# mem_store_rmw

[src/rtl/rv_mem_pkg.sv]
// Shared encodings for the memory-stage store path.
//   SZ_*  : request size encodings (2'b11 is reserved and behaves as a word)
//   ST_*  : state encodings of the store read-modify-write sequencer
//   is_misaligned() : alignment rule shared by the sequencer and unit tests
package rv_mem_pkg;

  localparam logic [1:0] SZ_BYTE = 2'b00;
  localparam logic [1:0] SZ_HALF = 2'b01;
  localparam logic [1:0] SZ_WORD = 2'b10;

  localparam logic [0:0] ST_IDLE  = 1'b0;
  localparam logic [0:0] ST_WRITE = 1'b1;

  // Bytes are never misaligned; halves need addr[0] = 0; words and the
  // reserved size need addr[1:0] = 0.
  function automatic logic is_misaligned(input logic [1:0] size,
                                         input logic [1:0] addr_lo);
    logic mis;
    mis = 1'b0;
    case (size)
      SZ_BYTE: mis = 1'b0;
      SZ_HALF: mis = addr_lo[0];
      default: mis = (addr_lo != 2'b00);
    endcase
    return mis;
  endfunction

endpackage

[src/rtl/store_merge.sv]
// Combinational merge of sub-word store data into an existing memory word.
// Ports:
//   old_word_i : word currently held in memory
//   wdata_i    : store data, sub-word data in the low bits
//   size_i     : SZ_BYTE / SZ_HALF / word (word and reserved pass wdata_i)
//   addr_lo_i  : byte address bits [1:0] selecting the lane
//   merged_o   : resulting word to write back
module store_merge
  import rv_mem_pkg::*;
(
  input  logic [31:0] old_word_i,
  input  logic [31:0] wdata_i,
  input  logic [1:0]  size_i,
  input  logic [1:0]  addr_lo_i,
  output logic [31:0] merged_o
);

  always_comb begin
    merged_o = old_word_i;
    case (size_i)
      SZ_BYTE: merged_o[{addr_lo_i, 3'b000} +: 8]     = wdata_i[7:0];
      SZ_HALF: merged_o[{addr_lo_i[1], 4'b0000} +: 16] = wdata_i[15:0];
      default: merged_o = wdata_i;
    endcase
  end

endmodule

[src/rtl/mem_store_rmw.sv]
// Store front end for memory_stage. Loads and aligned word stores pass
// straight through; byte/half stores become a read (IDLE, stalled) followed
// by a merged word write (WRITE). Misaligned requests are flagged and
// misaligned stores are dropped.
// Ports:
//   clk, rst_n        : pipeline clock, async active-low reset
//   req_*             : memory op presented by MEM
//   mmo               : memory read data, combinational on malu
//   mwmem, malu, mb   : write enable / address / write data to memory_stage
//   stall             : freeze upstream during the read half of an RMW
//   misalign          : misaligned request this cycle
//   misalign_sticky   : any misalign since reset
//   rmw_count         : completed RMW stores, saturating
//
// state    | meaning
// ST_IDLE  | evaluate request; sub-word store reads old word and stalls
// ST_WRITE | write captured merged word; requests ignored
module mem_store_rmw
  import rv_mem_pkg::*;
#(
  parameter int CNT_W = 16
) (
  input  logic             clk,
  input  logic             rst_n,
  input  logic             req_valid,
  input  logic             req_wr,
  input  logic [1:0]       req_size,
  input  logic [31:0]      req_addr,
  input  logic [31:0]      req_wdata,
  input  logic [31:0]      mmo,
  output logic             mwmem,
  output logic [31:0]      malu,
  output logic [31:0]      mb,
  output logic             stall,
  output logic             misalign,
  output logic             misalign_sticky,
  output logic [CNT_W-1:0] rmw_count
);

  logic [0:0]       state_q, state_d;
  logic [31:0]      cap_addr_q, cap_addr_d;
  logic [31:0]      cap_word_q, cap_word_d;
  logic             sticky_q, sticky_d;
  logic [CNT_W-1:0] cnt_q, cnt_d;

  logic        idle;
  logic        mis;
  logic        sub_store;
  logic        word_store;
  logic        mwmem_raw;
  logic        stall_raw;
  logic [31:0] aligned_addr;
  logic [31:0] merged;

  assign idle         = (state_q == ST_IDLE);
  assign aligned_addr = {req_addr[31:2], 2'b00};
  assign mis          = idle && req_valid && is_misaligned(req_size, req_addr[1:0]);
  assign sub_store    = idle && req_valid && req_wr && !mis && !req_size[1];
  assign word_store   = idle && req_valid && req_wr && !mis && req_size[1];

  store_merge u_store_merge (
    .old_word_i (mmo),
    .wdata_i    (req_wdata),
    .size_i     (req_size),
    .addr_lo_i  (req_addr[1:0]),
    .merged_o   (merged)
  );

  always_comb begin
    state_d    = state_q;
    cap_addr_d = cap_addr_q;
    cap_word_d = cap_word_q;
    sticky_d   = sticky_q | mis;
    cnt_d      = cnt_q;
    mwmem_raw  = 1'b0;
    stall_raw  = 1'b0;
    malu       = req_addr;
    mb         = req_wdata;

    if (state_q == ST_WRITE) begin
      mwmem_raw = 1'b1;
      malu      = cap_addr_q;
      mb        = cap_word_q;
      state_d   = ST_IDLE;
      if (cnt_q != {CNT_W{1'b1}}) cnt_d = cnt_q + 1'b1;
    end else if (sub_store) begin
      stall_raw  = 1'b1;
      malu       = aligned_addr;
      cap_addr_d = aligned_addr;
      cap_word_d = merged;
      state_d    = ST_WRITE;
    end else begin
      mwmem_raw = word_store;
    end
  end

  // Write enable and stall must be quiet while reset is held, even though
  // the request inputs may still be active.
  assign mwmem           = mwmem_raw & rst_n;
  assign stall           = stall_raw & rst_n;
  assign misalign        = mis;
  assign misalign_sticky = sticky_q;
  assign rmw_count       = cnt_q;

  always_ff @(posedge clk or negedge rst_n) begin
    if (!rst_n) begin
      state_q    <= ST_IDLE;
      cap_addr_q <= '0;
      cap_word_q <= '0;
      sticky_q   <= 1'b0;
      cnt_q      <= '0;
    end else begin
      state_q    <= state_d;
      cap_addr_q <= cap_addr_d;
      cap_word_q <= cap_word_d;
      sticky_q   <= sticky_d;
      cnt_q      <= cnt_d;
    end
  end

endmodule

[config.mk]
export PLATFORM = sky130hd
export DESIGN_NAME = mem_store_rmw
export DESIGN_NICKNAME = d
export VERILOG_FILES = /design/src/rtl/rv_mem_pkg.sv /design/src/rtl/store_merge.sv /design/src/rtl/mem_store_rmw.sv
export SDC_FILE = /design/constraint.sdc
export NUM_CORES = 1
export LEC_CHECK = 0
export CORE_MARGIN = 1.5
export CORE_UTILIZATION = 30
export CTS_BUF_LIST = sky130_fd_sc_hd__clkbuf_8
export DETAILED_ROUTE_END_ITERATION = 16
export GPL_TIMING_DRIVEN = 1
export SYNTH_ARGS = -nofsm -noshare
export SYNTH_HDL_FRONTEND = slang
export SYNTH_SLANG_ARGS = --single-unit
[constraint.sdc]
create_clock -name clk -period 3.14 [get_ports clk]
set_input_delay 0.942 -clock clk [delete_from_list [all_inputs] [get_ports clk]]
set_output_delay 0.942 -clock clk [all_outputs]
set_load 0.005 [all_outputs]
mem_store_rmw, signal wires on met1:
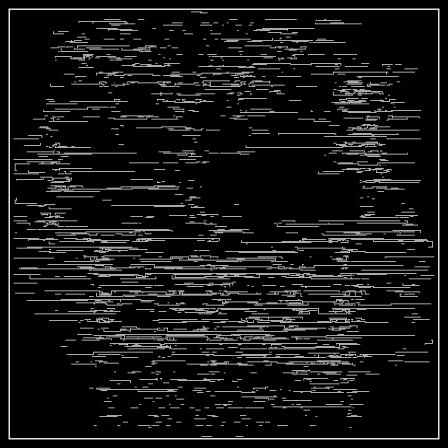
longest straight run	47.4 um
wire length on this layer	6760 um
GR Layer Usage met1: 22.5%
final wirelength: 16200 um
vias: 4663

==> CHANGELOG.md <==
## Flow update

- Status: complete, no violations
- Vias/cell: 5.04
- Postcts setup bufs: 1
- Distinct lib cells: 36
- GPL Wtd Cong: 0.833
- CP Launch Point: req_wdata[2]
- Final ANT Viol Nets: 0
- Critical path class: input port to output port
- Design Area, Final: approximately 7600 um2
- Crit path max-delay family: buffers and inverters
- Cell area leaders: dfrtp_1 39%, mux2_2 14%, nand2_1 7.3%
- Peak VDD IR: 0.000252 V
- CP endpoint kind: output port
- Area fraction in xor and xnor cells: 2.42%
- Worst-path clk slew: 80 ps
- Worst-Margin Slew: 1130 ps
- Pre-antenna DRT Iters: 4
- Crit path launch type: input port
- Mux share: 20.8%
- Worst hold slack: 477 ps
layout by cell type, fill, tap and decap left out, types with 4 or more instances in the layout:
cell and n:
clkdlybuf4s50_1 174, nand2_1 97, dfrtp_1 79, mux2_2 65, buf_4 38, mux2i_1 32, nor2b_1 27, a311o_1 24
a21oi_1 24, a22o_1 24, xnor2_1 14, clkbuf_8 10, a221oi_1 8, a2111oi_2 8, a21o_1 8, nand4_1 7
inv_1 6, ha_1 6, and3_1 5, nand3_1 5, buf_2 5, nor2_1 4, bufinv_16 4
sequential cells by signal, indices dropped and copies added, names as in the netlist:
name	count
state_q	1
cap_word_q	32
rmw_count	16
misalign_sticky	1
cap_addr_q	30
layout make-up:
| cell class | count | area [um2] | share of cell area (%) |
|---|---|---|---|
| Tap cell | 220 | 275 | 3.62 |
| Antenna cell | 1 | 2.50 | 0.0329 |
| Timing Repair Buffer | 224 | 2140 | 28.2 |
| Clock buffer | 10 | 138 | 1.81 |
| Inverter | 5 | 18.8 | 0.247 |
| Sequential cell | 80 | 2000 | 26.3 |
| Clock inverter | 6 | 131 | 1.73 |
| Multi-Input combinational cell | 379 | 2900 | 38.1 |

# wb_regfile

[config.mk]
export PLATFORM = sky130hd
export DESIGN_NAME = wb_regfile
export DESIGN_NICKNAME = d
export VERILOG_FILES = /design/src/rtl/wb_regfile_pkg.sv /design/src/rtl/wb_select.sv /design/src/rtl/wb_regfile.sv
export SDC_FILE = /design/constraint.sdc
export NUM_CORES = 2
export LEC_CHECK = 0
export CAP_MARGIN = 10
export CORE_ASPECT_RATIO = 0.5
export CORE_MARGIN = 5
export CORE_UTILIZATION = 45
export CTS_BUF_LIST = sky130_fd_sc_hd__clkbuf_4 sky130_fd_sc_hd__clkbuf_8 sky130_fd_sc_hd__clkbuf_16
export DETAILED_ROUTE_END_ITERATION = 10
export PLACE_DENSITY_LB_ADDON = 0.15
export RECOVER_POWER = 50
export SLEW_MARGIN = 20
export SYNTH_ARGS = -nofsm -noshare
export SYNTH_HDL_FRONTEND = slang
export SYNTH_SLANG_ARGS = --single-unit
export TNS_END_PERCENT = 10
[constraint.sdc]
create_clock -name CLOCK -period 9.5 [get_ports CLOCK]
set_clock_uncertainty 0.05 [all_clocks]
set_input_delay 1.9 -clock CLOCK [delete_from_list [all_inputs] [get_ports CLOCK]]
set_output_delay 1.9 -clock CLOCK [all_outputs]
set_load 0.1 [all_outputs]
[src/rtl/wb_regfile_pkg.sv]
// Shared write-back encodings and register-address constants for the integer pipeline.
package wb_regfile_pkg;

  localparam int unsigned REG_ADDR_W = 5;
  localparam int unsigned WB_SEL_W   = 2;
  localparam int unsigned COUNT_W    = 32;

  localparam logic [REG_ADDR_W-1:0] REG_ZERO = 5'd0;

  typedef enum logic [WB_SEL_W-1:0] {
    WB_SEL_ALU  = 2'b00,
    WB_SEL_MEM  = 2'b01,
    WB_SEL_LINK = 2'b10,
    WB_SEL_RSVD = 2'b11
  } wb_sel_e;

endpackage

[src/rtl/wb_select.sv]
// Write-back source multiplexer; the reserved encoding falls back to the ALU result.
module wb_select
  import wb_regfile_pkg::*;
#(
  parameter int unsigned DATA_W = 32
) (
  input  logic [WB_SEL_W-1:0] sel,
  input  logic [DATA_W-1:0]   alu_result,
  input  logic [DATA_W-1:0]   mem_result,
  input  logic [DATA_W-1:0]   link_addr,
  output logic [DATA_W-1:0]   wb_data_c
);

  always_comb begin
    wb_data_c = alu_result;
    case (wb_sel_e'(sel))
      WB_SEL_MEM:  wb_data_c = mem_result;
      WB_SEL_LINK: wb_data_c = link_addr;
      default:     wb_data_c = alu_result;
    endcase
  end

endmodule

[src/rtl/wb_regfile.sv]
// Integer register file with write-back source select, same-cycle read bypass
// and a committed-write counter. r0 is hardwired to zero.
module wb_regfile
  import wb_regfile_pkg::*;
#(
  parameter int unsigned NUM_REGS = 32,
  parameter int unsigned DATA_W   = 32
) (
  input  logic                  CLOCK,
  input  logic                  RESET,
  input  logic                  RegWriteEN_In,
  input  logic [WB_SEL_W-1:0]   Mem2RegSEL_In,
  input  logic [DATA_W-1:0]     ALUResult_In,
  input  logic [DATA_W-1:0]     MemResult_In,
  input  logic [DATA_W-1:0]     LinkAddr_In,
  input  logic [REG_ADDR_W-1:0] WriteBackRegAddr_In,
  input  logic [REG_ADDR_W-1:0] ReadAddrA_In,
  input  logic [REG_ADDR_W-1:0] ReadAddrB_In,
  output logic [DATA_W-1:0]     ReadDataA_Out,
  output logic [DATA_W-1:0]     ReadDataB_Out,
  output logic [DATA_W-1:0]     WriteBackData_Out,
  output logic [COUNT_W-1:0]    WriteCount_Out
);

  logic [DATA_W-1:0]  regs [NUM_REGS];
  logic [COUNT_W-1:0] write_count;
  logic [DATA_W-1:0]  wb_data_c;
  logic               wr_en_c;

  wb_select #(.DATA_W(DATA_W)) u_wb_select (
    .sel        (Mem2RegSEL_In),
    .alu_result (ALUResult_In),
    .mem_result (MemResult_In),
    .link_addr  (LinkAddr_In),
    .wb_data_c  (wb_data_c)
  );

  assign WriteBackData_Out = wb_data_c;
  assign WriteCount_Out    = write_count;

  // Writes to r0 are dropped here so they neither store nor count nor bypass.
  assign wr_en_c = RegWriteEN_In && (WriteBackRegAddr_In != REG_ZERO);

  always_ff @(posedge CLOCK) begin
    if (RESET) begin
      for (int i = 0; i < int'(NUM_REGS); i++) begin
        regs[i] <= '0;
      end
      write_count <= '0;
    end else if (wr_en_c) begin
      regs[WriteBackRegAddr_In] <= wb_data_c;
      write_count               <= write_count + COUNT_W'(1);
    end
  end

  // Read ports: zero under reset or for r0, otherwise bypass an in-flight write.
  always_comb begin
    ReadDataA_Out = '0;
    ReadDataB_Out = '0;
    if (!RESET) begin
      if (ReadAddrA_In != REG_ZERO) begin
        ReadDataA_Out = (wr_en_c && (ReadAddrA_In == WriteBackRegAddr_In))
                        ? wb_data_c : regs[ReadAddrA_In];
      end
      if (ReadAddrB_In != REG_ZERO) begin
        ReadDataB_Out = (wr_en_c && (ReadAddrB_In == WriteBackRegAddr_In))
                        ? wb_data_c : regs[ReadAddrB_In];
      end
    end
  end

endmodule

wb_regfile, signal wires on met1:
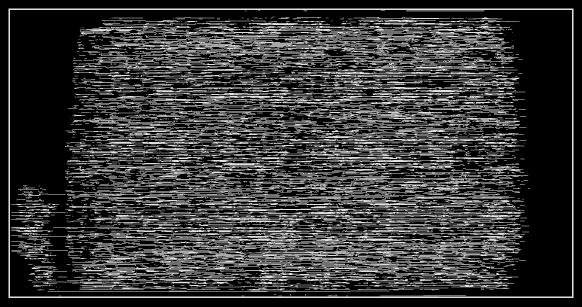
nets with wire on the layer	4166
longest straight run	196 um
wire length on this layer	79.8 mm
vias: 40000
final wirelength: 206000 um

wb_regfile, the metal 2 layer:
Bar = 200 um. Cells faint in the background.
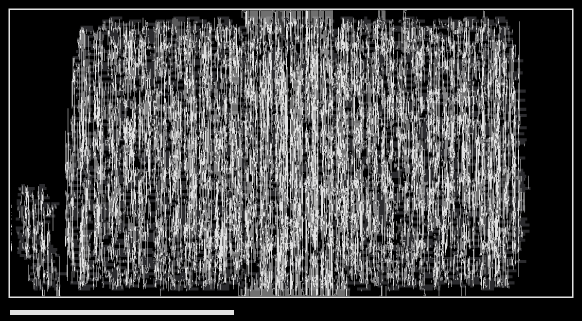
wire length on this layer	90.1 mm
share of all routed wire	44%
longest straight run	105 um
nets with wire on the layer	3752
GR Util met2: 45.9%

==> CHANGELOG.md <==
## Flow update

- GPL Wtd Cong: 0.906
- Period utilization: 90.7%
- Synth top cells by count: 1031 x nor2_1, 1024 x edfxtp_1, 384 x mux4_2, 287 x mux2i_1, 253 x clkbuf_1
- CTS H-Tree Depth: 3
- Die H: 256 um
- Post-synth EDFFs: 1024
- Fin util: 51.4%
- Design Area, Final: 61900 um2
- Flops: ~1100
- Placed cell area: 58800 um2
- Tool Warnings: 28
- Slew Limit Fails: about 1100
- CP endpoint kind: output port
- Clock Latency Late Sink: 710 ps
- Status: finished with violations
- Critical path class: input port to output port
- CP max FO: 22
- Hold Path End: WriteCount_Out[5]
- Max-cap viol count: 32
- FP Rows: 90
- Failing checks: max-capacitance violations, max-slew violations
- # IOs: 244
- Number of global-route vias before repair: slightly below 40000
wb_regfile, met3 routing:
Bar = 200 um.
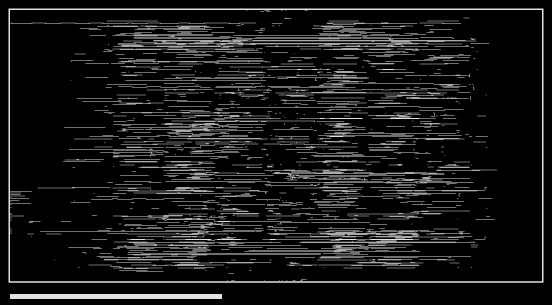
nets with wire on the layer	553
wire length on this layer	28.0 mm
main direction	horizontal

-- how the worst max path moves through the flow --
stage | from | endpoint | cells past startpoint
CTS | WriteBackRegAddr_In[1] | ReadDataA_Out[26] | 8
global route | WriteBackRegAddr_In[0] | ReadDataA_Out[25] | 8
detailed placement | WriteBackRegAddr_In[1] | ReadDataA_Out[26] | 8
floorplan | WriteBackRegAddr_In[0] | ReadDataB_Out[13] | 7
global placement | WriteBackRegAddr_In[0] | ReadDataA_Out[26] | 8
finish | WriteBackRegAddr_In[1] | ReadDataA_Out[20] | 8
-- flip-flops by register name, indices dropped and copies added, names as in the netlist --
signal / count
regs: 1024
WriteCount_Out: 32
-- per-layer routing --
metal | vias to the layer above | global-route usage (%) | routed length, um
met2 | 2830 | 45.9 | 90100
met5 | - | 0.815 | 149
met1 | 20800 | 44.5 | 79800
li1 | 15900 | - | -
met3 | 444 | 9.26 | 28000
met4 | 2 | 11.5 | 8250
-- where the power goes --
group | switching, mW | total, mW | internal [mW]
Combinational | 1.36 | 1.97 | 0.613
Sequential | 0.124 | 5.48 | 5.35
Clock | 1.85 | 4.10 | 2.25

# front_panel_encoders

front_panel_encoders, metal 4:
Cells faint in the background.
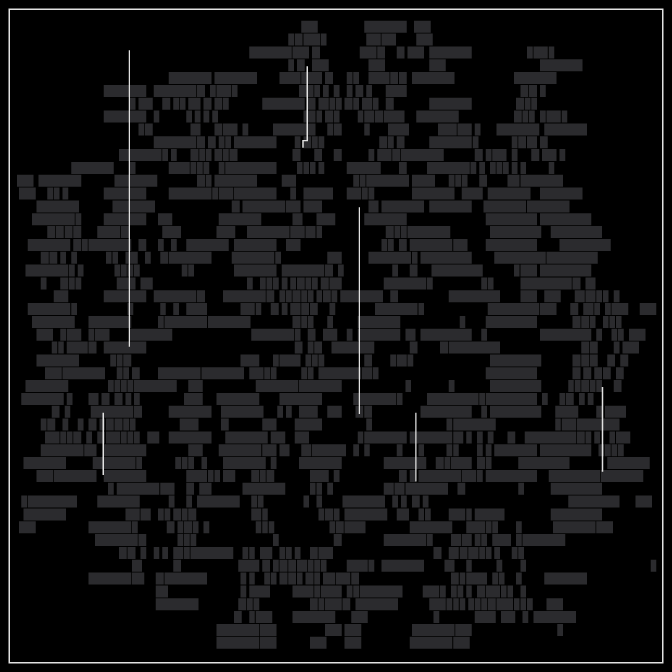
front_panel_encoders, signal wires on met1:
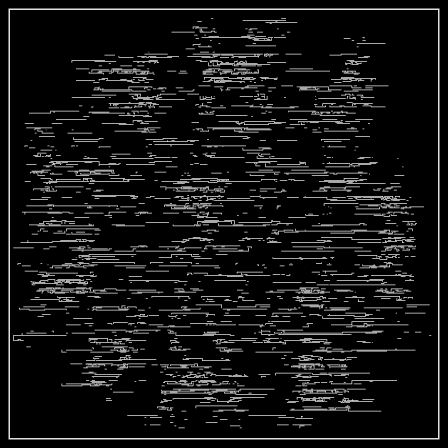
### src/rtl/front_panel_encoders.sv
// Multi-channel rotary encoder front panel: debounce, quadrature decode, position counters, event FIFO.
// Define ENC_ACCEL_EN to build per-channel detent-spacing timers that step position by 4 on fast turns.
module front_panel_encoders #(
  parameter int NUM_ENC         = 2,
  parameter int DEBOUNCE_CYCLES = 1000,
  parameter int FIFO_DEPTH      = 8,
  parameter int CNT_W           = 8
`ifdef ENC_ACCEL_EN
  ,
  parameter int ACCEL_WINDOW    = 50000
`endif
) (
  input  logic                        clk,
  input  logic                        spi_reset_n,
  input  logic [NUM_ENC-1:0]          encoder_A,
  input  logic [NUM_ENC-1:0]          encoder_B,
  input  logic [NUM_ENC-1:0]          encoder_sw,
  input  logic                        event_rd_stb,
  output logic [7:0]                  event_reg,
  output logic [$clog2(FIFO_DEPTH):0] event_count,
  output logic                        event_irq,
  output logic [NUM_ENC*CNT_W-1:0]    position,
  input  logic [NUM_ENC-1:0]          pos_clr_stb
);

  localparam int NB    = 3 * NUM_ENC;
  localparam int DB_W  = $clog2(DEBOUNCE_CYCLES);
  localparam int PTR_W = $clog2(FIFO_DEPTH);
  localparam int OCC_W = PTR_W + 1;

  logic [1:0] rst_pipe;
  logic       rst_n;

  always_ff @(posedge clk or negedge spi_reset_n) begin
    if (!spi_reset_n) rst_pipe <= 2'b00;
    else              rst_pipe <= {rst_pipe[0], 1'b1};
  end

  assign rst_n = rst_pipe[1];

  // Bit layout of the input vectors: [NUM_ENC-1:0] A, then B, then switch.
  logic [NB-1:0]   raw, sync1, sync2, deb, deb_q;
  logic [DB_W-1:0] db_cnt [NB];

  assign raw = {encoder_sw, encoder_B, encoder_A};

  always_ff @(posedge clk or negedge rst_n) begin
    if (!rst_n) begin
      sync1 <= '0;
      sync2 <= '0;
      deb   <= '0;
      deb_q <= '0;
      for (int i = 0; i < NB; i++) db_cnt[i] <= '0;
    end else begin
      sync1 <= raw;
      sync2 <= sync1;
      deb_q <= deb;
      for (int i = 0; i < NB; i++) begin
        if (sync2[i] == deb[i]) begin
          db_cnt[i] <= '0;
        end else if (db_cnt[i] == DB_W'(DEBOUNCE_CYCLES - 1)) begin
          deb[i]    <= sync2[i];
          db_cnt[i] <= '0;
        end else begin
          db_cnt[i] <= db_cnt[i] + DB_W'(1);
        end
      end
    end
  end

  function automatic logic [1:0] cw_next(input logic [1:0] ba);
    case (ba)
      2'b00:   return 2'b01;
      2'b01:   return 2'b11;
      2'b11:   return 2'b10;
      default: return 2'b00;
    endcase
  endfunction

  logic [NUM_ENC-1:0] legal, step_cw, detent, ev, last_dir;
  logic [2:0]         ev_word [NUM_ENC];

  // Event word low bits: {switch level, direction, click}.
  always_comb begin
    legal   = '0;
    step_cw = '0;
    detent  = '0;
    ev      = '0;
    for (int n = 0; n < NUM_ENC; n++) begin
      logic [1:0] ab_now, ab_old;
      logic       sw_edge;
      ab_now     = {deb[NUM_ENC + n], deb[n]};
      ab_old     = {deb_q[NUM_ENC + n], deb_q[n]};
      sw_edge    = deb[2*NUM_ENC + n] != deb_q[2*NUM_ENC + n];
      legal[n]   = (ab_now != ab_old) && ((ab_now ^ ab_old) != 2'b11);
      step_cw[n] = ab_now == cw_next(ab_old);
      detent[n]  = legal[n] && (ab_now == 2'b00);
      ev[n]      = legal[n] || sw_edge;
      ev_word[n] = {deb[2*NUM_ENC + n], legal[n] ? step_cw[n] : last_dir[n], detent[n]};
    end
  end

  logic [NUM_ENC-1:0] pend_valid, granted;
  logic [2:0]         pend_data [NUM_ENC];
  logic               grant_valid;
  logic [2:0]         grant_ch, grant_data;
  logic [OCC_W-1:0]   occ, occ_next;
  logic               pop, push, ovf_set, overflow;

  assign pop = event_rd_stb && (occ != '0);

  always_comb begin
    grant_valid = 1'b0;
    grant_ch    = 3'd0;
    grant_data  = 3'd0;
    for (int n = NUM_ENC - 1; n >= 0; n--) begin
      if (pend_valid[n]) begin
        grant_valid = 1'b1;
        grant_ch    = 3'(n);
        grant_data  = pend_data[n];
      end
    end
  end

  // A full FIFO still accepts a write when the head is popped in the same cycle.
  assign push = grant_valid && ((occ != OCC_W'(FIFO_DEPTH)) || pop);

  always_comb begin
    granted = '0;
    for (int n = 0; n < NUM_ENC; n++) granted[n] = push && (grant_ch == 3'(n));
  end

  assign ovf_set = |(ev & pend_valid & ~granted);

  always_ff @(posedge clk or negedge rst_n) begin
    if (!rst_n) begin
      pend_valid <= '0;
      last_dir   <= '0;
      for (int n = 0; n < NUM_ENC; n++) pend_data[n] <= 3'd0;
    end else begin
      for (int n = 0; n < NUM_ENC; n++) begin
        if (ev[n]) begin
          pend_valid[n] <= 1'b1;
          pend_data[n]  <= ev_word[n];
        end else if (granted[n]) begin
          pend_valid[n] <= 1'b0;
        end
        if (legal[n]) last_dir[n] <= step_cw[n];
      end
    end
  end

  logic [5:0]       mem [FIFO_DEPTH];
  logic [PTR_W-1:0] wr_ptr, rd_ptr;

  always_comb begin
    occ_next = occ;
    if (push && !pop)      occ_next = occ + OCC_W'(1);
    else if (pop && !push) occ_next = occ - OCC_W'(1);
  end

  always_ff @(posedge clk) begin
    if (push) mem[wr_ptr] <= {grant_ch, grant_data};
  end

  always_ff @(posedge clk or negedge rst_n) begin
    if (!rst_n) begin
      wr_ptr    <= '0;
      rd_ptr    <= '0;
      occ       <= '0;
      event_irq <= 1'b0;
      overflow  <= 1'b0;
    end else begin
      if (push) wr_ptr <= wr_ptr + PTR_W'(1);
      if (pop)  rd_ptr <= rd_ptr + PTR_W'(1);
      occ       <= occ_next;
      event_irq <= occ_next != '0;
      if (ovf_set)  overflow <= 1'b1;
      else if (pop) overflow <= 1'b0;
    end
  end

  assign event_reg   = (occ == '0) ? 8'h00 : {1'b1, overflow, mem[rd_ptr]};
  assign event_count = occ;

  logic [CNT_W-1:0] pos      [NUM_ENC];
  logic [CNT_W-1:0] step_mag [NUM_ENC];

`ifdef ENC_ACCEL_EN
  localparam int ACC_W = $clog2(ACCEL_WINDOW + 1);

  logic [ACC_W-1:0] gap_tmr [NUM_ENC];

  // Timers start saturated so the first detent after reset is a normal single step.
  always_ff @(posedge clk or negedge rst_n) begin
    if (!rst_n) begin
      for (int n = 0; n < NUM_ENC; n++) gap_tmr[n] <= ACC_W'(ACCEL_WINDOW);
    end else begin
      for (int n = 0; n < NUM_ENC; n++) begin
        if (detent[n])                                gap_tmr[n] <= '0;
        else if (gap_tmr[n] != ACC_W'(ACCEL_WINDOW)) gap_tmr[n] <= gap_tmr[n] + ACC_W'(1);
      end
    end
  end

  always_comb begin
    for (int n = 0; n < NUM_ENC; n++)
      step_mag[n] = (gap_tmr[n] < ACC_W'(ACCEL_WINDOW)) ? CNT_W'(4) : CNT_W'(1);
  end
`else
  always_comb begin
    for (int n = 0; n < NUM_ENC; n++) step_mag[n] = CNT_W'(1);
  end
`endif

  always_ff @(posedge clk or negedge rst_n) begin
    if (!rst_n) begin
      for (int n = 0; n < NUM_ENC; n++) pos[n] <= '0;
    end else begin
      for (int n = 0; n < NUM_ENC; n++) begin
        if (pos_clr_stb[n])  pos[n] <= '0;
        else if (detent[n])  pos[n] <= step_cw[n] ? pos[n] + step_mag[n] : pos[n] - step_mag[n];
      end
    end
  end

  always_comb begin
    position = '0;
    for (int n = 0; n < NUM_ENC; n++) position[n*CNT_W +: CNT_W] = pos[n];
  end

endmodule

### config.mk
export PLATFORM = sky130hd
export DESIGN_NAME = front_panel_encoders
export DESIGN_NICKNAME = d
export VERILOG_FILES = /design/src/rtl/front_panel_encoders.sv
export SDC_FILE = /design/constraint.sdc
export NUM_CORES = 1
export LEC_CHECK = 0
export ABC_AREA = 1
export CAP_MARGIN = 40
export CORE_UTILIZATION = 40
export DETAILED_ROUTE_END_ITERATION = 10
export GPL_ROUTABILITY_DRIVEN = 0
export PLACE_DENSITY = 0.55
export SYNTH_ARGS = -nofsm -noshare
export SYNTH_HDL_FRONTEND = slang
export SYNTH_SLANG_ARGS = --single-unit
export TNS_END_PERCENT = 5
### constraint.sdc
create_clock -name clk -period 4.5 [get_ports clk]
set_input_delay 0.9 -clock clk [delete_from_list [all_inputs] [get_ports clk]]
set_output_delay 0.9 -clock clk [all_outputs]
set_load 0.01 [all_outputs]
==> CHANGELOG.md <==
## Flow update

- Clock-net power: 1.38 mW
- CP endpoint kind: output port
- CP required: 3600 ps
- Post-synth ARST share: 79.5%
- Commonest flop: dfrtp_1
- Worst path most repeated cell: o21ai_0
- FP Util: 41.0%
- Worst-Margin Slew: 779 ps
- Internal power: between 2 and 3 mW
- Crit path launch type: flip-flop
- Worst r2r path cells: 10
- Count leader, synth: nand2_1
- Pleak: roughly 4 nW
- Cells after synthesis: 800
- Final Hold Fails: 0
- Failing checks: design-rule violations
- DRC Markers: 1
- Endpoints failing setup: 0
- Initial DRC Count: 247
- P&R area growth vs syn: 16.3%
- Slowest stage delay, CP: around 670 ps
- Setup slack, reg-to-reg: 2320 ps
- Cell area leaders: dfrtp_1 42%, edfxtp_1 13%, nand2_1 7.3%
- Status: finished with violations
## Picture notes: 'metal 4' of front_panel_encoders
main direction	vertical
longest straight run	62.6 um
share of all routed wire	1.2%

## Picture notes: 'signal wires on met1' of front_panel_encoders
wire length on this layer	6380 um
longest straight run	23.5 um

## metal layers
layer	vias up	track usage (%)	routed length, um
li1	2705	-	-
met1	2512	19.8	6380
met2	51	26.7	6850
met3	14	4.16	365
met4	0	4.97	168
met5	-	0	0
## layout make-up
cell class	count	area, um2	share of cell area (%)
clock buffer	24	482	5.58
multi-input combinational	542	2950	34.2
clock inverter	8	92.6	1.07
tap	229	287	3.32
timing repair buffer	40	390	4.52
inverter	95	358	4.15
sequential	156	4070	47.1
## registers in the layout (all words and copies together) (netlist names), 2 cells and up
signal / count
db_cnt: 60
mem: 32
position: 16
deb: 6
deb_q: 6
pend_data: 6
sync1: 6
sync2: 6
event_count: 4
rd_ptr: 3
wr_ptr: 3
last_dir: 2
pend_valid: 2
rst_pipe: 2
## how the worst max path moves through the flow
stage	slack (ps)	startpoint	endpoint
4_1_cts	1040	rd_ptr[0]	event_reg[1]
2_1_floorplan	790	rst_pipe[1]	db_cnt[0]
3_5_place_dp	1490	rd_ptr[0]	event_reg[1]
6_report	1030	rd_ptr[0]	event_reg[1]
5_1_grt	800	rd_ptr[0]	event_reg[1]
3_3_place_gp	1680	rd_ptr[0]	event_reg[1]

# cycle_latency_probe

cycle_latency_probe, signal wires on met1:
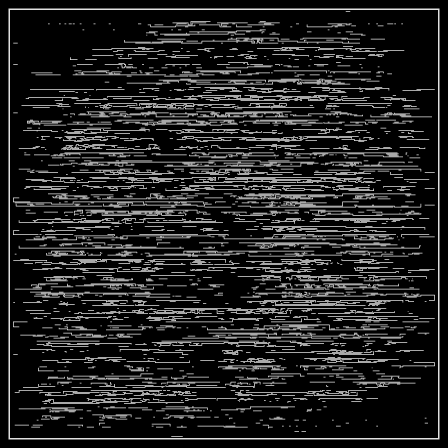
cycle_latency_probe, the metal 2 layer:
Bar = 50 um. Cells faint in the background.
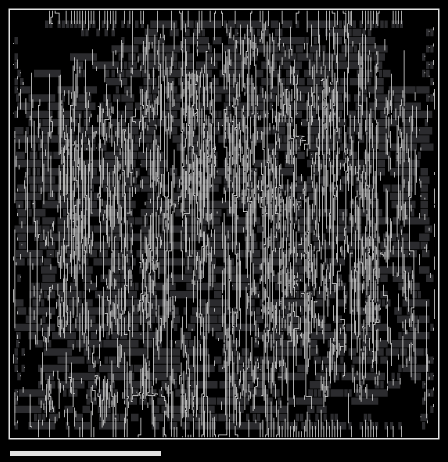
cycle_latency_probe, met3 routing:
Bar = 50 um.
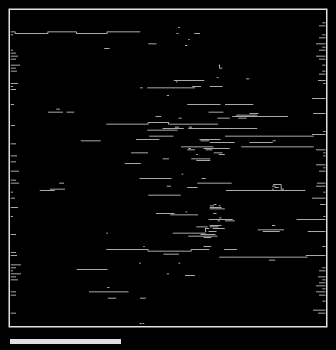
===== config.mk =====
export PLATFORM = sky130hd
export DESIGN_NAME = cycle_latency_probe
export DESIGN_NICKNAME = d
export VERILOG_FILES = /design/src/rtl/latency_probe_pkg.sv /design/src/rtl/latency_stats_accum.sv /design/src/rtl/cycle_latency_probe.sv
export SDC_FILE = /design/constraint.sdc
export NUM_CORES = 1
export LEC_CHECK = 0
export CAP_MARGIN = 20
export CORE_MARGIN = 1
export CORE_UTILIZATION = 45
export CTS_CLUSTER_SIZE = 20
export DETAILED_ROUTE_END_ITERATION = 6
export PLACE_DENSITY_LB_ADDON = 0.08
export SLEW_MARGIN = 20
export SYNTH_ARGS = -nofsm -noshare
export SYNTH_HDL_FRONTEND = slang
export SYNTH_SLANG_ARGS = --single-unit

===== constraint.sdc =====
create_clock -name clk -period 3 [get_ports clk]
set_input_delay 0.45 -clock clk [delete_from_list [all_inputs] [get_ports clk]]
set_output_delay 0.45 -clock clk [all_outputs]
set_load 0.1 [all_outputs]

===== src/rtl/latency_probe_pkg.sv =====
// Shared types and helpers for the cycle latency probe.
// Optional statistics block is enabled by defining LATENCY_PROBE_STATS_EN.
package latency_probe_pkg;

  localparam int unsigned CNT_W  = 32;
  localparam int unsigned SUM_W  = 48;
  localparam int unsigned NCNT_W = 16;

  localparam logic [CNT_W-1:0] TIMEOUT_VAL = 32'hFFFF_FFFF;

  typedef enum logic [1:0] {
    IDLE  = 2'd0,
    ARMED = 2'd1,
    HOLD  = 2'd2
  } state_e;

  // Distance from b forward to a on a counter that wraps with the given period.
  function automatic logic [CNT_W-1:0] mod_diff(input logic [CNT_W-1:0] a,
                                                input logic [CNT_W-1:0] b,
                                                input logic [CNT_W:0]   period);
    logic [CNT_W:0] w_d;
    if (a >= b) w_d = {1'b0, a} - {1'b0, b};
    else        w_d = {1'b0, a} + period - {1'b0, b};
    return CNT_W'(w_d);
  endfunction

endpackage


===== src/rtl/latency_stats_accum.sv =====
// Running min/max/sum/count of accepted latency samples, all saturating.
// Only instanced when LATENCY_PROBE_STATS_EN is defined.
module latency_stats_accum
  import latency_probe_pkg::*;
(
  input  logic                clk,
  input  logic                rst_n,
  input  logic                i_clear,
  input  logic                i_upd,
  input  logic [CNT_W-1:0]    i_latency,
  output logic [CNT_W-1:0]    o_min,
  output logic [CNT_W-1:0]    o_max,
  output logic [SUM_W-1:0]    o_sum,
  output logic [NCNT_W-1:0]   o_n
);

  logic [CNT_W-1:0]  r_min;
  logic [CNT_W-1:0]  r_max;
  logic [SUM_W-1:0]  r_sum;
  logic [NCNT_W-1:0] r_n;
  logic [SUM_W:0]    w_sum_ext;

  assign w_sum_ext = {1'b0, r_sum} + (SUM_W+1)'(i_latency);

  // Clear wins over a same-cycle sample.
  always_ff @(posedge clk or negedge rst_n) begin
    if (!rst_n) begin
      r_min <= TIMEOUT_VAL;
      r_max <= '0;
      r_sum <= '0;
      r_n   <= '0;
    end else if (i_clear) begin
      r_min <= TIMEOUT_VAL;
      r_max <= '0;
      r_sum <= '0;
      r_n   <= '0;
    end else if (i_upd) begin
      if (i_latency < r_min) r_min <= i_latency;
      if (i_latency > r_max) r_max <= i_latency;
      r_sum <= w_sum_ext[SUM_W] ? {SUM_W{1'b1}} : w_sum_ext[SUM_W-1:0];
      if (r_n != {NCNT_W{1'b1}}) r_n <= r_n + NCNT_W'(1);
    end
  end

  assign o_min = r_min;
  assign o_max = r_max;
  assign o_sum = r_sum;
  assign o_n   = r_n;

endmodule


===== src/rtl/cycle_latency_probe.sv =====
// Start->stop latency probe using timestamps from a wrapping cycle counter.
// Define LATENCY_PROBE_STATS_EN to build the min/max/sum/n statistics.
module cycle_latency_probe
  import latency_probe_pkg::*;
#(
  parameter int unsigned MAX_COUNT = 32'd1000
) (
  input  logic        clk,
  input  logic        rst_n,
  input  logic [31:0] count,
  input  logic        start,
  input  logic        stop,
  input  logic        clear,
  input  logic        out_ready,
  output logic        out_valid,
  output logic [31:0] out_latency,
  output logic        out_timeout,
  output logic        busy,
  output logic [15:0] drop_count,
  output logic [31:0] stat_min,
  output logic [31:0] stat_max,
  output logic [47:0] stat_sum,
  output logic [15:0] stat_n
);

  localparam logic [CNT_W:0] PERIOD = (CNT_W+1)'(MAX_COUNT) + (CNT_W+1)'(1);

  state_e             r_state;
  state_e             w_state_nxt;
  logic [CNT_W-1:0]   r_start_ts;
  logic [CNT_W-1:0]   w_start_ts_nxt;
  logic               r_out_valid;
  logic [CNT_W-1:0]   r_out_latency;
  logic [CNT_W-1:0]   w_lat_nxt;
  logic               r_out_timeout;
  logic               w_to_nxt;
  logic               r_busy;
  logic [NCNT_W-1:0]  r_drop_count;
  logic               w_drop_inc;
  logic               w_handshake;

  assign w_handshake = r_out_valid & out_ready;

  always_ff @(posedge clk or negedge rst_n) begin
    if (!rst_n) r_state <= IDLE;
    else        r_state <= w_state_nxt;
  end

  always_comb begin
    w_state_nxt    = r_state;
    w_start_ts_nxt = r_start_ts;
    w_lat_nxt      = r_out_latency;
    w_to_nxt       = r_out_timeout;
    w_drop_inc     = 1'b0;
    case (r_state)
      IDLE: begin
        if (start && !stop) begin
          w_start_ts_nxt = count;
          w_state_nxt    = ARMED;
        end else if (start && stop) begin
          w_lat_nxt   = '0;
          w_to_nxt    = 1'b0;
          w_state_nxt = HOLD;
        end
      end
      ARMED: begin
        w_drop_inc = start;
        // Stop takes precedence over a full-period timeout on the same cycle.
        if (stop) begin
          w_lat_nxt   = mod_diff(count, r_start_ts, PERIOD);
          w_to_nxt    = 1'b0;
          w_state_nxt = HOLD;
        end else if (count == r_start_ts) begin
          w_lat_nxt   = TIMEOUT_VAL;
          w_to_nxt    = 1'b1;
          w_state_nxt = HOLD;
        end
      end
      HOLD: begin
        w_drop_inc = start;
        if (w_handshake) w_state_nxt = IDLE;
      end
      default: w_state_nxt = IDLE;
    endcase
  end

  always_ff @(posedge clk or negedge rst_n) begin
    if (!rst_n) begin
      r_start_ts    <= '0;
      r_out_valid   <= 1'b0;
      r_out_latency <= '0;
      r_out_timeout <= 1'b0;
      r_busy        <= 1'b0;
    end else begin
      r_start_ts    <= w_start_ts_nxt;
      r_out_valid   <= (w_state_nxt == HOLD);
      r_out_latency <= w_lat_nxt;
      r_out_timeout <= w_to_nxt;
      r_busy        <= (w_state_nxt == ARMED);
    end
  end

  always_ff @(posedge clk or negedge rst_n) begin
    if (!rst_n)                                         r_drop_count <= '0;
    else if (clear)                                     r_drop_count <= '0;
    else if (w_drop_inc && (r_drop_count != 16'hFFFF))  r_drop_count <= r_drop_count + NCNT_W'(1);
  end

  assign out_valid   = r_out_valid;
  assign out_latency = r_out_latency;
  assign out_timeout = r_out_timeout;
  assign busy        = r_busy;
  assign drop_count  = r_drop_count;

`ifdef LATENCY_PROBE_STATS_EN
  logic w_stat_upd;
  assign w_stat_upd = w_handshake & ~r_out_timeout;

  latency_stats_accum u_stats (
    .clk       (clk),
    .rst_n     (rst_n),
    .i_clear   (clear),
    .i_upd     (w_stat_upd),
    .i_latency (r_out_latency),
    .o_min     (stat_min),
    .o_max     (stat_max),
    .o_sum     (stat_sum),
    .o_n       (stat_n)
  );
`else
  assign stat_min = '0;
  assign stat_max = '0;
  assign stat_sum = '0;
  assign stat_n   = '0;
`endif

endmodule

==> CHANGELOG.md <==
## Flow update

- Endpoints failing setup: 8
- Slowest stage delay, CP: 620 ps
- Status: finished with violations
- Design Area, Final: 12900 um2
- Hold-fix buffers, CTS: 0
- DP Worst Slack: -852 ps
- Setup TNS: -530 ps
- Worst r2r path cells: 14
- Footprint of the multi-input gates: approximately 6600 um2
- Grt met3 use: 3.36%
- Grt peak-use layer: met2
- CP required: 3260 ps
- Clock Latency Late Sink: 370 ps
- Final ANT Viol Nets: 0
- Failing checks: negative setup slack
- GR Util met2: a little under half
- Netlist Area Pre-Place: approximately 8800 um2
- Setup ws final: -136 ps
- Gr usage total: 26.9%
- Max-cap viol count: 0
- Metal-1 WL: 11800 um
Notes on 'signal wires on met1' of cycle_latency_probe above:
share of all routed wire	44%
main direction	horizontal
wire length on this layer	11800 um
final wirelength: 27100 um
GR Layer Usage met1: 34.5%
vias: 8440

Notes on 'the metal 2 layer' of cycle_latency_probe above:
share of all routed wire	49%
wire length on this layer	13400 um
main direction	vertical
longest straight run	49.0 um
nets with wire on the layer	1332

Notes on 'met3 routing' of cycle_latency_probe above:
share of all routed wire	4.2%
wire length on this layer	1140 um
main direction	horizontal

power by group:
group | internal, mW | switching [mW]
registers | 1.57 | 0.339
clock network | 0.602 | 0.622
logic | 5.92 | 7.94
worst min path at each step:
stage,endpoint,slack [ps],depth (start not counted)
CTS,r_start_ts[29],120,1
detailed placement,out_latency[1],470,2
finish,r_start_ts[28],90,1
global placement,out_latency[5],460,2
global route,r_start_ts[29],130,1
floorplan,busy,150,0
flip-flops by register name, summed over array words and instances (netlist names):
register	cells
out_latency	32
r_start_ts	32
drop_count	16
r_state	2
busy	1
out_timeout	1
out_valid	1
area by class of cell:
type                            count  area share, %
Tap cell                          260           2.53
Sequential cell                    85           16.6
Clock buffer                        9           1.75
Timing Repair Buffer              381           24.0
Clock inverter                      7          0.730
Inverter                          103           3.10
Multi-Input combinational cell    828           51.4
cells by family after synthesis:
kind of cell               synth area share, %
other                                   0.0425
DFF                                       24.1
AOI/OAI and AO/OA                         19.9
and+or+nand+nor                           14.8
muxes                                     2.22
buffers and inverters                     16.8
adders and majority gates                 16.0
xor gates and xnor gates                  6.05
through the flow:
step	hold WS, ps	std cells
detailed placement	470	1613
global placement	461	1613
finish	89.3	1673
floorplan	154	1174
global route	130	1673
CTS	118	1655

# spi_param_regs

spi_param_regs, signal wires on met1:
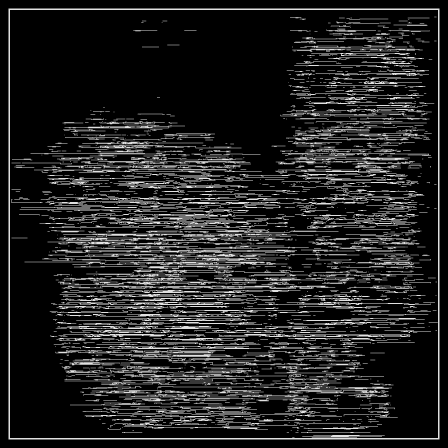
spi_param_regs, the metal 2 layer:
Bar = 100 um. Cells faint in the background.
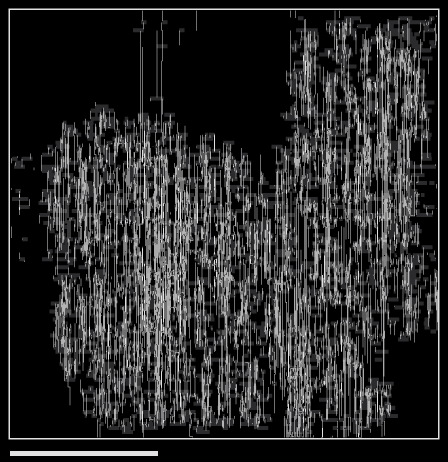
`src/rtl/spi_param_pkg.sv`:
```
// Shared definitions for the SPI parameter register bank.
//   WORD_BASE : first address of the 16-bit word register window
//   CLR_ADRS  : address that triggers a bank clear
//   CLR_KEY   : data byte that must accompany CLR_ADRS for the clear to execute
//   dec_e     : classification of one received frame
//   sat_inc8  : 8-bit increment that sticks at 8'hFF
package spi_param_pkg;

  localparam logic [7:0] WORD_BASE = 8'h80;
  localparam logic [7:0] CLR_ADRS  = 8'hFF;
  localparam logic [7:0] CLR_KEY   = 8'hA5;

  typedef enum logic [2:0] {
    DEC_BYTE = 3'd0,  // byte register write
    DEC_WHI  = 3'd1,  // word high byte, goes to staging
    DEC_WLO  = 3'd2,  // word low byte, commits a staged word
    DEC_CLR  = 3'd3,  // keyed bank clear
    DEC_ERR  = 3'd4   // anything else
  } dec_e;

  function automatic logic [7:0] sat_inc8(input logic [7:0] v);
    return (v == 8'hFF) ? v : v + 8'h01;
  endfunction

endpackage

```
`src/rtl/spi_frame_decode.sv`:
```
// Combinational classifier for one SPI frame.
// Ports:
//   adrs     in  8  frame address
//   data     in  8  frame data (only consulted for the clear key)
//   dec_kind out    decode result (dec_e)
//   dec_idx  out 8  byte index for DEC_BYTE, word index k for DEC_WHI/DEC_WLO,
//                   zero otherwise
module spi_frame_decode
  import spi_param_pkg::*;
#(
  parameter int NUM_BYTES = 32,
  parameter int NUM_WORDS = 8
) (
  input  logic [7:0] adrs,
  input  logic [7:0] data,
  output dec_e       dec_kind,
  output logic [7:0] dec_idx
);

  // Window limits are held at 9 bits so that 0x80 + 2*63 and a full 128-entry
  // byte map compare cleanly against the 8-bit address.
  localparam logic [8:0] BYTE_END  = 9'(NUM_BYTES);
  localparam logic [8:0] WORD_LO   = {1'b0, WORD_BASE};
  localparam logic [8:0] WORD_END  = WORD_LO + 9'(2 * NUM_WORDS);

  logic [8:0] adrs_x;
  logic [7:0] word_off;

  always_comb begin
    adrs_x   = {1'b0, adrs};
    word_off = adrs - WORD_BASE;
    dec_kind = DEC_ERR;
    dec_idx  = 8'h00;
    if (adrs_x < BYTE_END) begin
      dec_kind = DEC_BYTE;
      dec_idx  = adrs;
    end else if ((adrs_x >= WORD_LO) && (adrs_x < WORD_END)) begin
      // Even offset = high byte, odd offset = low byte of word k = offset/2.
      dec_kind = word_off[0] ? DEC_WLO : DEC_WHI;
      dec_idx  = {1'b0, word_off[7:1]};
    end else if ((adrs == CLR_ADRS) && (data == CLR_KEY)) begin
      dec_kind = DEC_CLR;
    end
  end

endmodule

```
`src/rtl/spi_param_regs.sv`:
```
// Synth parameter register bank fed by decoded SPI frames.
// Holds NUM_BYTES byte registers and NUM_WORDS 16-bit word registers (written
// as a high/low pair through a one-entry staging register), registered read
// ports, an update strobe per committed write or clear, and a saturating count
// of rejected frames.
// Ports:
//   clk, reset      clock, synchronous active-high reset
//   adrs, data      frame address/data from the SPI receiver
//   rx_valid        frame-valid level
//   rd_byte_sel     byte read select  -> rd_byte_data (1-cycle latency)
//   rd_word_sel     word read select  -> rd_word_data (1-cycle latency)
//   upd_valid       one-cycle strobe per committed write or clear
//   upd_is_word     1 = word commit, 0 = byte write / clear
//   upd_index       byte index, word index, or 0xFF for a clear
//   upd_value       written value (bytes zero-extended, 0 for a clear)
//   clr_done        one-cycle strobe when a bank clear executes
//   err_cnt         saturating rejected-frame count
//
// Handshake: rx_valid is a level with no back-pressure. A frame is taken on the
// cycle rx_valid rises (rx_valid & ~rx_valid_d); adrs/data are sampled in that
// cycle only, and holding rx_valid high longer never produces a second accept.
// Reset clears the delayed copy, so rx_valid already high when reset drops is
// taken as a fresh frame.
module spi_param_regs
  import spi_param_pkg::*;
#(
  parameter int NUM_BYTES = 32,
  parameter int NUM_WORDS = 8,
  localparam int BSEL_W = (NUM_BYTES > 1) ? $clog2(NUM_BYTES) : 1,
  localparam int WSEL_W = (NUM_WORDS > 1) ? $clog2(NUM_WORDS) : 1
) (
  input  logic              clk,
  input  logic              reset,
  input  logic [7:0]        adrs,
  input  logic [7:0]        data,
  input  logic              rx_valid,
  input  logic [BSEL_W-1:0] rd_byte_sel,
  output logic [7:0]        rd_byte_data,
  input  logic [WSEL_W-1:0] rd_word_sel,
  output logic [15:0]       rd_word_data,
  output logic              upd_valid,
  output logic              upd_is_word,
  output logic [7:0]        upd_index,
  output logic [15:0]       upd_value,
  output logic              clr_done,
  output logic [7:0]        err_cnt
);

  if ((NUM_BYTES < 1) || (NUM_BYTES > 128)) begin : g_bad_num_bytes
    $error("spi_param_regs: NUM_BYTES must be 1..128");
  end
  if ((NUM_WORDS < 1) || (NUM_WORDS > 63)) begin : g_bad_num_words
    $error("spi_param_regs: NUM_WORDS must be 1..63");
  end

  // ---------------------------------------------------------------------------
  // Frame decode
  // ---------------------------------------------------------------------------
  dec_e       dec_kind;
  logic [7:0] dec_idx;

  spi_frame_decode #(
    .NUM_BYTES (NUM_BYTES),
    .NUM_WORDS (NUM_WORDS)
  ) u_decode (
    .adrs     (adrs),
    .data     (data),
    .dec_kind (dec_kind),
    .dec_idx  (dec_idx)
  );

  // ---------------------------------------------------------------------------
  // State
  // ---------------------------------------------------------------------------
  logic        rx_valid_d_q,  rx_valid_d_d;
  logic [7:0]  byte_q [NUM_BYTES];
  logic [7:0]  byte_d [NUM_BYTES];
  logic [15:0] word_q [NUM_WORDS];
  logic [15:0] word_d [NUM_WORDS];
  logic [7:0]  stage_hi_q,    stage_hi_d;
  logic [7:0]  stage_idx_q,   stage_idx_d;
  logic        stage_vld_q,   stage_vld_d;
  logic        upd_valid_q,   upd_valid_d;
  logic        upd_is_word_q, upd_is_word_d;
  logic [7:0]  upd_index_q,   upd_index_d;
  logic [15:0] upd_value_q,   upd_value_d;
  logic        clr_done_q,    clr_done_d;
  logic [7:0]  err_cnt_q,     err_cnt_d;
  logic [7:0]  rd_byte_data_q, rd_byte_data_d;
  logic [15:0] rd_word_data_q, rd_word_data_d;

  logic accept;

  // ---------------------------------------------------------------------------
  // Next-state logic
  // ---------------------------------------------------------------------------
  always_comb begin
    accept        = rx_valid & ~rx_valid_d_q;
    rx_valid_d_d  = rx_valid;
    byte_d        = byte_q;
    word_d        = word_q;
    stage_hi_d    = stage_hi_q;
    stage_idx_d   = stage_idx_q;
    stage_vld_d   = stage_vld_q;
    upd_valid_d   = 1'b0;
    clr_done_d    = 1'b0;
    upd_is_word_d = upd_is_word_q;
    upd_index_d   = upd_index_q;
    upd_value_d   = upd_value_q;
    err_cnt_d     = err_cnt_q;

    if (accept) begin
      case (dec_kind)
        DEC_BYTE: begin
          for (int i = 0; i < NUM_BYTES; i++) begin
            if (dec_idx == 8'(i)) byte_d[i] = data;
          end
          upd_valid_d   = 1'b1;
          upd_is_word_d = 1'b0;
          upd_index_d   = dec_idx;
          upd_value_d   = {8'h00, data};
        end
        DEC_WHI: begin
          // A repeated high byte simply replaces whatever was staged.
          stage_hi_d  = data;
          stage_idx_d = dec_idx;
          stage_vld_d = 1'b1;
        end
        DEC_WLO: begin
          if (stage_vld_q && (stage_idx_q == dec_idx)) begin
            for (int i = 0; i < NUM_WORDS; i++) begin
              if (dec_idx == 8'(i)) word_d[i] = {stage_hi_q, data};
            end
            upd_valid_d   = 1'b1;
            upd_is_word_d = 1'b1;
            upd_index_d   = dec_idx;
            upd_value_d   = {stage_hi_q, data};
          end else begin
            err_cnt_d = sat_inc8(err_cnt_q);
          end
          // A low byte always consumes the staging, matched or not, so a
          // stale high byte can never pair with a later low byte.
          stage_vld_d = 1'b0;
        end
        DEC_CLR: begin
          for (int i = 0; i < NUM_BYTES; i++) byte_d[i] = 8'h00;
          for (int i = 0; i < NUM_WORDS; i++) word_d[i] = 16'h0000;
          stage_hi_d    = 8'h00;
          stage_idx_d   = 8'h00;
          stage_vld_d   = 1'b0;
          clr_done_d    = 1'b1;
          upd_valid_d   = 1'b1;
          upd_is_word_d = 1'b0;
          upd_index_d   = CLR_ADRS;
          upd_value_d   = 16'h0000;
        end
        default: begin
          err_cnt_d = sat_inc8(err_cnt_q);
        end
      endcase
    end

    // Read ports sample the current (pre-write) bank; selects beyond the
    // populated range fall through to zero.
    rd_byte_data_d = 8'h00;
    for (int i = 0; i < NUM_BYTES; i++) begin
      if (rd_byte_sel == BSEL_W'(i)) rd_byte_data_d = byte_q[i];
    end
    rd_word_data_d = 16'h0000;
    for (int i = 0; i < NUM_WORDS; i++) begin
      if (rd_word_sel == WSEL_W'(i)) rd_word_data_d = word_q[i];
    end
  end

  // ---------------------------------------------------------------------------
  // Registers
  // ---------------------------------------------------------------------------
  always_ff @(posedge clk) begin
    if (reset) begin
      rx_valid_d_q <= 1'b0;
      for (int i = 0; i < NUM_BYTES; i++) byte_q[i] <= 8'h00;
      for (int i = 0; i < NUM_WORDS; i++) word_q[i] <= 16'h0000;
      stage_hi_q     <= 8'h00;
      stage_idx_q    <= 8'h00;
      stage_vld_q    <= 1'b0;
      upd_valid_q    <= 1'b0;
      upd_is_word_q  <= 1'b0;
      upd_index_q    <= 8'h00;
      upd_value_q    <= 16'h0000;
      clr_done_q     <= 1'b0;
      err_cnt_q      <= 8'h00;
      rd_byte_data_q <= 8'h00;
      rd_word_data_q <= 16'h0000;
    end else begin
      rx_valid_d_q   <= rx_valid_d_d;
      byte_q         <= byte_d;
      word_q         <= word_d;
      stage_hi_q     <= stage_hi_d;
      stage_idx_q    <= stage_idx_d;
      stage_vld_q    <= stage_vld_d;
      upd_valid_q    <= upd_valid_d;
      upd_is_word_q  <= upd_is_word_d;
      upd_index_q    <= upd_index_d;
      upd_value_q    <= upd_value_d;
      clr_done_q     <= clr_done_d;
      err_cnt_q      <= err_cnt_d;
      rd_byte_data_q <= rd_byte_data_d;
      rd_word_data_q <= rd_word_data_d;
    end
  end

  assign rd_byte_data = rd_byte_data_q;
  assign rd_word_data = rd_word_data_q;
  assign upd_valid    = upd_valid_q;
  assign upd_is_word  = upd_is_word_q;
  assign upd_index    = upd_index_q;
  assign upd_value    = upd_value_q;
  assign clr_done     = clr_done_q;
  assign err_cnt      = err_cnt_q;

endmodule

```
`config.mk`:
```
export PLATFORM = sky130hd
export DESIGN_NAME = spi_param_regs
export DESIGN_NICKNAME = d
export VERILOG_FILES = /design/src/rtl/spi_param_pkg.sv /design/src/rtl/spi_frame_decode.sv /design/src/rtl/spi_param_regs.sv
export SDC_FILE = /design/constraint.sdc
export NUM_CORES = 1
export LEC_CHECK = 0
export ABC_CLOCK_PERIOD_IN_PS = 3700
export CAP_MARGIN = 0
export CORE_UTILIZATION = 27
export CTS_CLUSTER_SIZE = 8
export DETAILED_ROUTE_END_ITERATION = 10
export PLACE_DENSITY = 0.42
export SLEW_MARGIN = 15
export SYNTH_ARGS = -nofsm -noshare
export SYNTH_HDL_FRONTEND = slang
export SYNTH_SLANG_ARGS = --single-unit
```
`constraint.sdc`:
```
create_clock -name clk -period 3.7 [get_ports clk]
set_input_delay 0.37 -clock clk [delete_from_list [all_inputs] [get_ports clk]]
set_output_delay 0.37 -clock clk [all_outputs]
set_load 0.02 [all_outputs]
```
==> CHANGELOG.md <==
## Flow update

- IO Port Bufs: around 85
- Clk buf depth: 3
- Distinct lib cells: 82
- Worst hold path depth: 2
- Core area: between 80000 and 90000 um2
- Ys flops: between 400 and 500
- Max-cap viol count: 0
- NonClk Buf Share: 6.92%
- Cell area leaders: dfxtp_1 41%, mux2i_1 15%, nand2b_1 6.2%
- Top class by area: logic gates
- CTS sink cnt: 461
- Clock skew: 26.8 ps
- Multi-input logic portion of the cell area: 45.2%
- Synth top cells by count: 461 x dfxtp_1, 338 x mux2i_1, 220 x nand2b_1, 216 x nor2_1, 187 x a21oi_1
- Clock Latency Late Sink: 610 ps
- Max transition margin: a little over a quarter
- Number of global-route vias before repair: 18800
- Status: complete, no violations
- Netlist Area Pre-Place: around 22000 um2
- Hold-fix buffers, CTS: 0
About 'signal wires on met1' of spi_param_regs:
longest straight run	94.3 um
wire length on this layer	38.2 mm

About 'the metal 2 layer' of spi_param_regs:
main direction	vertical
nets with wire on the layer	2065

==> registers in the layout, indices dropped and copies added, names as in the netlist <==
register,flops
word_q,128
stage_idx_q,8
clr_done,1
rd_word_data,16
stage_hi_q,8
upd_is_word,1
rd_byte_data,8
err_cnt,8
upd_valid,1
upd_index,8
rx_valid_d_q,1
stage_vld_q,1
byte_q,256
upd_value,16
==> stage by stage <==
step | instances | util, %
global placement | 3531 | 29.9
detailed placement | 3531 | 29.9
finish | 3617 | 32.3
CTS | 3617 | 32.3
floorplan | 2489 | -
global route | 3617 | 32.3
==> power by group through the flow <==
stage,clock [mW],sequential (mW),combinational (mW)
global placement,0,5.13,0.919
global route,6.18,5.03,0.983
detailed placement,0,5.13,0.920
finish,5.79,5.03,0.925
floorplan,0,5.15,0.505
CTS,5.97,5.03,0.923
==> routing by layer <==
metal	vias up	routed length, um
li1	8901	-
met1	9348	38200
met2	519	37300
met3	124	3970
met4	0	1960
met5	-	0
==> worst max-delay path: stages <==
cell             delay [ps]
clkdlybuf4s50_1         820
buf_4                   280
nor2b_1                 180
nand2_1                 110
or3_1                   440
o311a_1                 140
a221oi_1                550
o211ai_1                240
a221oi_1                650

# multi_piso_tx

<file path="config.mk">
export PLATFORM = sky130hd
export DESIGN_NAME = multi_piso_tx
export DESIGN_NICKNAME = d
export VERILOG_FILES = /design/src/rtl/multi_piso_tx_pkg.sv /design/src/rtl/multi_piso_tx_hold_reg.sv /design/src/rtl/multi_piso_tx.sv
export SDC_FILE = /design/constraint.sdc
export NUM_CORES = 1
export LEC_CHECK = 0
export CORE_ASPECT_RATIO = 1.75
export CORE_MARGIN = 2
export CORE_UTILIZATION = 51
export DETAILED_ROUTE_END_ITERATION = 7
export GPL_TIMING_DRIVEN = 0
export PLACE_DENSITY_LB_ADDON = 0.15
export REMOVE_ABC_BUFFERS = 1
export SYNTH_ARGS = -nofsm -noshare
export SYNTH_HDL_FRONTEND = slang
export SYNTH_SLANG_ARGS = --single-unit
</file>
<file path="constraint.sdc">
create_clock -name clk -period 2.2 [get_ports clk]
set_input_delay 0.44 -clock clk [delete_from_list [all_inputs] [get_ports clk]]
set_output_delay 0.44 -clock clk [all_outputs]
set_load 0.05 [all_outputs]
</file>
<file path="src/rtl/multi_piso_tx_pkg.sv">
// Shared types and helpers for the multi-channel parallel-in/serial-out transmitter.
package multi_piso_tx_pkg;

    typedef enum logic [1:0] {
        IDLE   = 2'd0,
        SHIFT  = 2'd1,
        PARITY = 2'd2,
        DONE   = 2'd3
    } state_e;

    // Counter width for a terminal count of n-1, never narrower than one bit.
    function automatic int unsigned cnt_w(input int unsigned n);
        return (n <= 2) ? 1 : $clog2(n);
    endfunction

endpackage

</file>
<file path="src/rtl/multi_piso_tx_hold_reg.sv">
// One channel holding register: async clear, load enable, combinational bit select.
module multi_piso_tx_hold_reg
    import multi_piso_tx_pkg::*;
#(
    parameter int unsigned W = 4
) (
    input  logic                   clk,
    input  logic                   clr_n,
    input  logic                   ld_i,
    input  logic [W-1:0]           d_i,
    input  logic [cnt_w(W)-1:0]    idx_i,
    output logic                   bit_o
);

    logic [W-1:0] hold_q;
    logic [W-1:0] hold_d;

    always_comb begin
        hold_d = hold_q;
        if (ld_i) hold_d = d_i;
    end

    always_ff @(posedge clk or negedge clr_n) begin
        if (!clr_n) hold_q <= '0;
        else        hold_q <= hold_d;
    end

    assign bit_o = hold_q[idx_i];

endmodule

</file>
<file path="src/rtl/multi_piso_tx.sv">
// NCH x W frame transmitter: channel 0 first, optional LSB-first order and even parity.
module multi_piso_tx
    import multi_piso_tx_pkg::*;
#(
    parameter int unsigned NCH       = 4,
    parameter int unsigned W         = 4,
    parameter bit          MSB_FIRST = 1'b1,
    parameter bit          PARITY_EN = 1'b0
) (
    input  logic             clk,
    input  logic             clr_n,
    input  logic [NCH-1:0]   ld,
    input  logic [NCH*W-1:0] data_in,
    input  logic             start,
    output logic             tx_data,
    output logic             tx_frame,
    output logic             busy,
    output logic             done
);

    localparam int unsigned BW        = cnt_w(W);
    localparam int unsigned CW        = cnt_w(NCH);
    localparam logic [BW-1:0] BIT_LAST = BW'(W - 1);
    localparam logic [CW-1:0] CH_LAST  = CW'(NCH - 1);
    localparam int unsigned FIRST_IDX = MSB_FIRST ? W - 1 : 0;

    state_e         state_q, state_d;
    logic [BW-1:0]  bit_cnt_q, bit_cnt_d, bit_nxt, pos, sel_idx;
    logic [CW-1:0]  ch_cnt_q, ch_cnt_d, ch_nxt, sel_ch;
    logic           par_q, par_d;
    logic           tx_data_d, tx_frame_d, busy_d, done_d;
    logic [NCH-1:0] ld_en, ch_bit;
    logic           sel_bit, first_bit, frame_last;

    // Counter advance: bit counter wraps at W-1 and carries into the channel counter.
    always_comb begin
        bit_nxt = bit_cnt_q + BW'(1);
        ch_nxt  = ch_cnt_q;
        if (bit_cnt_q == BIT_LAST) begin
            bit_nxt = '0;
            ch_nxt  = ch_cnt_q + CW'(1);
        end
    end

    assign frame_last = (bit_cnt_q == BIT_LAST) && (ch_cnt_q == CH_LAST);

    // The holding registers are looked up at the position about to be registered on tx_data.
    assign pos     = (state_q == IDLE) ? '0 : bit_nxt;
    assign sel_ch  = (state_q == IDLE) ? '0 : ch_nxt;
    assign sel_idx = MSB_FIRST ? (BIT_LAST - pos) : pos;
    assign ld_en   = (state_q == IDLE) ? ld : '0;

    for (genvar g = 0; g < NCH; g++) begin : g_hold
        multi_piso_tx_hold_reg #(.W(W)) u_hold (
            .clk   (clk),
            .clr_n (clr_n),
            .ld_i  (ld_en[g]),
            .d_i   (data_in[g*W +: W]),
            .idx_i (sel_idx),
            .bit_o (ch_bit[g])
        );
    end

    always_comb begin
        sel_bit = 1'b0;
        for (int unsigned i = 0; i < NCH; i++) begin
            if (sel_ch == CW'(i)) sel_bit = ch_bit[i];
        end
    end

    // A same-edge load of channel 0 must already be reflected in the first bit.
    assign first_bit = ld[0] ? data_in[FIRST_IDX] : sel_bit;

    always_ff @(posedge clk or negedge clr_n) begin
        if (!clr_n) state_q <= IDLE;
        else        state_q <= state_d;
    end

    always_comb begin
        state_d = state_q;
        case (state_q)
            IDLE:    if (start) state_d = SHIFT;
            SHIFT:   if (frame_last) state_d = PARITY_EN ? PARITY : DONE;
            PARITY:  state_d = DONE;
            DONE:    state_d = IDLE;
            default: state_d = IDLE;
        endcase
    end

    always_comb begin
        bit_cnt_d  = bit_cnt_q;
        ch_cnt_d   = ch_cnt_q;
        par_d      = par_q;
        tx_data_d  = 1'b0;
        tx_frame_d = 1'b0;
        busy_d     = 1'b0;
        done_d     = 1'b0;
        case (state_q)
            IDLE: begin
                if (start) begin
                    bit_cnt_d  = '0;
                    ch_cnt_d   = '0;
                    tx_frame_d = 1'b1;
                    busy_d     = 1'b1;
                    tx_data_d  = first_bit;
                    par_d      = first_bit;
                end
            end
            SHIFT: begin
                busy_d = 1'b1;
                if (!frame_last) begin
                    bit_cnt_d  = bit_nxt;
                    ch_cnt_d   = ch_nxt;
                    tx_frame_d = 1'b1;
                    tx_data_d  = sel_bit;
                    par_d      = par_q ^ sel_bit;
                end else if (PARITY_EN) begin
                    tx_frame_d = 1'b1;
                    tx_data_d  = par_q;
                end else begin
                    done_d = 1'b1;
                end
            end
            PARITY: begin
                busy_d = 1'b1;
                done_d = 1'b1;
            end
            default: ;
        endcase
    end

    always_ff @(posedge clk or negedge clr_n) begin
        if (!clr_n) begin
            bit_cnt_q <= '0;
            ch_cnt_q  <= '0;
            par_q     <= 1'b0;
            tx_data   <= 1'b0;
            tx_frame  <= 1'b0;
            busy      <= 1'b0;
            done      <= 1'b0;
        end else begin
            bit_cnt_q <= bit_cnt_d;
            ch_cnt_q  <= ch_cnt_d;
            par_q     <= par_d;
            tx_data   <= tx_data_d;
            tx_frame  <= tx_frame_d;
            busy      <= busy_d;
            done      <= done_d;
        end
    end

endmodule

</file>
==> CHANGELOG.md <==
## Flow update

- Reg power frac: 35.2%
- CP required: ~2400 ps
- Share of cells above drive strength 1: 17.9%
- Gr usage total: 18.2%
- Endpoints failing setup: 0
- Non-Clock Buffer Count: 27
- CTS sink cnt: 26
- Clk buf depth: 2
- FP Util: 52.1%
- Ao+oa area frac: between 10 and 15%
- Met2 wire length: 1350 um
- Worst r2r path cells: 6
- Ys flops: 26
- Crit-path cells: ha_1, nor2_8, mux2i_1, o22ai_1, a41oi_1, o311ai_2
- Top-area cell share: 46.9%
- Inverter count: 7
- Final ANT Viol Nets: 0
- Grt peak-use layer: met2
- Fmax: around 0.51 GHz
- Pleak: 0.803 nW
- PwrDens: between 1000 and 1500 nW/um2
- Finished Layout Cells: between 150 and 200
- Die area: ~3200 um2
- Status: complete, no violations
- Min cycle time layout: slightly below 2000 ps
- # IOs: 27
- Synth Area in Simple Gates: 12.6%
Yosys cell counts (all sizes together), types with 3 or more instances:
library cell,n
ha,8
nor2b,4
o22ai,3
mux2i,7
inv,7
mux2,17
o21ai,5
nand2,12
a21oi,4
dfrtp,26
nor2,10
worst max-delay path by stage:
stage,cells past startpoint,endpoint,start
after floorplan,6,tx_data,bit_cnt_q[0]
after global placement,7,tx_data,state_q[0]
after detailed placement,7,tx_data,state_q[0]
after CTS,7,tx_data,state_q[0]
after global routing,6,tx_data,bit_cnt_q[0]
final,6,tx_data,bit_cnt_q[0]
worst max-delay path, delay by kind of cell, from the launching register on:
| kind | cells | cell delay (ps) |
|---|---|---|
| mux | 1 | 260 |
| fa+ha+maj | 1 | 360 |
| compound gates | 3 | 490 |
| simple gates | 1 | 250 |
| flops | 1 | 500 |
what timing repair did:
action,in CTS,in global routing
gates resized,0,1
setup endpoints to repair,0,1
buffers inserted,0,0
flip-flops by register name, indices dropped and copies added, names as in the netlist:
| register | cells |
|---|---|
| bit_cnt_q | 2 |
| ch_cnt_q | 2 |
| g_hold.u_hold.hold_q | 16 |
| state_q | 2 |
| tx_data | 1 |
| busy | 1 |
| tx_frame | 1 |
| done | 1 |
multi_piso_tx, signal wires on met1:
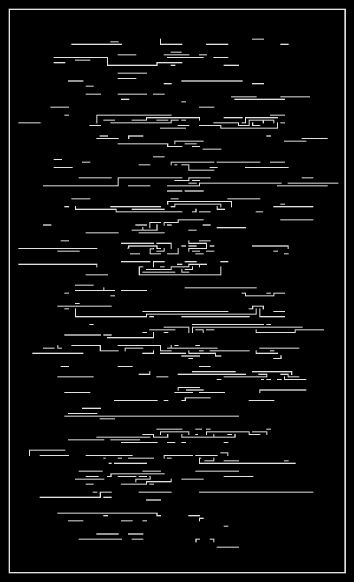
longest straight run	22.5 um
nets with wire on the layer	159
main direction	horizontal
share of all routed wire	41%
GR Layer Usage met1: 20.4%
final wirelength: 2500 um

multi_piso_tx, the metal 2 layer:
Bar = 10 um. Cells faint in the background.
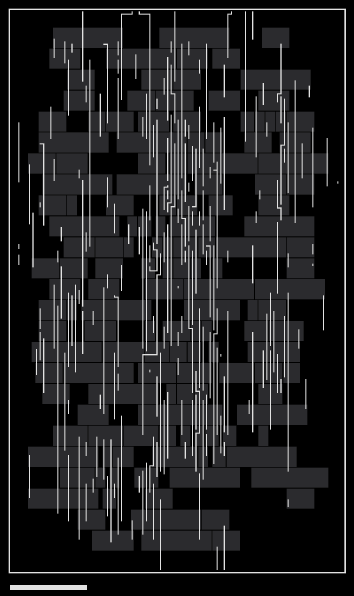
nets with wire on the layer	151
wire length on this layer	1350 um
main direction	vertical
longest straight run	26.9 um
share of all routed wire	54%

multi_piso_tx, met3 routing:
Bar = 10 um.
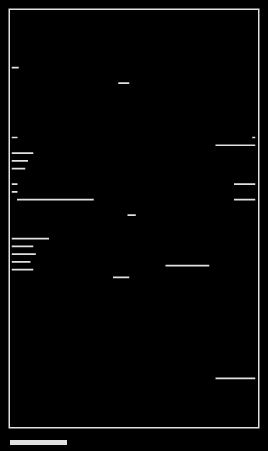
share of all routed wire	3.1%
wire length on this layer	77.3 um
main direction	horizontal


# clock_mode_controller

clock_mode_controller, signal wires on met1:
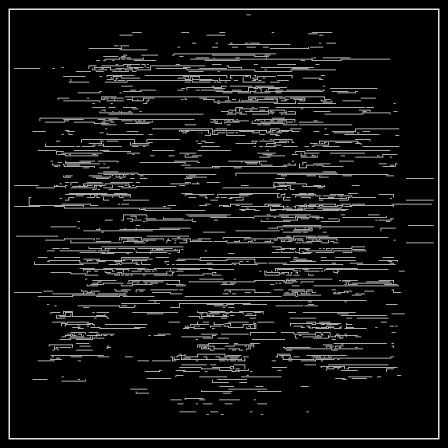
clock_mode_controller, the metal 2 layer:
Bar = 20 um. Cells faint in the background.
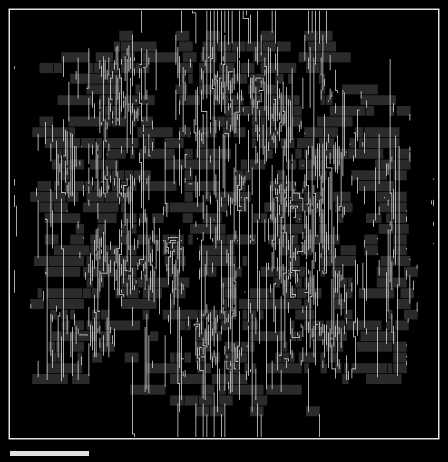
`config.mk`:
```
export PLATFORM = sky130hd
export DESIGN_NAME = clock_mode_controller
export DESIGN_NICKNAME = d
export VERILOG_FILES = /design/src/rtl/clock_ctrl_pkg.sv /design/src/rtl/btn_edge_detect.sv /design/src/rtl/clock_mode_controller.sv
export SDC_FILE = /design/constraint.sdc
export NUM_CORES = 1
export LEC_CHECK = 0
export CORE_MARGIN = 5
export CORE_UTILIZATION = 40
export CTS_CLUSTER_SIZE = 20
export DETAILED_ROUTE_END_ITERATION = 7
export GPL_TIMING_DRIVEN = 0
export SLEW_MARGIN = 25
export SYNTH_ARGS = -nofsm -noshare
export SYNTH_HDL_FRONTEND = slang
export SYNTH_SLANG_ARGS = --single-unit
export TNS_END_PERCENT = 20
```
`constraint.sdc`:
```
create_clock -name clk -period 4.2 [get_ports clk]
set_clock_uncertainty 0.15 [all_clocks]
set_input_delay 0.84 -clock clk [delete_from_list [all_inputs] [get_ports clk]]
set_output_delay 0.84 -clock clk [all_outputs]
set_load 0.01 [all_outputs]
```
`src/rtl/clock_ctrl_pkg.sv`:
```
// Shared types and constants for the alarm clock mode controller.
package clock_ctrl_pkg;

   typedef enum logic [2:0] {
      RUN         = 3'd0,
      SET_TIME_H  = 3'd1,
      SET_TIME_M  = 3'd2,
      SET_ALARM_H = 3'd3,
      SET_ALARM_M = 3'd4
   } mode_t;

   localparam int unsigned TIME_W = 8;
   localparam int unsigned BTN_W  = 4;

   localparam logic [TIME_W-1:0] HOURS_MAX = TIME_W'(23);
   localparam logic [TIME_W-1:0] MINS_MAX  = TIME_W'(59);
   localparam logic [TIME_W-1:0] SECS_MAX  = TIME_W'(59);

   // Bit positions within the debounced button vector
   localparam int unsigned BTN_MODE   = 0;
   localparam int unsigned BTN_INC_H  = 1;
   localparam int unsigned BTN_INC_M  = 2;
   localparam int unsigned BTN_ALM_EN = 3;

   function automatic logic [TIME_W-1:0] wrap_inc(input logic [TIME_W-1:0] v,
                                                  input logic [TIME_W-1:0] max);
      return (v >= max) ? TIME_W'(0) : v + TIME_W'(1);
   endfunction

endpackage

```
`src/rtl/btn_edge_detect.sv`:
```
// Rising-edge detector over a vector of debounced button levels.
module btn_edge_detect #(
   parameter int unsigned WIDTH = 1
) (
   input  logic             clk,
   input  logic             reset,
   input  logic [WIDTH-1:0] level,
   output logic [WIDTH-1:0] rise_c
);

   logic [WIDTH-1:0] prev_q;

   always_ff @(posedge clk or posedge reset) begin
      if (reset) prev_q <= '0;
      else       prev_q <= level;
   end

   assign rise_c = level & ~prev_q;

endmodule

```
`src/rtl/clock_mode_controller.sv`:
```
// Alarm clock sequencer: timekeeping, alarm, button-driven set modes and display select.
module clock_mode_controller
   import clock_ctrl_pkg::*;
#(
   parameter int unsigned TIMEOUT_S = 10,
   parameter int unsigned RING_S    = 60
) (
   input  logic              clk,
   input  logic              reset,
   input  logic              tick_1hz,
   input  logic              btn_mode,
   input  logic              btn_inc_hours,
   input  logic              btn_inc_mins,
   input  logic              btn_alarm_en,
   output logic [TIME_W-1:0] cur_hours,
   output logic [TIME_W-1:0] cur_mins,
   output logic [TIME_W-1:0] cur_secs,
   output logic [TIME_W-1:0] alarm_hours,
   output logic [TIME_W-1:0] alarm_mins,
   output logic              alarm_en,
   output logic              alarm_ring,
   output logic [2:0]        mode,
   output logic [TIME_W-1:0] disp_hours,
   output logic [TIME_W-1:0] disp_mins
);

   localparam int unsigned TO_W   = $clog2(TIMEOUT_S + 1);
   localparam int unsigned RING_W = $clog2(RING_S + 1);

   logic [BTN_W-1:0] btn_level;
   logic [BTN_W-1:0] rise;
   logic             any_edge;
   logic             consumed;
   logic             running;
   logic             trig;

   mode_t             mode_q, mode_d;
   logic [TIME_W-1:0] hours_q, hours_d, mins_q, mins_d, secs_q, secs_d;
   logic [TIME_W-1:0] alm_h_q, alm_h_d, alm_m_q, alm_m_d;
   logic              alm_en_q, alm_en_d;
   logic              ring_q, ring_d;
   logic [TO_W-1:0]   to_cnt_q, to_cnt_d;
   logic [RING_W-1:0] ring_cnt_q, ring_cnt_d;

   assign btn_level = {btn_alarm_en, btn_inc_mins, btn_inc_hours, btn_mode};

   btn_edge_detect #(.WIDTH(BTN_W)) u_edge (
      .clk    (clk),
      .reset  (reset),
      .level  (btn_level),
      .rise_c (rise)
   );

   assign any_edge = |rise;
   assign consumed = ring_q & any_edge;
   assign running  = (mode_q != SET_TIME_H) && (mode_q != SET_TIME_M);

   always_ff @(posedge clk or posedge reset) begin
      if (reset) begin
         mode_q     <= RUN;
         hours_q    <= '0;
         mins_q     <= '0;
         secs_q     <= '0;
         alm_h_q    <= '0;
         alm_m_q    <= '0;
         alm_en_q   <= 1'b0;
         ring_q     <= 1'b0;
         to_cnt_q   <= '0;
         ring_cnt_q <= '0;
      end else begin
         mode_q     <= mode_d;
         hours_q    <= hours_d;
         mins_q     <= mins_d;
         secs_q     <= secs_d;
         alm_h_q    <= alm_h_d;
         alm_m_q    <= alm_m_d;
         alm_en_q   <= alm_en_d;
         ring_q     <= ring_d;
         to_cnt_q   <= to_cnt_d;
         ring_cnt_q <= ring_cnt_d;
      end
   end

   always_comb begin
      mode_d     = mode_q;
      hours_d    = hours_q;
      mins_d     = mins_q;
      secs_d     = secs_q;
      alm_h_d    = alm_h_q;
      alm_m_d    = alm_m_q;
      alm_en_d   = alm_en_q;
      ring_d     = ring_q;
      to_cnt_d   = to_cnt_q;
      ring_cnt_d = ring_cnt_q;
      trig       = 1'b0;

      // Timekeeping with carry chain; trigger compares the post-increment time
      if (tick_1hz && running) begin
         secs_d = wrap_inc(secs_q, SECS_MAX);
         if (secs_q == SECS_MAX) begin
            mins_d = wrap_inc(mins_q, MINS_MAX);
            if (mins_q == MINS_MAX) hours_d = wrap_inc(hours_q, HOURS_MAX);
         end
         trig = alm_en_q && (hours_d == alm_h_q) && (mins_d == alm_m_q) &&
                (secs_d == TIME_W'(0));
      end

      // Button actions; an edge that dismisses the ring does nothing else
      if (!consumed) begin
         unique case (mode_q)
            RUN: begin
               if (rise[BTN_ALM_EN]) alm_en_d = ~alm_en_q;
               if (rise[BTN_MODE]) begin
                  mode_d = SET_TIME_H;
                  secs_d = '0;
               end
            end
            SET_TIME_H: begin
               if (rise[BTN_INC_H])     hours_d = wrap_inc(hours_q, HOURS_MAX);
               else if (rise[BTN_MODE]) mode_d  = SET_TIME_M;
            end
            SET_TIME_M: begin
               if (rise[BTN_INC_M])     mins_d = wrap_inc(mins_q, MINS_MAX);
               else if (rise[BTN_MODE]) mode_d = SET_ALARM_H;
            end
            SET_ALARM_H: begin
               if (rise[BTN_INC_H])     alm_h_d = wrap_inc(alm_h_q, HOURS_MAX);
               else if (rise[BTN_MODE]) mode_d  = SET_ALARM_M;
            end
            SET_ALARM_M: begin
               if (rise[BTN_INC_M])     alm_m_d = wrap_inc(alm_m_q, MINS_MAX);
               else if (rise[BTN_MODE]) mode_d  = RUN;
            end
            default: mode_d = RUN;
         endcase
      end

      // Inactivity timeout in set modes
      if (mode_q == RUN || any_edge) begin
         to_cnt_d = '0;
      end else if (tick_1hz) begin
         if ((32'(to_cnt_q) + 32'd1) >= TIMEOUT_S) begin
            mode_d   = RUN;
            to_cnt_d = '0;
         end else begin
            to_cnt_d = to_cnt_q + TO_W'(1);
         end
      end

      // Ring dismiss, auto-clear and trigger
      if (consumed) begin
         ring_d     = 1'b0;
         ring_cnt_d = '0;
      end else if (ring_q && tick_1hz) begin
         if ((32'(ring_cnt_q) + 32'd1) >= RING_S) begin
            ring_d     = 1'b0;
            ring_cnt_d = '0;
         end else begin
            ring_cnt_d = ring_cnt_q + RING_W'(1);
         end
      end
      if (trig) begin
         ring_d     = 1'b1;
         ring_cnt_d = '0;
      end
      if (!alm_en_d) ring_d = 1'b0;
   end

   assign cur_hours   = hours_q;
   assign cur_mins    = mins_q;
   assign cur_secs    = secs_q;
   assign alarm_hours = alm_h_q;
   assign alarm_mins  = alm_m_q;
   assign alarm_en    = alm_en_q;
   assign alarm_ring  = ring_q;
   assign mode        = mode_q;

   always_comb begin
      disp_hours = hours_q;
      disp_mins  = mins_q;
      if (mode_q == SET_ALARM_H || mode_q == SET_ALARM_M) begin
         disp_hours = alm_h_q;
         disp_mins  = alm_m_q;
      end
   end

endmodule

```
==> CHANGELOG.md <==
## Flow update

- Min cycle time layout: 3800 ps
- Grt peak-use layer: met2
- Diode count: 0
- Ao+oa area frac: between 20% and 30%
- Seq share, synth: 38.0%
- IO Port Bufs: 66
- Grt met3 use: 4.48%
- Clock Latency Late Sink: 340 ps
- Status: complete, no violations
- Distinct lib cells: 59
- Crit path max-delay family: buffers and inverters
- Share of cells above drive strength 1: 7.99%
- Total CTS buffers: 9
- Crit-path cells: clkbuf_1, nor2_1, a21oi_4, mux2_2, clkdlybuf4s50_1
- Top cells excl fill/tap: 66 x clkdlybuf4s50_1, 59 x dfrtp_1, 47 x o21ai_0
- FP Util: 40.3%
- Ys flops: 59
- Period utilization: between 90% and 100%
- Fmax: 0.263 GHz
- Endpoints failing setup: 0
- Dpl hpwl: 8080 um
- Crit path max-delay cell type: a21oi_4
- Postcts setup bufs: 0
- CTS sink cnt: around 60
## Picture notes: 'signal wires on met1' of clock_mode_controller
wire length on this layer	5030 um
nets with wire on the layer	498
share of all routed wire	47%
final wirelength: 10800 um
GR Layer Usage met1: 27.6%
vias: 3793

## Picture notes: 'the metal 2 layer' of clock_mode_controller
main direction	vertical
wire length on this layer	5000 um
share of all routed wire	46%

Yosys cell counts, drive strengths merged, types with 8 or more instances:
master / count
nand3b: 8
nand2b: 10
clkbuf: 23
and2: 9
ha: 8
mux2: 13
inv: 9
and3: 16
dfrtp: 59
a21oi: 30
nor3: 11
nor2b: 13
o31ai: 10
nand3: 23
nand2: 44
o21ai: 50
nor2: 31
where the power goes:
group	internal (mW)	total (mW)	switching [mW]	leakage, nW
Combinational	0.468	0.995	0.527	1.08
Sequential	0.657	0.804	0.147	0.793
Clock	0.320	0.551	0.230	0.108
Total	1.45	2.35	0.904	1.98
area by class of cell:
cell class                      instances  area [um2]  area share [%]
Buffer                                 24        92.6            1.87
Clock buffer                           12         165            3.33
Clock inverter                          4        47.5           0.958
Inverter                                9        36.3           0.731
Multi-Input combinational cell        363        2300            46.3
Sequential cell                        59        1480            29.8
Tap cell                              133         166            3.35
Timing Repair Buffer                   67         681            13.7
metrics by stage:
stage / util (%) / power, mW / hold WS (ps)
after detailed placement: 49.2 / 1.81 / 362
after global routing: 51.5 / 2.53 / 423
final: 51.5 / 2.35 / 376
after floorplan: - / 1.36 / 328
after global placement: 48.9 / 1.80 / 353
after CTS: 51.5 / 2.39 / 374

# dump_ctrl_flat

dump_ctrl_flat, signal wires on met1:
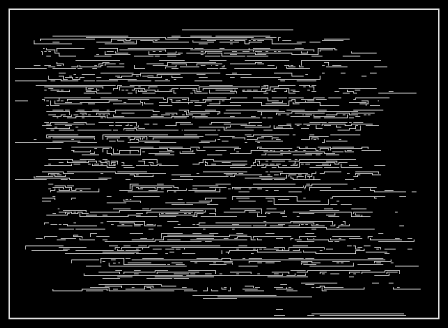
**src/rtl/la_pkg.sv**
```systemverilog
// Shared types and constants for the logic-analyser capture/dump blocks.
// Latency: none (declarations only).
// Backpressure: none (declarations only).
package la_pkg;

    typedef enum logic [1:0] {
        IDLE,
        RD,
        LATCH,
        WAIT
    } dump_state_t;

    localparam logic [2:0] CH_MIN = 3'd1;
    localparam logic [2:0] CH_MAX = 3'd5;

    // A channel number names one of the sample RAMs only inside CH_MIN..CH_MAX.
    function automatic logic chan_valid(input logic [2:0] ch);
        return (ch >= CH_MIN) && (ch <= CH_MAX);
    endfunction

endpackage

```
**src/rtl/dump_ctrl_if.sv**
```systemverilog
// Dump command, RAM read port and UART response signals of dump_ctrl.
// Latency: none (wiring only).
// Backpressure: resp_sent from the transmitter paces every send_resp.
interface dump_ctrl_if #(
    parameter int LOG2 = 9
);

    logic            dump_start;
    logic [2:0]      dump_chan;
    logic [LOG2-1:0] addr_ptr;
    logic [7:0]      rdataCH1;
    logic [7:0]      rdataCH2;
    logic [7:0]      rdataCH3;
    logic [7:0]      rdataCH4;
    logic [7:0]      rdataCH5;
    logic            resp_sent;

    logic [LOG2-1:0] raddr;
    logic [7:0]      resp;
    logic            send_resp;
    logic            dump_busy;
    logic            dump_done;
    logic            dump_err;

    // Environment side: command decoder, sample RAMs and UART transmitter.
    modport master (
        output dump_start, dump_chan, addr_ptr,
        output rdataCH1, rdataCH2, rdataCH3, rdataCH4, rdataCH5,
        output resp_sent,
        input  raddr, resp, send_resp, dump_busy, dump_done, dump_err
    );

    // Dump sequencer side.
    modport slave (
        input  dump_start, dump_chan, addr_ptr,
        input  rdataCH1, rdataCH2, rdataCH3, rdataCH4, rdataCH5,
        input  resp_sent,
        output raddr, resp, send_resp, dump_busy, dump_done, dump_err
    );

endinterface

```
**src/rtl/wrap_ptr.sv**
```systemverilog
// Circular buffer address register: load, increment, wrap from ENTRIES-1 to 0.
// Latency: 1 clk from load/inc to the new ptr value.
// Backpressure: none; holds its value whenever neither load nor inc is set.
module wrap_ptr #(
    parameter int ENTRIES = 384,
    parameter int LOG2    = 9
) (
    input  logic            clk,
    input  logic            rst_n,
    input  logic            load,
    input  logic [LOG2-1:0] load_val,
    input  logic            inc,
    output logic [LOG2-1:0] ptr
);

    localparam logic [LOG2-1:0] LAST    = LOG2'(ENTRIES - 1);
    // One bit wider so ENTRIES == 2**LOG2 still compares correctly.
    localparam logic [LOG2:0]   EXT_ENT = (LOG2 + 1)'(ENTRIES);

    // Out-of-range load values fall back to location 0; load wins over inc.
    always_ff @(posedge clk or negedge rst_n) begin
        if (!rst_n) begin
            ptr <= '0;
        end else if (load) begin
            ptr <= ({1'b0, load_val} < EXT_ENT) ? load_val : '0;
        end else if (inc) begin
            ptr <= (ptr == LAST) ? '0 : ptr + LOG2'(1);
        end
    end

endmodule

```
**src/rtl/dump_ctrl.sv**
```systemverilog
// Walks one channel's circular sample RAM from the oldest entry and hands each byte to the UART.
// Latency: dump_start at E0 -> raddr after E0, first resp/send_resp after E2; 3 clk minimum per byte.
// Backpressure: each byte is held in WAIT until resp_sent; dump_start is ignored while busy.
module dump_ctrl
    import la_pkg::*;
#(
    parameter int ENTRIES = 384,
    parameter int LOG2    = 9
) (
    input  logic        clk,
    input  logic        rst_n,
    dump_ctrl_if.slave  bus
);

    localparam logic [LOG2-1:0] LAST = LOG2'(ENTRIES - 1);

    dump_state_t     state_q;
    dump_state_t     state_d;
    logic [2:0]      chan_q;
    logic [LOG2-1:0] count_q;
    logic [7:0]      resp_q;
    logic [7:0]      sel_dat;
    logic            send_q;
    logic            busy_q;
    logic            done_q;
    logic            err_q;

    logic            accept;
    logic            reject;
    logic            ack;
    logic            last_ack;
    logic            adv;

    // Requests are only looked at in IDLE, which is what makes them ignored while busy.
    assign accept   = (state_q == IDLE) && bus.dump_start &&  chan_valid(bus.dump_chan);
    assign reject   = (state_q == IDLE) && bus.dump_start && !chan_valid(bus.dump_chan);
    assign ack      = (state_q == WAIT) && bus.resp_sent;
    assign last_ack = ack && (count_q == LAST);
    assign adv      = ack && (count_q != LAST);

    wrap_ptr #(
        .ENTRIES (ENTRIES),
        .LOG2    (LOG2)
    ) u_raddr (
        .clk      (clk),
        .rst_n    (rst_n),
        .load     (accept),
        .load_val (bus.addr_ptr),
        .inc      (adv),
        .ptr      (bus.raddr)
    );

    // Sequencer state register.
    always_ff @(posedge clk or negedge rst_n) begin
        if (!rst_n) begin
            state_q <= IDLE;
        end else begin
            state_q <= state_d;
        end
    end

    // Next state: one RAM read, one latch, then wait for the UART per byte.
    always_comb begin
        state_d = state_q;
        unique case (state_q)
            IDLE:    if (accept) state_d = RD;
            RD:      state_d = LATCH;
            LATCH:   state_d = WAIT;
            WAIT:    if (bus.resp_sent) state_d = (count_q == LAST) ? IDLE : RD;
            default: state_d = IDLE;
        endcase
    end

    // Channel select feeding the resp register; the channel is frozen at acceptance.
    always_comb begin
        sel_dat = 8'h00;
        unique case (chan_q)
            3'd1:    sel_dat = bus.rdataCH1;
            3'd2:    sel_dat = bus.rdataCH2;
            3'd3:    sel_dat = bus.rdataCH3;
            3'd4:    sel_dat = bus.rdataCH4;
            3'd5:    sel_dat = bus.rdataCH5;
            default: sel_dat = 8'h00;
        endcase
    end

    // Registered outputs, channel latch and byte counter.
    always_ff @(posedge clk or negedge rst_n) begin
        if (!rst_n) begin
            chan_q  <= '0;
            count_q <= '0;
            resp_q  <= '0;
            send_q  <= 1'b0;
            busy_q  <= 1'b0;
            done_q  <= 1'b0;
            err_q   <= 1'b0;
        end else begin
            send_q <= (state_q == LATCH);
            done_q <= last_ack;
            err_q  <= reject;
            if (state_q == LATCH) begin
                resp_q <= sel_dat;
            end
            if (accept) begin
                chan_q  <= bus.dump_chan;
                count_q <= '0;
                busy_q  <= 1'b1;
            end else begin
                if (adv) begin
                    count_q <= count_q + LOG2'(1);
                end
                if (last_ack) begin
                    busy_q <= 1'b0;
                end
            end
        end
    end

    assign bus.resp      = resp_q;
    assign bus.send_resp = send_q;
    assign bus.dump_busy = busy_q;
    assign bus.dump_done = done_q;
    assign bus.dump_err  = err_q;

endmodule
```
**src/flat_wrapper.sv**
```systemverilog
// flat-port wrapper written by rule: the top's interface ports become plain ports
module dump_ctrl_flat import la_pkg::*;
#(
    parameter int ENTRIES = 384,
    parameter int LOG2    = 9
)
  (clk, rst_n, bus_dump_start, bus_dump_chan, bus_addr_ptr, bus_rdataCH1, bus_rdataCH2, bus_rdataCH3, bus_rdataCH4, bus_rdataCH5, bus_resp_sent, bus_raddr, bus_resp, bus_send_resp, bus_dump_busy, bus_dump_done, bus_dump_err);
  dump_ctrl_if #(.LOG2(LOG2)) bus_i ();
  input  logic clk;
  input  logic rst_n;
  input wire logic [$bits(bus_i.dump_start)-1:0] bus_dump_start;
  input wire logic [$bits(bus_i.dump_chan)-1:0] bus_dump_chan;
  input wire logic [$bits(bus_i.addr_ptr)-1:0] bus_addr_ptr;
  input wire logic [$bits(bus_i.rdataCH1)-1:0] bus_rdataCH1;
  input wire logic [$bits(bus_i.rdataCH2)-1:0] bus_rdataCH2;
  input wire logic [$bits(bus_i.rdataCH3)-1:0] bus_rdataCH3;
  input wire logic [$bits(bus_i.rdataCH4)-1:0] bus_rdataCH4;
  input wire logic [$bits(bus_i.rdataCH5)-1:0] bus_rdataCH5;
  input wire logic [$bits(bus_i.resp_sent)-1:0] bus_resp_sent;
  output wire logic [$bits(bus_i.raddr)-1:0] bus_raddr;
  output wire logic [$bits(bus_i.resp)-1:0] bus_resp;
  output wire logic [$bits(bus_i.send_resp)-1:0] bus_send_resp;
  output wire logic [$bits(bus_i.dump_busy)-1:0] bus_dump_busy;
  output wire logic [$bits(bus_i.dump_done)-1:0] bus_dump_done;
  output wire logic [$bits(bus_i.dump_err)-1:0] bus_dump_err;
  assign bus_i.dump_start = bus_dump_start;
  assign bus_i.dump_chan = bus_dump_chan;
  assign bus_i.addr_ptr = bus_addr_ptr;
  assign bus_i.rdataCH1 = bus_rdataCH1;
  assign bus_i.rdataCH2 = bus_rdataCH2;
  assign bus_i.rdataCH3 = bus_rdataCH3;
  assign bus_i.rdataCH4 = bus_rdataCH4;
  assign bus_i.rdataCH5 = bus_rdataCH5;
  assign bus_i.resp_sent = bus_resp_sent;
  assign bus_raddr = bus_i.raddr;
  assign bus_resp = bus_i.resp;
  assign bus_send_resp = bus_i.send_resp;
  assign bus_dump_busy = bus_i.dump_busy;
  assign bus_dump_done = bus_i.dump_done;
  assign bus_dump_err = bus_i.dump_err;
  dump_ctrl #(.ENTRIES(ENTRIES), .LOG2(LOG2)) u_core (.clk(clk), .rst_n(rst_n), .bus(bus_i));
endmodule
```
**config.mk**
```make
export PLATFORM = sky130hd
export DESIGN_NAME = dump_ctrl_flat
export DESIGN_NICKNAME = d
export VERILOG_FILES = /design/src/rtl/la_pkg.sv /design/src/rtl/dump_ctrl_if.sv /design/src/rtl/wrap_ptr.sv /design/src/rtl/dump_ctrl.sv /design/src/flat_wrapper.sv
export SDC_FILE = /design/constraint.sdc
export NUM_CORES = 1
export LEC_CHECK = 0
export ABC_AREA = 1
export CORE_ASPECT_RATIO = 0.7
export CORE_MARGIN = 3
export CORE_UTILIZATION = 41
export CTS_CLUSTER_DIAMETER = 120
export DETAILED_ROUTE_END_ITERATION = 6
export HOLD_SLACK_MARGIN = 0.05
export PLACE_DENSITY = 0.76
export SETUP_SLACK_MARGIN = 0.1
export SLEW_MARGIN = 20
export SYNTH_ARGS = -nofsm -noshare
export SYNTH_HDL_FRONTEND = slang
export SYNTH_SLANG_ARGS = --single-unit
```
**constraint.sdc**
```tcl
create_clock -name clk -period 1.45 [get_ports clk]
set_clock_uncertainty 0.1 [all_clocks]
set_input_delay 0.2175 -clock clk [delete_from_list [all_inputs] [get_ports clk]]
set_output_delay 0.2175 -clock clk [all_outputs]
set_load 0.005 [all_outputs]
```
==> CHANGELOG.md <==
## Flow update

- Max transition margin: 80.4%
- Final Hold Fails: 0
- Pleak: approximately 2.2 nW
- Seq area share: 20.8%
- Postcts setup bufs: 24
- WP depth: 11
- Endpoints failing setup: 29
- Ao+oa area frac: 7.11%
- Setup ws final: -334 ps
- Seq share, synth: 39.2%
- Tool Warnings: 32
- Netlist Area Pre-Place: approximately 2200 um2
- Adder Area Share: 3.36%
- Footprint of the multi-input gates: 1650 um2
- Finished Layout Cells: 546
- Status: finished with violations
- Routed wl met3: 930 um
- Multi-input logic portion of the cell area: 39.0%
- Failing checks: negative setup slack
- GR Util met2: 44.7%
- Flop area: about 900 um2
- Yosys warnings: 0
- Cell area leaders: dfrtp_1 39%, nand2_1 26%, inv_1 5.0%
- Fmax: 0.561 GHz
- Grt peak-use layer: met2
Notes on 'signal wires on met1' of dump_ctrl_flat above:
share of all routed wire	38%
nets with wire on the layer	493
wire length on this layer	3990 um
vias: 3075
final wirelength: 10400 um

[layout by cell type, fill, tap and decap left out, types with 8 or more instances in the layout]
cell             Yosys  routed
nand2_2              1      32
dfrtp_1             35      30
buf_4                1      45
clkdlybuf4s50_1      0      55
nand3_1             20       8
nor2_1              22      18
o21ai_2              3      14
nand2_1            154     107
buf_6                2      17
nand3_2              2      12
inv_1               30      21
dlygate4sd2_1        0      18
nand2_4              2      18
[path summary, 6_finish.rpt]
check / from / end / slack (ps)
setup / recovery: u_core.state_q[0] / u_core.u_raddr.ptr[4] / -330
hold / removal: rst_n / u_core.count_q[1] / 180
setup reg to reg: u_core.state_q[0] / u_core.u_raddr.ptr[4] / -330
hold reg to reg: u_core.bus.resp[2] / u_core.bus.resp[2] / 370
max in group asynchronous: rst_n / u_core.u_raddr.ptr[4] / 860
min in group clk: u_core.bus.resp[2] / u_core.bus.resp[2] / 370
[cell usage after synthesis, types with 3 or more instances]
master and count:
o21ai_1 8, nand4_1 6, nand3_1 20, dfrtp_1 35, nand2_1 154, o21ai_2 3
nor2_1 22, xor2_1 3, o21ai_0 13, nor3_2 5, ha_1 6, inv_1 30
a21oi_1 4

# rect_draw_scheduler

**config.mk**
```make
export PLATFORM = sky130hd
export DESIGN_NAME = rect_draw_scheduler
export DESIGN_NICKNAME = d
export VERILOG_FILES = /design/src/rtl/rect_draw_scheduler.sv
export SDC_FILE = /design/constraint.sdc
export NUM_CORES = 1
export LEC_CHECK = 0
export ABC_AREA = 1
export CAP_MARGIN = 0
export CORE_AREA = 2 2 217 219
export DETAILED_ROUTE_END_ITERATION = 8
export DIE_AREA = 0 0 219 221
export HOLD_SLACK_MARGIN = 0.02
export MAX_ROUTING_LAYER = met4
export PLACE_DENSITY = 0.56
export SKIP_LAST_GASP = 1
export SYNTH_ARGS = -nofsm -noshare
export SYNTH_HDL_FRONTEND = slang
export SYNTH_SLANG_ARGS = --single-unit
```
**constraint.sdc**
```tcl
create_clock -name _clock -period 16.7 [get_ports _clock]
set_input_delay 3.34 -clock _clock [delete_from_list [all_inputs] [get_ports _clock]]
set_output_delay 3.34 -clock _clock [all_outputs]
set_load 0.02 [all_outputs]
```
**src/rtl/rect_draw_scheduler.sv**
```systemverilog
// rect_draw_scheduler: shares one rectangle-draw generator between two
// requesters. Jobs are arbitrated round-robin, the generator is launched,
// and its coordinate stream is forwarded to a pixel sink tagged with the
// job owner. Each job ends with a completion pulse carrying owner, timeout
// flag and forwarded pixel count.
//
// Optional build macro: RECT_SCHED_CLIP_EN
//   When defined, pixels outside FB_WIDTH x FB_HEIGHT are suppressed and
//   counted on the clip_count output.
//
// state  | meaning
// -------+-----------------------------------------------------------
// IDLE   | waiting for a request, round-robin grant on req_ready
// LAUNCH | one-cycle gen_start pulse, counters cleared
// RUN    | forwarding generator coordinates, watching done/timeout
// DONE   | one-cycle job_done pulse with id/err/pixel count
module rect_draw_scheduler #(
  parameter int TIMEOUT_CYCLES = 65535,
  parameter int FB_WIDTH       = 640,
  parameter int FB_HEIGHT      = 480
) (
  input  logic        _clock,
  input  logic        _reset,
  input  logic [1:0]  req_valid,
  output logic [1:0]  req_ready,
  input  logic [63:0] req_x,
  input  logic [63:0] req_y,
  input  logic [63:0] req_height,
  input  logic [63:0] req_width,
  output logic        gen_start,
  output logic [31:0] gen_s_x,
  output logic [31:0] gen_s_y,
  output logic [31:0] gen_height,
  output logic [31:0] gen_width,
  input  logic [31:0] gen_out0,
  input  logic [31:0] gen_out1,
  input  logic        gen_valid,
  input  logic        gen_done,
  output logic        pix_valid,
  output logic [31:0] pix_x,
  output logic [31:0] pix_y,
  output logic        pix_id,
  output logic        job_done,
  output logic        job_id,
  output logic        job_err,
  output logic [31:0] job_pixels,
  output logic        busy
`ifdef RECT_SCHED_CLIP_EN
  ,
  output logic [31:0] clip_count
`endif
);

  localparam int CW = $clog2(TIMEOUT_CYCLES + 1);

  typedef enum logic [1:0] {
    IDLE,
    LAUNCH,
    RUN,
    DONE
  } state_t;

  state_t         state;
  state_t         state_nxt;

  logic           rr_last;      // last requester served; the other wins ties
  logic           owner;
  logic [1:0]     grant;
  logic           accept;
  logic           win;
  logic [31:0]    sel_x;
  logic [31:0]    sel_y;
  logic [31:0]    sel_h;
  logic [31:0]    sel_w;
  logic           degenerate;

  logic [31:0]    pix_cnt;
  logic [CW-1:0]  cyc_cnt;
  logic [CW-1:0]  cyc_inc;
  logic           timeout_hit;
  logic           err_q;
  logic           clip_hit;
  logic           pix_take;

  // round-robin grant: a lone request wins, a tie goes to the requester not last served
  always_comb begin
    grant = 2'b00;
    if (req_valid == 2'b11) begin
      grant = rr_last ? 2'b01 : 2'b10;
    end else begin
      grant = req_valid;
    end
  end

  // reset gating keeps req_ready low while reset is held even with requests pending
  assign req_ready  = (state == IDLE && !_reset) ? grant : 2'b00;
  assign accept     = |(req_valid & req_ready);
  assign win        = req_ready[1];
  assign sel_x      = win ? req_x[63:32]      : req_x[31:0];
  assign sel_y      = win ? req_y[63:32]      : req_y[31:0];
  assign sel_h      = win ? req_height[63:32] : req_height[31:0];
  assign sel_w      = win ? req_width[63:32]  : req_width[31:0];
  assign degenerate = (sel_h == 32'd0) || (sel_w == 32'd0);

  assign cyc_inc     = cyc_cnt + CW'(1);
  assign timeout_hit = (cyc_inc == CW'(TIMEOUT_CYCLES));

`ifdef RECT_SCHED_CLIP_EN
  assign clip_hit = (gen_out0 >= 32'(FB_WIDTH)) || (gen_out1 >= 32'(FB_HEIGHT));
`else
  logic unused_fb_dims;
  assign clip_hit       = 1'b0;
  assign unused_fb_dims = (FB_WIDTH == FB_HEIGHT);
`endif

  assign pix_take = (state == RUN) && gen_valid && !clip_hit;

  // state register
  always_ff @(posedge _clock or posedge _reset) begin
    if (_reset) begin
      state <= IDLE;
    end else begin
      state <= state_nxt;
    end
  end

  // next-state decode and state-derived outputs
  always_comb begin
    state_nxt  = state;
    gen_start  = 1'b0;
    job_done   = 1'b0;
    job_id     = 1'b0;
    job_err    = 1'b0;
    job_pixels = 32'd0;
    busy       = 1'b1;
    case (state)
      IDLE: begin
        busy = 1'b0;
        if (accept) begin
          state_nxt = degenerate ? DONE : LAUNCH;
        end
      end
      LAUNCH: begin
        gen_start = 1'b1;
        state_nxt = RUN;
      end
      RUN: begin
        // gen_done has priority so a job finishing on the timeout cycle is not flagged
        if (gen_done || timeout_hit) begin
          state_nxt = DONE;
        end
      end
      DONE: begin
        job_done   = 1'b1;
        job_id     = owner;
        job_err    = err_q;
        job_pixels = pix_cnt;
        // an aborted generator is re-initialised with an extra start pulse
        gen_start  = err_q;
        state_nxt  = IDLE;
      end
      default: begin
        state_nxt = IDLE;
      end
    endcase
  end

  // capture the winning job's arguments and owner, advance the round-robin pointer
  always_ff @(posedge _clock or posedge _reset) begin
    if (_reset) begin
      rr_last    <= 1'b1;
      owner      <= 1'b0;
      gen_s_x    <= 32'd0;
      gen_s_y    <= 32'd0;
      gen_height <= 32'd0;
      gen_width  <= 32'd0;
    end else if (accept) begin
      rr_last    <= win;
      owner      <= win;
      gen_s_x    <= sel_x;
      gen_s_y    <= sel_y;
      gen_height <= sel_h;
      gen_width  <= sel_w;
    end
  end

  // pixel counter, run-cycle counter and timeout flag
  always_ff @(posedge _clock or posedge _reset) begin
    if (_reset) begin
      pix_cnt <= 32'd0;
      cyc_cnt <= '0;
      err_q   <= 1'b0;
    end else begin
      case (state)
        IDLE: begin
          if (accept) begin
            pix_cnt <= 32'd0;
            cyc_cnt <= '0;
            err_q   <= 1'b0;
          end
        end
        LAUNCH: begin
          pix_cnt <= 32'd0;
          cyc_cnt <= '0;
        end
        RUN: begin
          cyc_cnt <= cyc_inc;
          if (pix_take && (pix_cnt != 32'hFFFF_FFFF)) begin
            pix_cnt <= pix_cnt + 32'd1;
          end
          if (!gen_done && timeout_hit) begin
            err_q <= 1'b1;
          end
        end
        default: begin
        end
      endcase
    end
  end

  // forward each accepted generator coordinate one cycle later, tagged with the owner
  always_ff @(posedge _clock or posedge _reset) begin
    if (_reset) begin
      pix_valid <= 1'b0;
      pix_x     <= 32'd0;
      pix_y     <= 32'd0;
      pix_id    <= 1'b0;
    end else begin
      pix_valid <= pix_take;
      if (pix_take) begin
        pix_x  <= gen_out0;
        pix_y  <= gen_out1;
        pix_id <= owner;
      end
    end
  end

`ifdef RECT_SCHED_CLIP_EN
  // saturating count of coordinates suppressed by the framebuffer bounds
  always_ff @(posedge _clock or posedge _reset) begin
    if (_reset) begin
      clip_count <= 32'd0;
    end else if ((state == RUN) && gen_valid && clip_hit && (clip_count != 32'hFFFF_FFFF)) begin
      clip_count <= clip_count + 32'd1;
    end
  end
`endif

endmodule

```
rect_draw_scheduler, signal wires on met1:
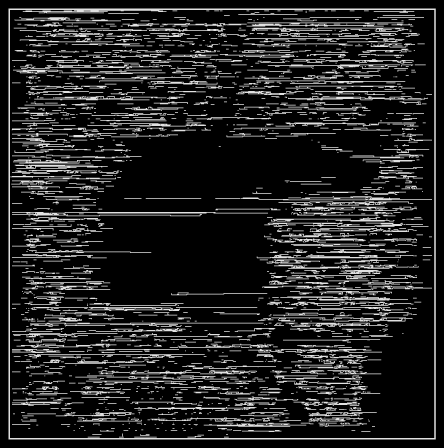
main direction	horizontal
share of all routed wire	41%
nets with wire on the layer	2259
wire length on this layer	20.3 mm
longest straight run	84.6 um
GR Layer Usage met1: 24.7%
vias: 12700
final wirelength: 49700 um

==> CHANGELOG.md <==
## Flow update

- Dpl hpwl: 37700 um
- FP Util: 27.6%
- Hold-fix buffers, CTS: 0
- Clock skew: 14.7 ps
- Max-cap viol count: 0
- Critical path class: input port to output port
- Clock buffer cells: around 45
- DRC Markers: 0
- Initial DRC Count: around 750
- Seq area share: 31.3%
- Status: complete, no violations
- Chip Area, Yosys: around 13000 um2
- Postcts setup bufs: 0
- Min cycle time layout: 8550 ps
- Crit path launch type: input port
rect_draw_scheduler, the metal 2 layer:
Bar = 50 um. Cells faint in the background.
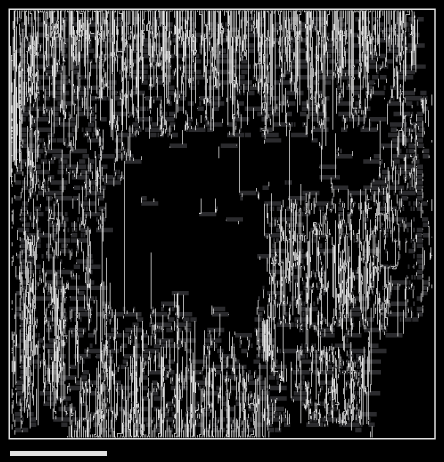
main direction	vertical
share of all routed wire	48%
nets with wire on the layer	1971
wire length on this layer	23.9 mm

state kept, by name, summed over array words and instances, names as in the netlist, 2 cells and up:
| name | cells |
|---|---|
| pix_y | 32 |
| gen_width | 32 |
| gen_s_y | 32 |
| pix_x | 32 |
| pix_cnt | 32 |
| state | 2 |
| gen_height | 32 |
| gen_s_x | 32 |
| cyc_cnt | 16 |
placed cells by master (no fill, tap or decap), drive strengths merged:
cell type / n
dfstp: 1
clkbuf: 45
o21ai: 159
nand4: 17
nand3: 51
clkinv: 8
nor4b: 1
dfrtp: 246
buf: 13
nor3: 17
clkdlybuf4s50: 558
ha: 8
xor2: 20
a31oi: 64
a21oi: 3
o22ai: 2
nor4: 5
nand2: 691
nand3b: 1
a2bb2oi: 1
diode: 7
inv: 159
xnor2: 8
bufinv: 2
nor2: 157
report_power, final:
part           switching (mW)  leakage [nW]  internal [mW]
Clock                   0.277         0.529          0.416
Sequential              0.131          3.06          0.831
Combinational           0.860          5.40          0.611
Total                    1.27          8.99           1.86
layer usage:
metal	up-vias	wire (um)	track usage [%]
met2	391	23900	34.1
met5	-	0	-
li1	6359	-	-
met3	89	3750	5.33
met4	0	1730	7.43
met1	5865	20300	24.7

# video_rx_locator

video_rx_locator, signal wires on met1:
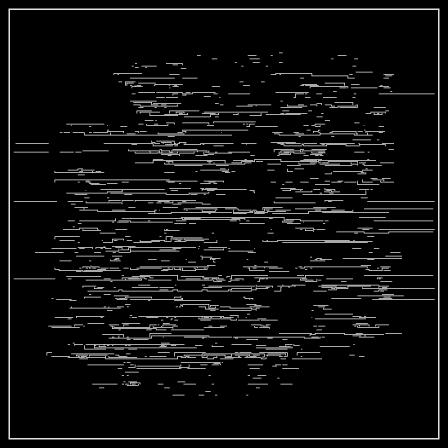
video_rx_locator, the metal 2 layer:
Bar = 20 um. Cells faint in the background.
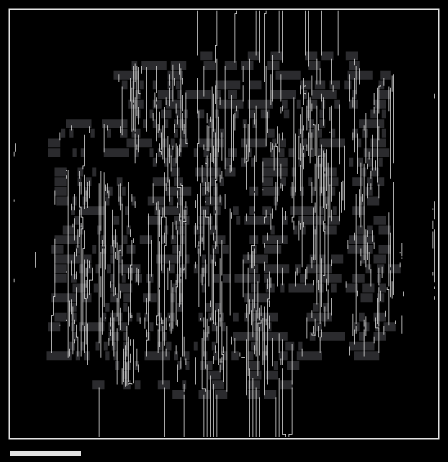
**src/rtl/video_rx_locator.sv**
```systemverilog
// Recovers pixel x/y from an incoming DE + VSYNC stream, measures line width and
// frame height against expected timing, and reports lock after a clean frame.
module video_rx_locator #(
  parameter int NUM_X_BITS = 10,
  parameter int NUM_Y_BITS = 10
) (
  input  logic                  clk,
  input  logic                  rst,
  input  logic                  de_in,
  input  logic                  vsync_in,
  input  logic [NUM_X_BITS-1:0] expect_width,
  input  logic [NUM_Y_BITS-1:0] expect_height,
  output logic [NUM_X_BITS-1:0] x_out,
  output logic [NUM_Y_BITS-1:0] y_out,
  output logic                  pixel_valid,
  output logic                  line_done,
  output logic                  frame_done,
  output logic [NUM_X_BITS-1:0] measured_width,
  output logic                  width_err,
  output logic                  height_err,
  output logic                  locked
);

  typedef enum logic [1:0] {
    SEARCH = 2'd0,
    BLANK  = 2'd1,
    ACTIVE = 2'd2
  } state_t;

  state_t                r_state, w_state_next;
  logic                  r_de_q, r_de_qq, r_vs_q, r_vs_qq;
  logic [NUM_X_BITS-1:0] r_x_cnt, w_x_cnt_next;
  logic [NUM_Y_BITS-1:0] r_y_cnt, w_y_cnt_next;
  logic [NUM_Y_BITS-1:0] r_y_out, w_y_out_next;
  logic                  r_frame_err, w_frame_err_next;
  logic                  r_pixel_valid, w_pixel_valid_next;
  logic                  r_line_done, w_line_done_next;
  logic                  r_frame_done, w_frame_done_next;
  logic [NUM_X_BITS-1:0] r_measured_width, w_measured_width_next;
  logic                  r_width_err, w_width_err_next;
  logic                  r_height_err, w_height_err_next;
  logic                  r_locked, w_locked_next;

  logic                  w_de_rise, w_vs_rise;
  logic [NUM_X_BITS-1:0] w_x_inc;
  logic [NUM_Y_BITS-1:0] w_y_inc;
  logic                  w_height_bad, w_width_bad;

  // Edges are taken between the first and second input registers, which gives
  // the one-cycle pixel-to-output latency.
  assign w_de_rise    = r_de_q & ~r_de_qq;
  assign w_vs_rise    = r_vs_q & ~r_vs_qq;
  assign w_x_inc      = (&r_x_cnt) ? r_x_cnt : r_x_cnt + 1'b1;
  assign w_y_inc      = (&r_y_cnt) ? r_y_cnt : r_y_cnt + 1'b1;
  assign w_height_bad = (r_y_cnt != expect_height);
  assign w_width_bad  = (w_x_inc != expect_width);

  always_ff @(posedge clk) begin
    if (rst) begin
      r_state          <= SEARCH;
      r_de_q           <= 1'b0;
      r_de_qq          <= 1'b0;
      r_vs_q           <= 1'b0;
      r_vs_qq          <= 1'b0;
      r_x_cnt          <= '0;
      r_y_cnt          <= '0;
      r_y_out          <= '0;
      r_frame_err      <= 1'b0;
      r_pixel_valid    <= 1'b0;
      r_line_done      <= 1'b0;
      r_frame_done     <= 1'b0;
      r_measured_width <= '0;
      r_width_err      <= 1'b0;
      r_height_err     <= 1'b0;
      r_locked         <= 1'b0;
    end else begin
      r_state          <= w_state_next;
      r_de_q           <= de_in;
      r_de_qq          <= r_de_q;
      r_vs_q           <= vsync_in;
      r_vs_qq          <= r_vs_q;
      r_x_cnt          <= w_x_cnt_next;
      r_y_cnt          <= w_y_cnt_next;
      r_y_out          <= w_y_out_next;
      r_frame_err      <= w_frame_err_next;
      r_pixel_valid    <= w_pixel_valid_next;
      r_line_done      <= w_line_done_next;
      r_frame_done     <= w_frame_done_next;
      r_measured_width <= w_measured_width_next;
      r_width_err      <= w_width_err_next;
      r_height_err     <= w_height_err_next;
      r_locked         <= w_locked_next;
    end
  end

  always_comb begin
    w_state_next          = r_state;
    w_x_cnt_next          = r_x_cnt;
    w_y_cnt_next          = r_y_cnt;
    w_y_out_next          = r_y_out;
    w_frame_err_next      = r_frame_err;
    w_pixel_valid_next    = 1'b0;
    w_line_done_next      = 1'b0;
    w_frame_done_next     = 1'b0;
    w_measured_width_next = r_measured_width;
    w_width_err_next      = 1'b0;
    w_height_err_next     = 1'b0;
    w_locked_next         = r_locked;

    case (r_state)
      SEARCH: begin
        if (w_vs_rise) begin
          w_state_next     = BLANK;
          w_y_cnt_next     = '0;
          w_frame_err_next = 1'b0;
        end
      end
      BLANK, ACTIVE: begin
        // A vsync rise wins over everything, aborting any line in progress.
        if (w_vs_rise) begin
          w_state_next      = BLANK;
          w_frame_done_next = 1'b1;
          w_height_err_next = w_height_bad;
          w_locked_next     = ~(r_frame_err | w_height_bad);
          w_y_cnt_next      = '0;
          w_frame_err_next  = 1'b0;
        end else if (r_state == BLANK) begin
          if (w_de_rise) begin
            w_state_next       = ACTIVE;
            w_x_cnt_next       = '0;
            w_y_out_next       = r_y_cnt;
            w_pixel_valid_next = 1'b1;
          end
        end else if (r_de_q) begin
          w_x_cnt_next       = w_x_inc;
          w_pixel_valid_next = 1'b1;
        end else begin
          // In ACTIVE a low sample is always the falling edge of the line.
          w_state_next          = BLANK;
          w_line_done_next      = 1'b1;
          w_measured_width_next = w_x_inc;
          w_width_err_next      = w_width_bad;
          w_y_cnt_next          = w_y_inc;
          if (w_width_bad) begin
            w_frame_err_next = 1'b1;
            w_locked_next    = 1'b0;
          end
        end
      end
      default: w_state_next = SEARCH;
    endcase
  end

  assign x_out          = r_x_cnt;
  assign y_out          = r_y_out;
  assign pixel_valid    = r_pixel_valid;
  assign line_done      = r_line_done;
  assign frame_done     = r_frame_done;
  assign measured_width = r_measured_width;
  assign width_err      = r_width_err;
  assign height_err     = r_height_err;
  assign locked         = r_locked;

endmodule

```
**config.mk**
```make
export PLATFORM = sky130hd
export DESIGN_NAME = video_rx_locator
export DESIGN_NICKNAME = d
export VERILOG_FILES = /design/src/rtl/video_rx_locator.sv
export SDC_FILE = /design/constraint.sdc
export NUM_CORES = 1
export LEC_CHECK = 0
export ABC_AREA = 1
export CAP_MARGIN = 15
export CELL_PAD_IN_SITES_DETAIL_PLACEMENT = 1
export CELL_PAD_IN_SITES_GLOBAL_PLACEMENT = 2
export CORE_MARGIN = 10
export CORE_UTILIZATION = 28
export CTS_CLUSTER_DIAMETER = 60
export DETAILED_ROUTE_END_ITERATION = 6
export GPL_ROUTABILITY_DRIVEN = 0
export PLACE_DENSITY_LB_ADDON = 0.15
export SYNTH_ARGS = -nofsm -noshare
export SYNTH_HDL_FRONTEND = slang
export SYNTH_SLANG_ARGS = --single-unit
```
**constraint.sdc**
```tcl
create_clock -name clk -period 2.5 [get_ports clk]
set_input_delay 0.75 -clock clk [delete_from_list [all_inputs] [get_ports clk]]
set_output_delay 0.75 -clock clk [all_outputs]
set_load 0.01 [all_outputs]
```
==> CHANGELOG.md <==
## Flow update

- Clk pwr share: between 20% and 30%
- Period utilization: 91.1%
- Worst Path Arrival: between 1500 and 2000 ps
- Final ANT Viol Nets: 0
- CP max FO: 8
- Chip Area, Yosys: about 2800 um2
- Cell area leaders: dfxtp_1 38%, nand2_1 11%, inv_1 7.5%
- CP endpoint kind: output port
- Status: complete, no violations
- Flop area: around 1100 um2
- Worst hold slack: 457 ps
- Number of global-route vias before repair: 2876
- Reg power frac: between 40% and 50%
- Post-cts gate resize count: 0
- Hold crit path type: flip-flop to flip-flop
- Antenna violations before repair: 0
- Comb pwr share: 33.6%
- Final Hold Fails: 0
- Syn_area_per_cell: 7.08 um2
- Top class by area: logic gates
- Pre-antenna DRT Iters: 4
- Final wirelength: approximately 9000 um
- GRT Residual Overflow: 0
- Hold Path End: r_vs_qq
Notes on 'signal wires on met1' of video_rx_locator above:
share of all routed wire	45%
longest straight run	41.4 um

Notes on 'the metal 2 layer' of video_rx_locator above:
share of all routed wire	50%
wire length on this layer	4540 um
vias: 2754
GR Util met2: 22.9%

-- registers in the layout, indices dropped and copies added (netlist names) --
signal,cells
r_state,2
height_err,1
locked,1
line_done,1
r_y_cnt,10
r_de_q,1
r_frame_err,1
measured_width,10
frame_done,1
width_err,1
r_vs_q,1
r_de_qq,1
r_vs_qq,1
pixel_valid,1
y_out,10
x_out,10
-- power by group through the flow --
stage | sequential [mW] | clock, mW | combinational, mW
floorplan | 1.06 | 0 | 0.423
global placement | 1.04 | 0 | 0.786
detailed placement | 1.04 | 0 | 0.805
CTS | 1.02 | 0.562 | 0.809
global route | 1.03 | 0.598 | 0.897
finish | 1.02 | 0.533 | 0.786
-- cell usage in the layout, fill, tap and decap left out, drive strengths merged --
master and n:
dfxtp 53, nand3 41, o211ai 7, clkbuf 5
nor4 3, nand4 9, o21a 1, a211oi 2
xor2 3, xnor2 7, o21ai 19, ha 7
a31oi 2, buf 10, nor2 35, clkdlybuf4s50 59
nand2 89, nor3 7, nand3b 3, o21bai 3
inv 62, or2 4, a21oi 33
-- cells by family after synthesis --
kind of cell               count (synthesis)
adders and majority gates                  7
AOI/OAI and AO/OA                         67
and+or+nand+nor                          191
buffers and inverters                     70
DFF                                       53
xor gates and xnor gates                  10

# ser_rx_ctrl

--- src/rtl/ser_rx_ctrl.sv ---
// -----------------------------------------------------------------------------
// ser_rx_ctrl
//   Receive-side controller and shift register for the start/strobe serial
//   frame. A one-cycle start pulse is followed by WIDTH data bits on sdi, one
//   per clock. The bits are assembled into a parallel word. valid pulses for
//   one cycle when dout is updated with the new word.
//
//   Optional build macro: SER_RX_PARITY_EN
//     When it is defined, each frame carries one even-parity bit after the
//     data bits. A frame with good parity produces valid. A frame with bad
//     parity produces err and leaves dout unchanged.
//     When it is undefined, no parity logic exists.
//
// Parameters
//   WIDTH      data bits per frame (2..31)
//   MSB_FIRST  1: first received bit -> dout[WIDTH-1]; 0: first bit -> dout[0]
//
// Ports
//   clk    in   system clock, rising edge
//   rst    in   synchronous reset, active-high
//   start  in   frame-start pulse, immediately precedes the first data bit
//   sdi    in   serial data, sampled on every edge while shifting
//   dout   out  last completed frame, held until the next valid
//   valid  out  one-cycle pulse, dout updated in the same cycle
//   busy   out  high while a frame is being shifted in
//   err    out  one-cycle pulse on a framing (or parity) error
// -----------------------------------------------------------------------------
module ser_rx_ctrl #(
   parameter int WIDTH     = 16,
   parameter bit MSB_FIRST = 1'b1
) (
   input  logic             clk,
   input  logic             rst,
   input  logic             start,
   input  logic             sdi,
   output logic [WIDTH-1:0] dout,
   output logic             valid,
   output logic             busy,
   output logic             err
);

   // state   | meaning
   // S_IDLE  | waiting for start, sdi ignored
   // S_SHIFT | sampling one frame bit per edge
   // S_DONE  | one cycle; valid/err reported, start here begins the next frame
   typedef enum logic [1:0] {
      S_IDLE  = 2'd0,
      S_SHIFT = 2'd1,
      S_DONE  = 2'd2
   } state_t;

   localparam int CNT_W = $clog2(WIDTH) + 1;

`ifdef SER_RX_PARITY_EN
   // The extra edge after the data bits samples the parity bit.
   localparam logic [CNT_W-1:0] LAST_CNT = CNT_W'(WIDTH);
`else
   localparam logic [CNT_W-1:0] LAST_CNT = CNT_W'(WIDTH - 1);
`endif

   state_t             state_q;
   logic [CNT_W-1:0]   cnt_q;
   logic [WIDTH-1:0]   shift_q;
   logic [WIDTH-1:0]   shift_d;
   logic [WIDTH-1:0]   dout_q;
   logic               valid_q;
   logic               busy_q;
   logic               err_q;

   always_comb begin
      shift_d = shift_q;
      if (MSB_FIRST) begin
         shift_d = {shift_q[WIDTH-2:0], sdi};
      end else begin
         shift_d = {sdi, shift_q[WIDTH-1:1]};
      end
   end

`ifdef SER_RX_PARITY_EN
   // Even parity: XOR over the data word and the parity bit must be 0.
   logic parity_ok;
   always_comb begin
      parity_ok = ~((^shift_q) ^ sdi);
   end
`endif

   always_ff @(posedge clk) begin
      if (rst) begin
         state_q <= S_IDLE;
         cnt_q   <= '0;
         shift_q <= '0;
         dout_q  <= '0;
         valid_q <= 1'b0;
         busy_q  <= 1'b0;
         err_q   <= 1'b0;
      end else begin
         valid_q <= 1'b0;
         err_q   <= 1'b0;
         case (state_q)
            S_IDLE, S_DONE: begin
               if (start) begin
                  state_q <= S_SHIFT;
                  cnt_q   <= '0;
                  busy_q  <= 1'b1;
               end else begin
                  state_q <= S_IDLE;
                  busy_q  <= 1'b0;
               end
            end
            S_SHIFT: begin
               if (start) begin
                  // A new start mid-frame aborts the partial frame and restarts
                  // reception; this edge belongs to the new start pulse.
                  err_q   <= 1'b1;
                  cnt_q   <= '0;
                  shift_q <= '0;
               end else if (cnt_q == LAST_CNT) begin
                  state_q <= S_DONE;
                  busy_q  <= 1'b0;
`ifdef SER_RX_PARITY_EN
                  // shift_q already holds the data word; sdi is the parity bit.
                  if (parity_ok) begin
                     dout_q  <= shift_q;
                     valid_q <= 1'b1;
                  end else begin
                     err_q   <= 1'b1;
                  end
`else
                  shift_q <= shift_d;
                  dout_q  <= shift_d;
                  valid_q <= 1'b1;
`endif
               end else begin
                  shift_q <= shift_d;
                  cnt_q   <= cnt_q + 1'b1;
               end
            end
            default: begin
               state_q <= S_IDLE;
               busy_q  <= 1'b0;
            end
         endcase
      end
   end

   assign dout  = dout_q;
   assign valid = valid_q;
   assign busy  = busy_q;
   assign err   = err_q;

endmodule
--- config.mk ---
export PLATFORM = sky130hd
export DESIGN_NAME = ser_rx_ctrl
export DESIGN_NICKNAME = d
export VERILOG_FILES = /design/src/rtl/ser_rx_ctrl.sv
export SDC_FILE = /design/constraint.sdc
export NUM_CORES = 1
export LEC_CHECK = 0
export CAP_MARGIN = 30
export CORE_MARGIN = 4
export CORE_UTILIZATION = 40
export CTS_CLUSTER_SIZE = 25
export DETAILED_ROUTE_END_ITERATION = 6
export DONT_BUFFER_PORTS = 1
export HOLD_SLACK_MARGIN = 0.12
export SETUP_SLACK_MARGIN = 0.4
export SLEW_MARGIN = 20
export SYNTH_ARGS = -nofsm -noshare
export SYNTH_HDL_FRONTEND = slang
export SYNTH_SLANG_ARGS = --single-unit
export TNS_END_PERCENT = 100
--- constraint.sdc ---
create_clock -name clk -period 4.3 [get_ports clk]
set_input_delay 0.43 -clock clk [delete_from_list [all_inputs] [get_ports clk]]
set_output_delay 0.43 -clock clk [all_outputs]
set_load 0.05 [all_outputs]
ser_rx_ctrl, signal wires on met1:
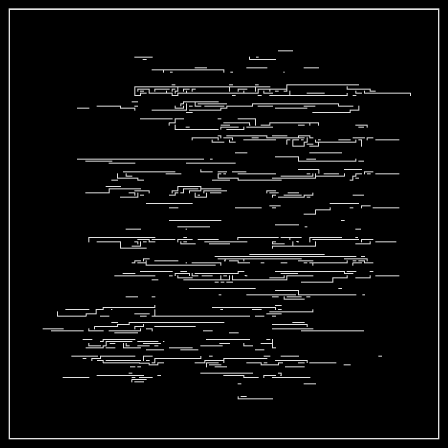
main direction	horizontal
wire length on this layer	1260 um
nets with wire on the layer	159
share of all routed wire	48%
longest straight run	22.5 um
vias: 1050
GR Layer Usage met1: 16.7%
final wirelength: 2630 um

==> CHANGELOG.md <==
## Flow update

- Clk buf depth: 2
- Ys flops: 41
- Fmax: 0.508 GHz
- Flop area: a little over 800 um2
- FP Util: between 40% and 50%
- Status: complete, no violations
- Distinct lib cells: 27
- Initial DRC Count: 77
- Inverter count: 3
- Diode count: 0
- Tool Warnings: 26
- Vias/cell: 5.00
- Worst-Margin Slew: 670 ps
- Pre-antenna DRT Iters: 4
- GRT Residual Overflow: 0
- Pleak: 0.536 nW
- Hold-fix buffers, CTS: 0
- Worst-path clk slew: 80 ps
- Top cells excl fill/tap: 41 x dfxtp_1, 35 x nand2_1, 23 x nor2_1
- Fill cells: 337
- Placed Cells: slightly above 200
- Max-cap viol count: 0
- Setup slack, reg-to-reg: 2330 ps
- NumNets Final: 169
- Comb pwr share: 2.1%
- Gr usage total: 13.3%
[critical path: stages (launching register included)]
cell and delay (ps):
dfxtp_1 340, ha_1 230, and3_1 190, ha_1 240, nor2b_1 130, o21ai_1 180
or4_4 470, a21oi_2 130
[power by group through the flow]
stage / Clock [mW] / Combinational (mW) / Sequential (mW)
CTS: 0.327 / 0.0151 / 0.387
global placement: 0 / 0.0142 / 0.396
finish: 0.318 / 0.0151 / 0.387
global route: 0.346 / 0.0168 / 0.388
detailed placement: 0 / 0.0150 / 0.396
floorplan: 0 / 0.0181 / 0.396
[metal layers]
metal | track usage (%) | up-vias
met3 | 5.35 | 6
met4 | 6.70 | 0
li1 | - | 552
met1 | 16.7 | 470
met5 | 0 | -
met2 | 19.5 | 22
[sequential cells by signal, summed over array words and instances (netlist names)]
name     cells
dout        16
shift_q     15
cnt_q        5
state_q      2
busy         1
err          1
valid        1
[synth_stat cells (all sizes together)]
cell	count
ha	2
a211oi	1
o21ai	2
or3b	1
nor2	23
a21oi	20
or2b	1
nand3	1
mux2i	1
nor3	2
dfxtp	41
nor2b	1
and3	1
or4	1
nor3b	2
clkbuf	8
a22oi	16
or3	1
buf	3
inv	3
nand2	35
and2	1


==> notes/layouts.md <==
Pictures saved along the way, in no particular order.

Routing congestion map.
picture 1
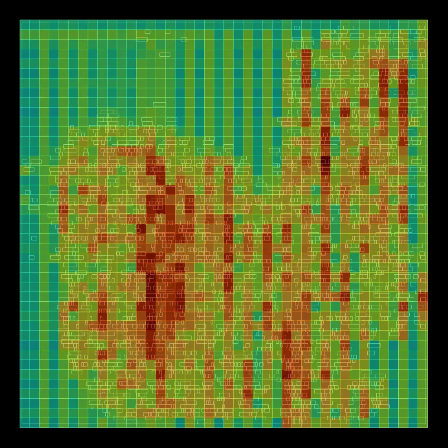
picture 2
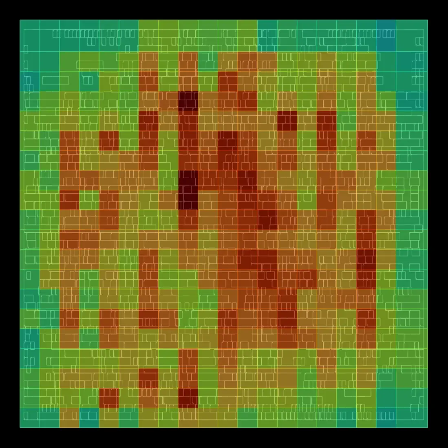
picture 3
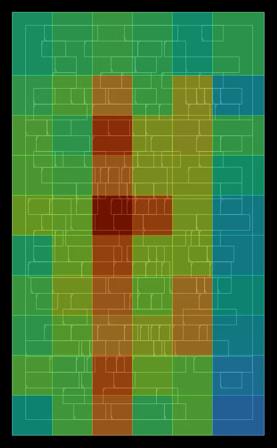
picture 4
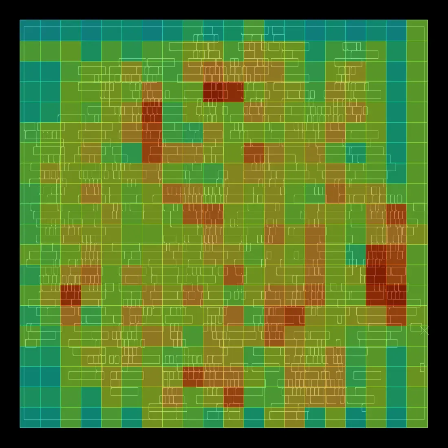
picture 5
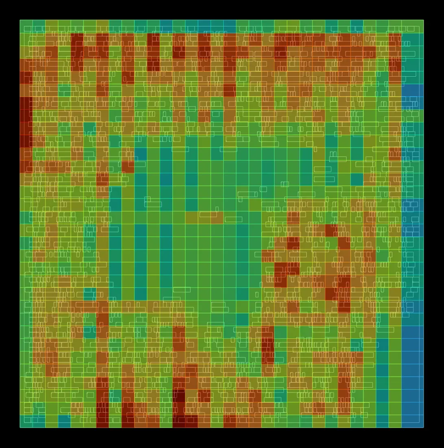
picture 6
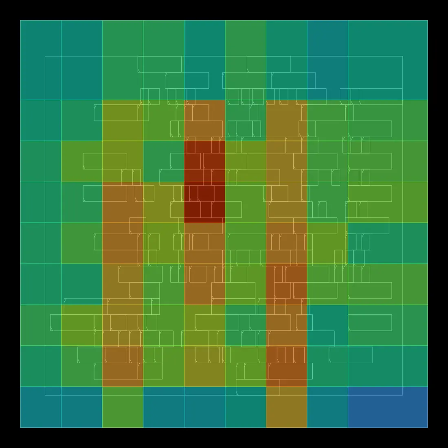
Picture 6 comes from ser_rx_ctrl.
Picture 1 comes from spi_param_regs.
Picture 3 comes from multi_piso_tx.
Picture 2 comes from cycle_latency_probe.
Picture 5 comes from rect_draw_scheduler.
Picture 4 comes from front_panel_encoders.


==> notes/layouts.md <==
Pictures saved along the way, in no particular order.

Routing congestion map.
image #1
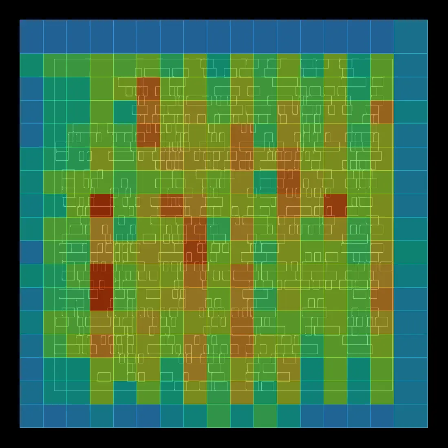
image #2
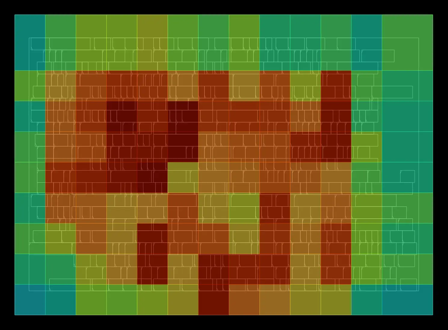
image #3
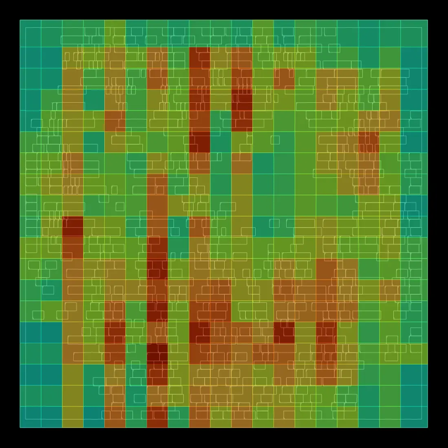
image #4
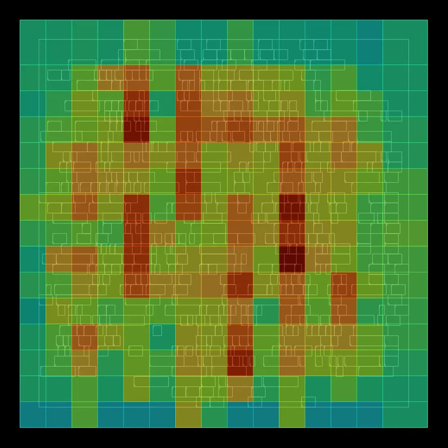
| from | picture |
|---|---|
| video_rx_locator | image #1 |
| dump_ctrl_flat | image #2 |
| clock_mode_controller | image #4 |
| mem_store_rmw | image #3 |

Power is estimated from default activity; no workload was simulated.
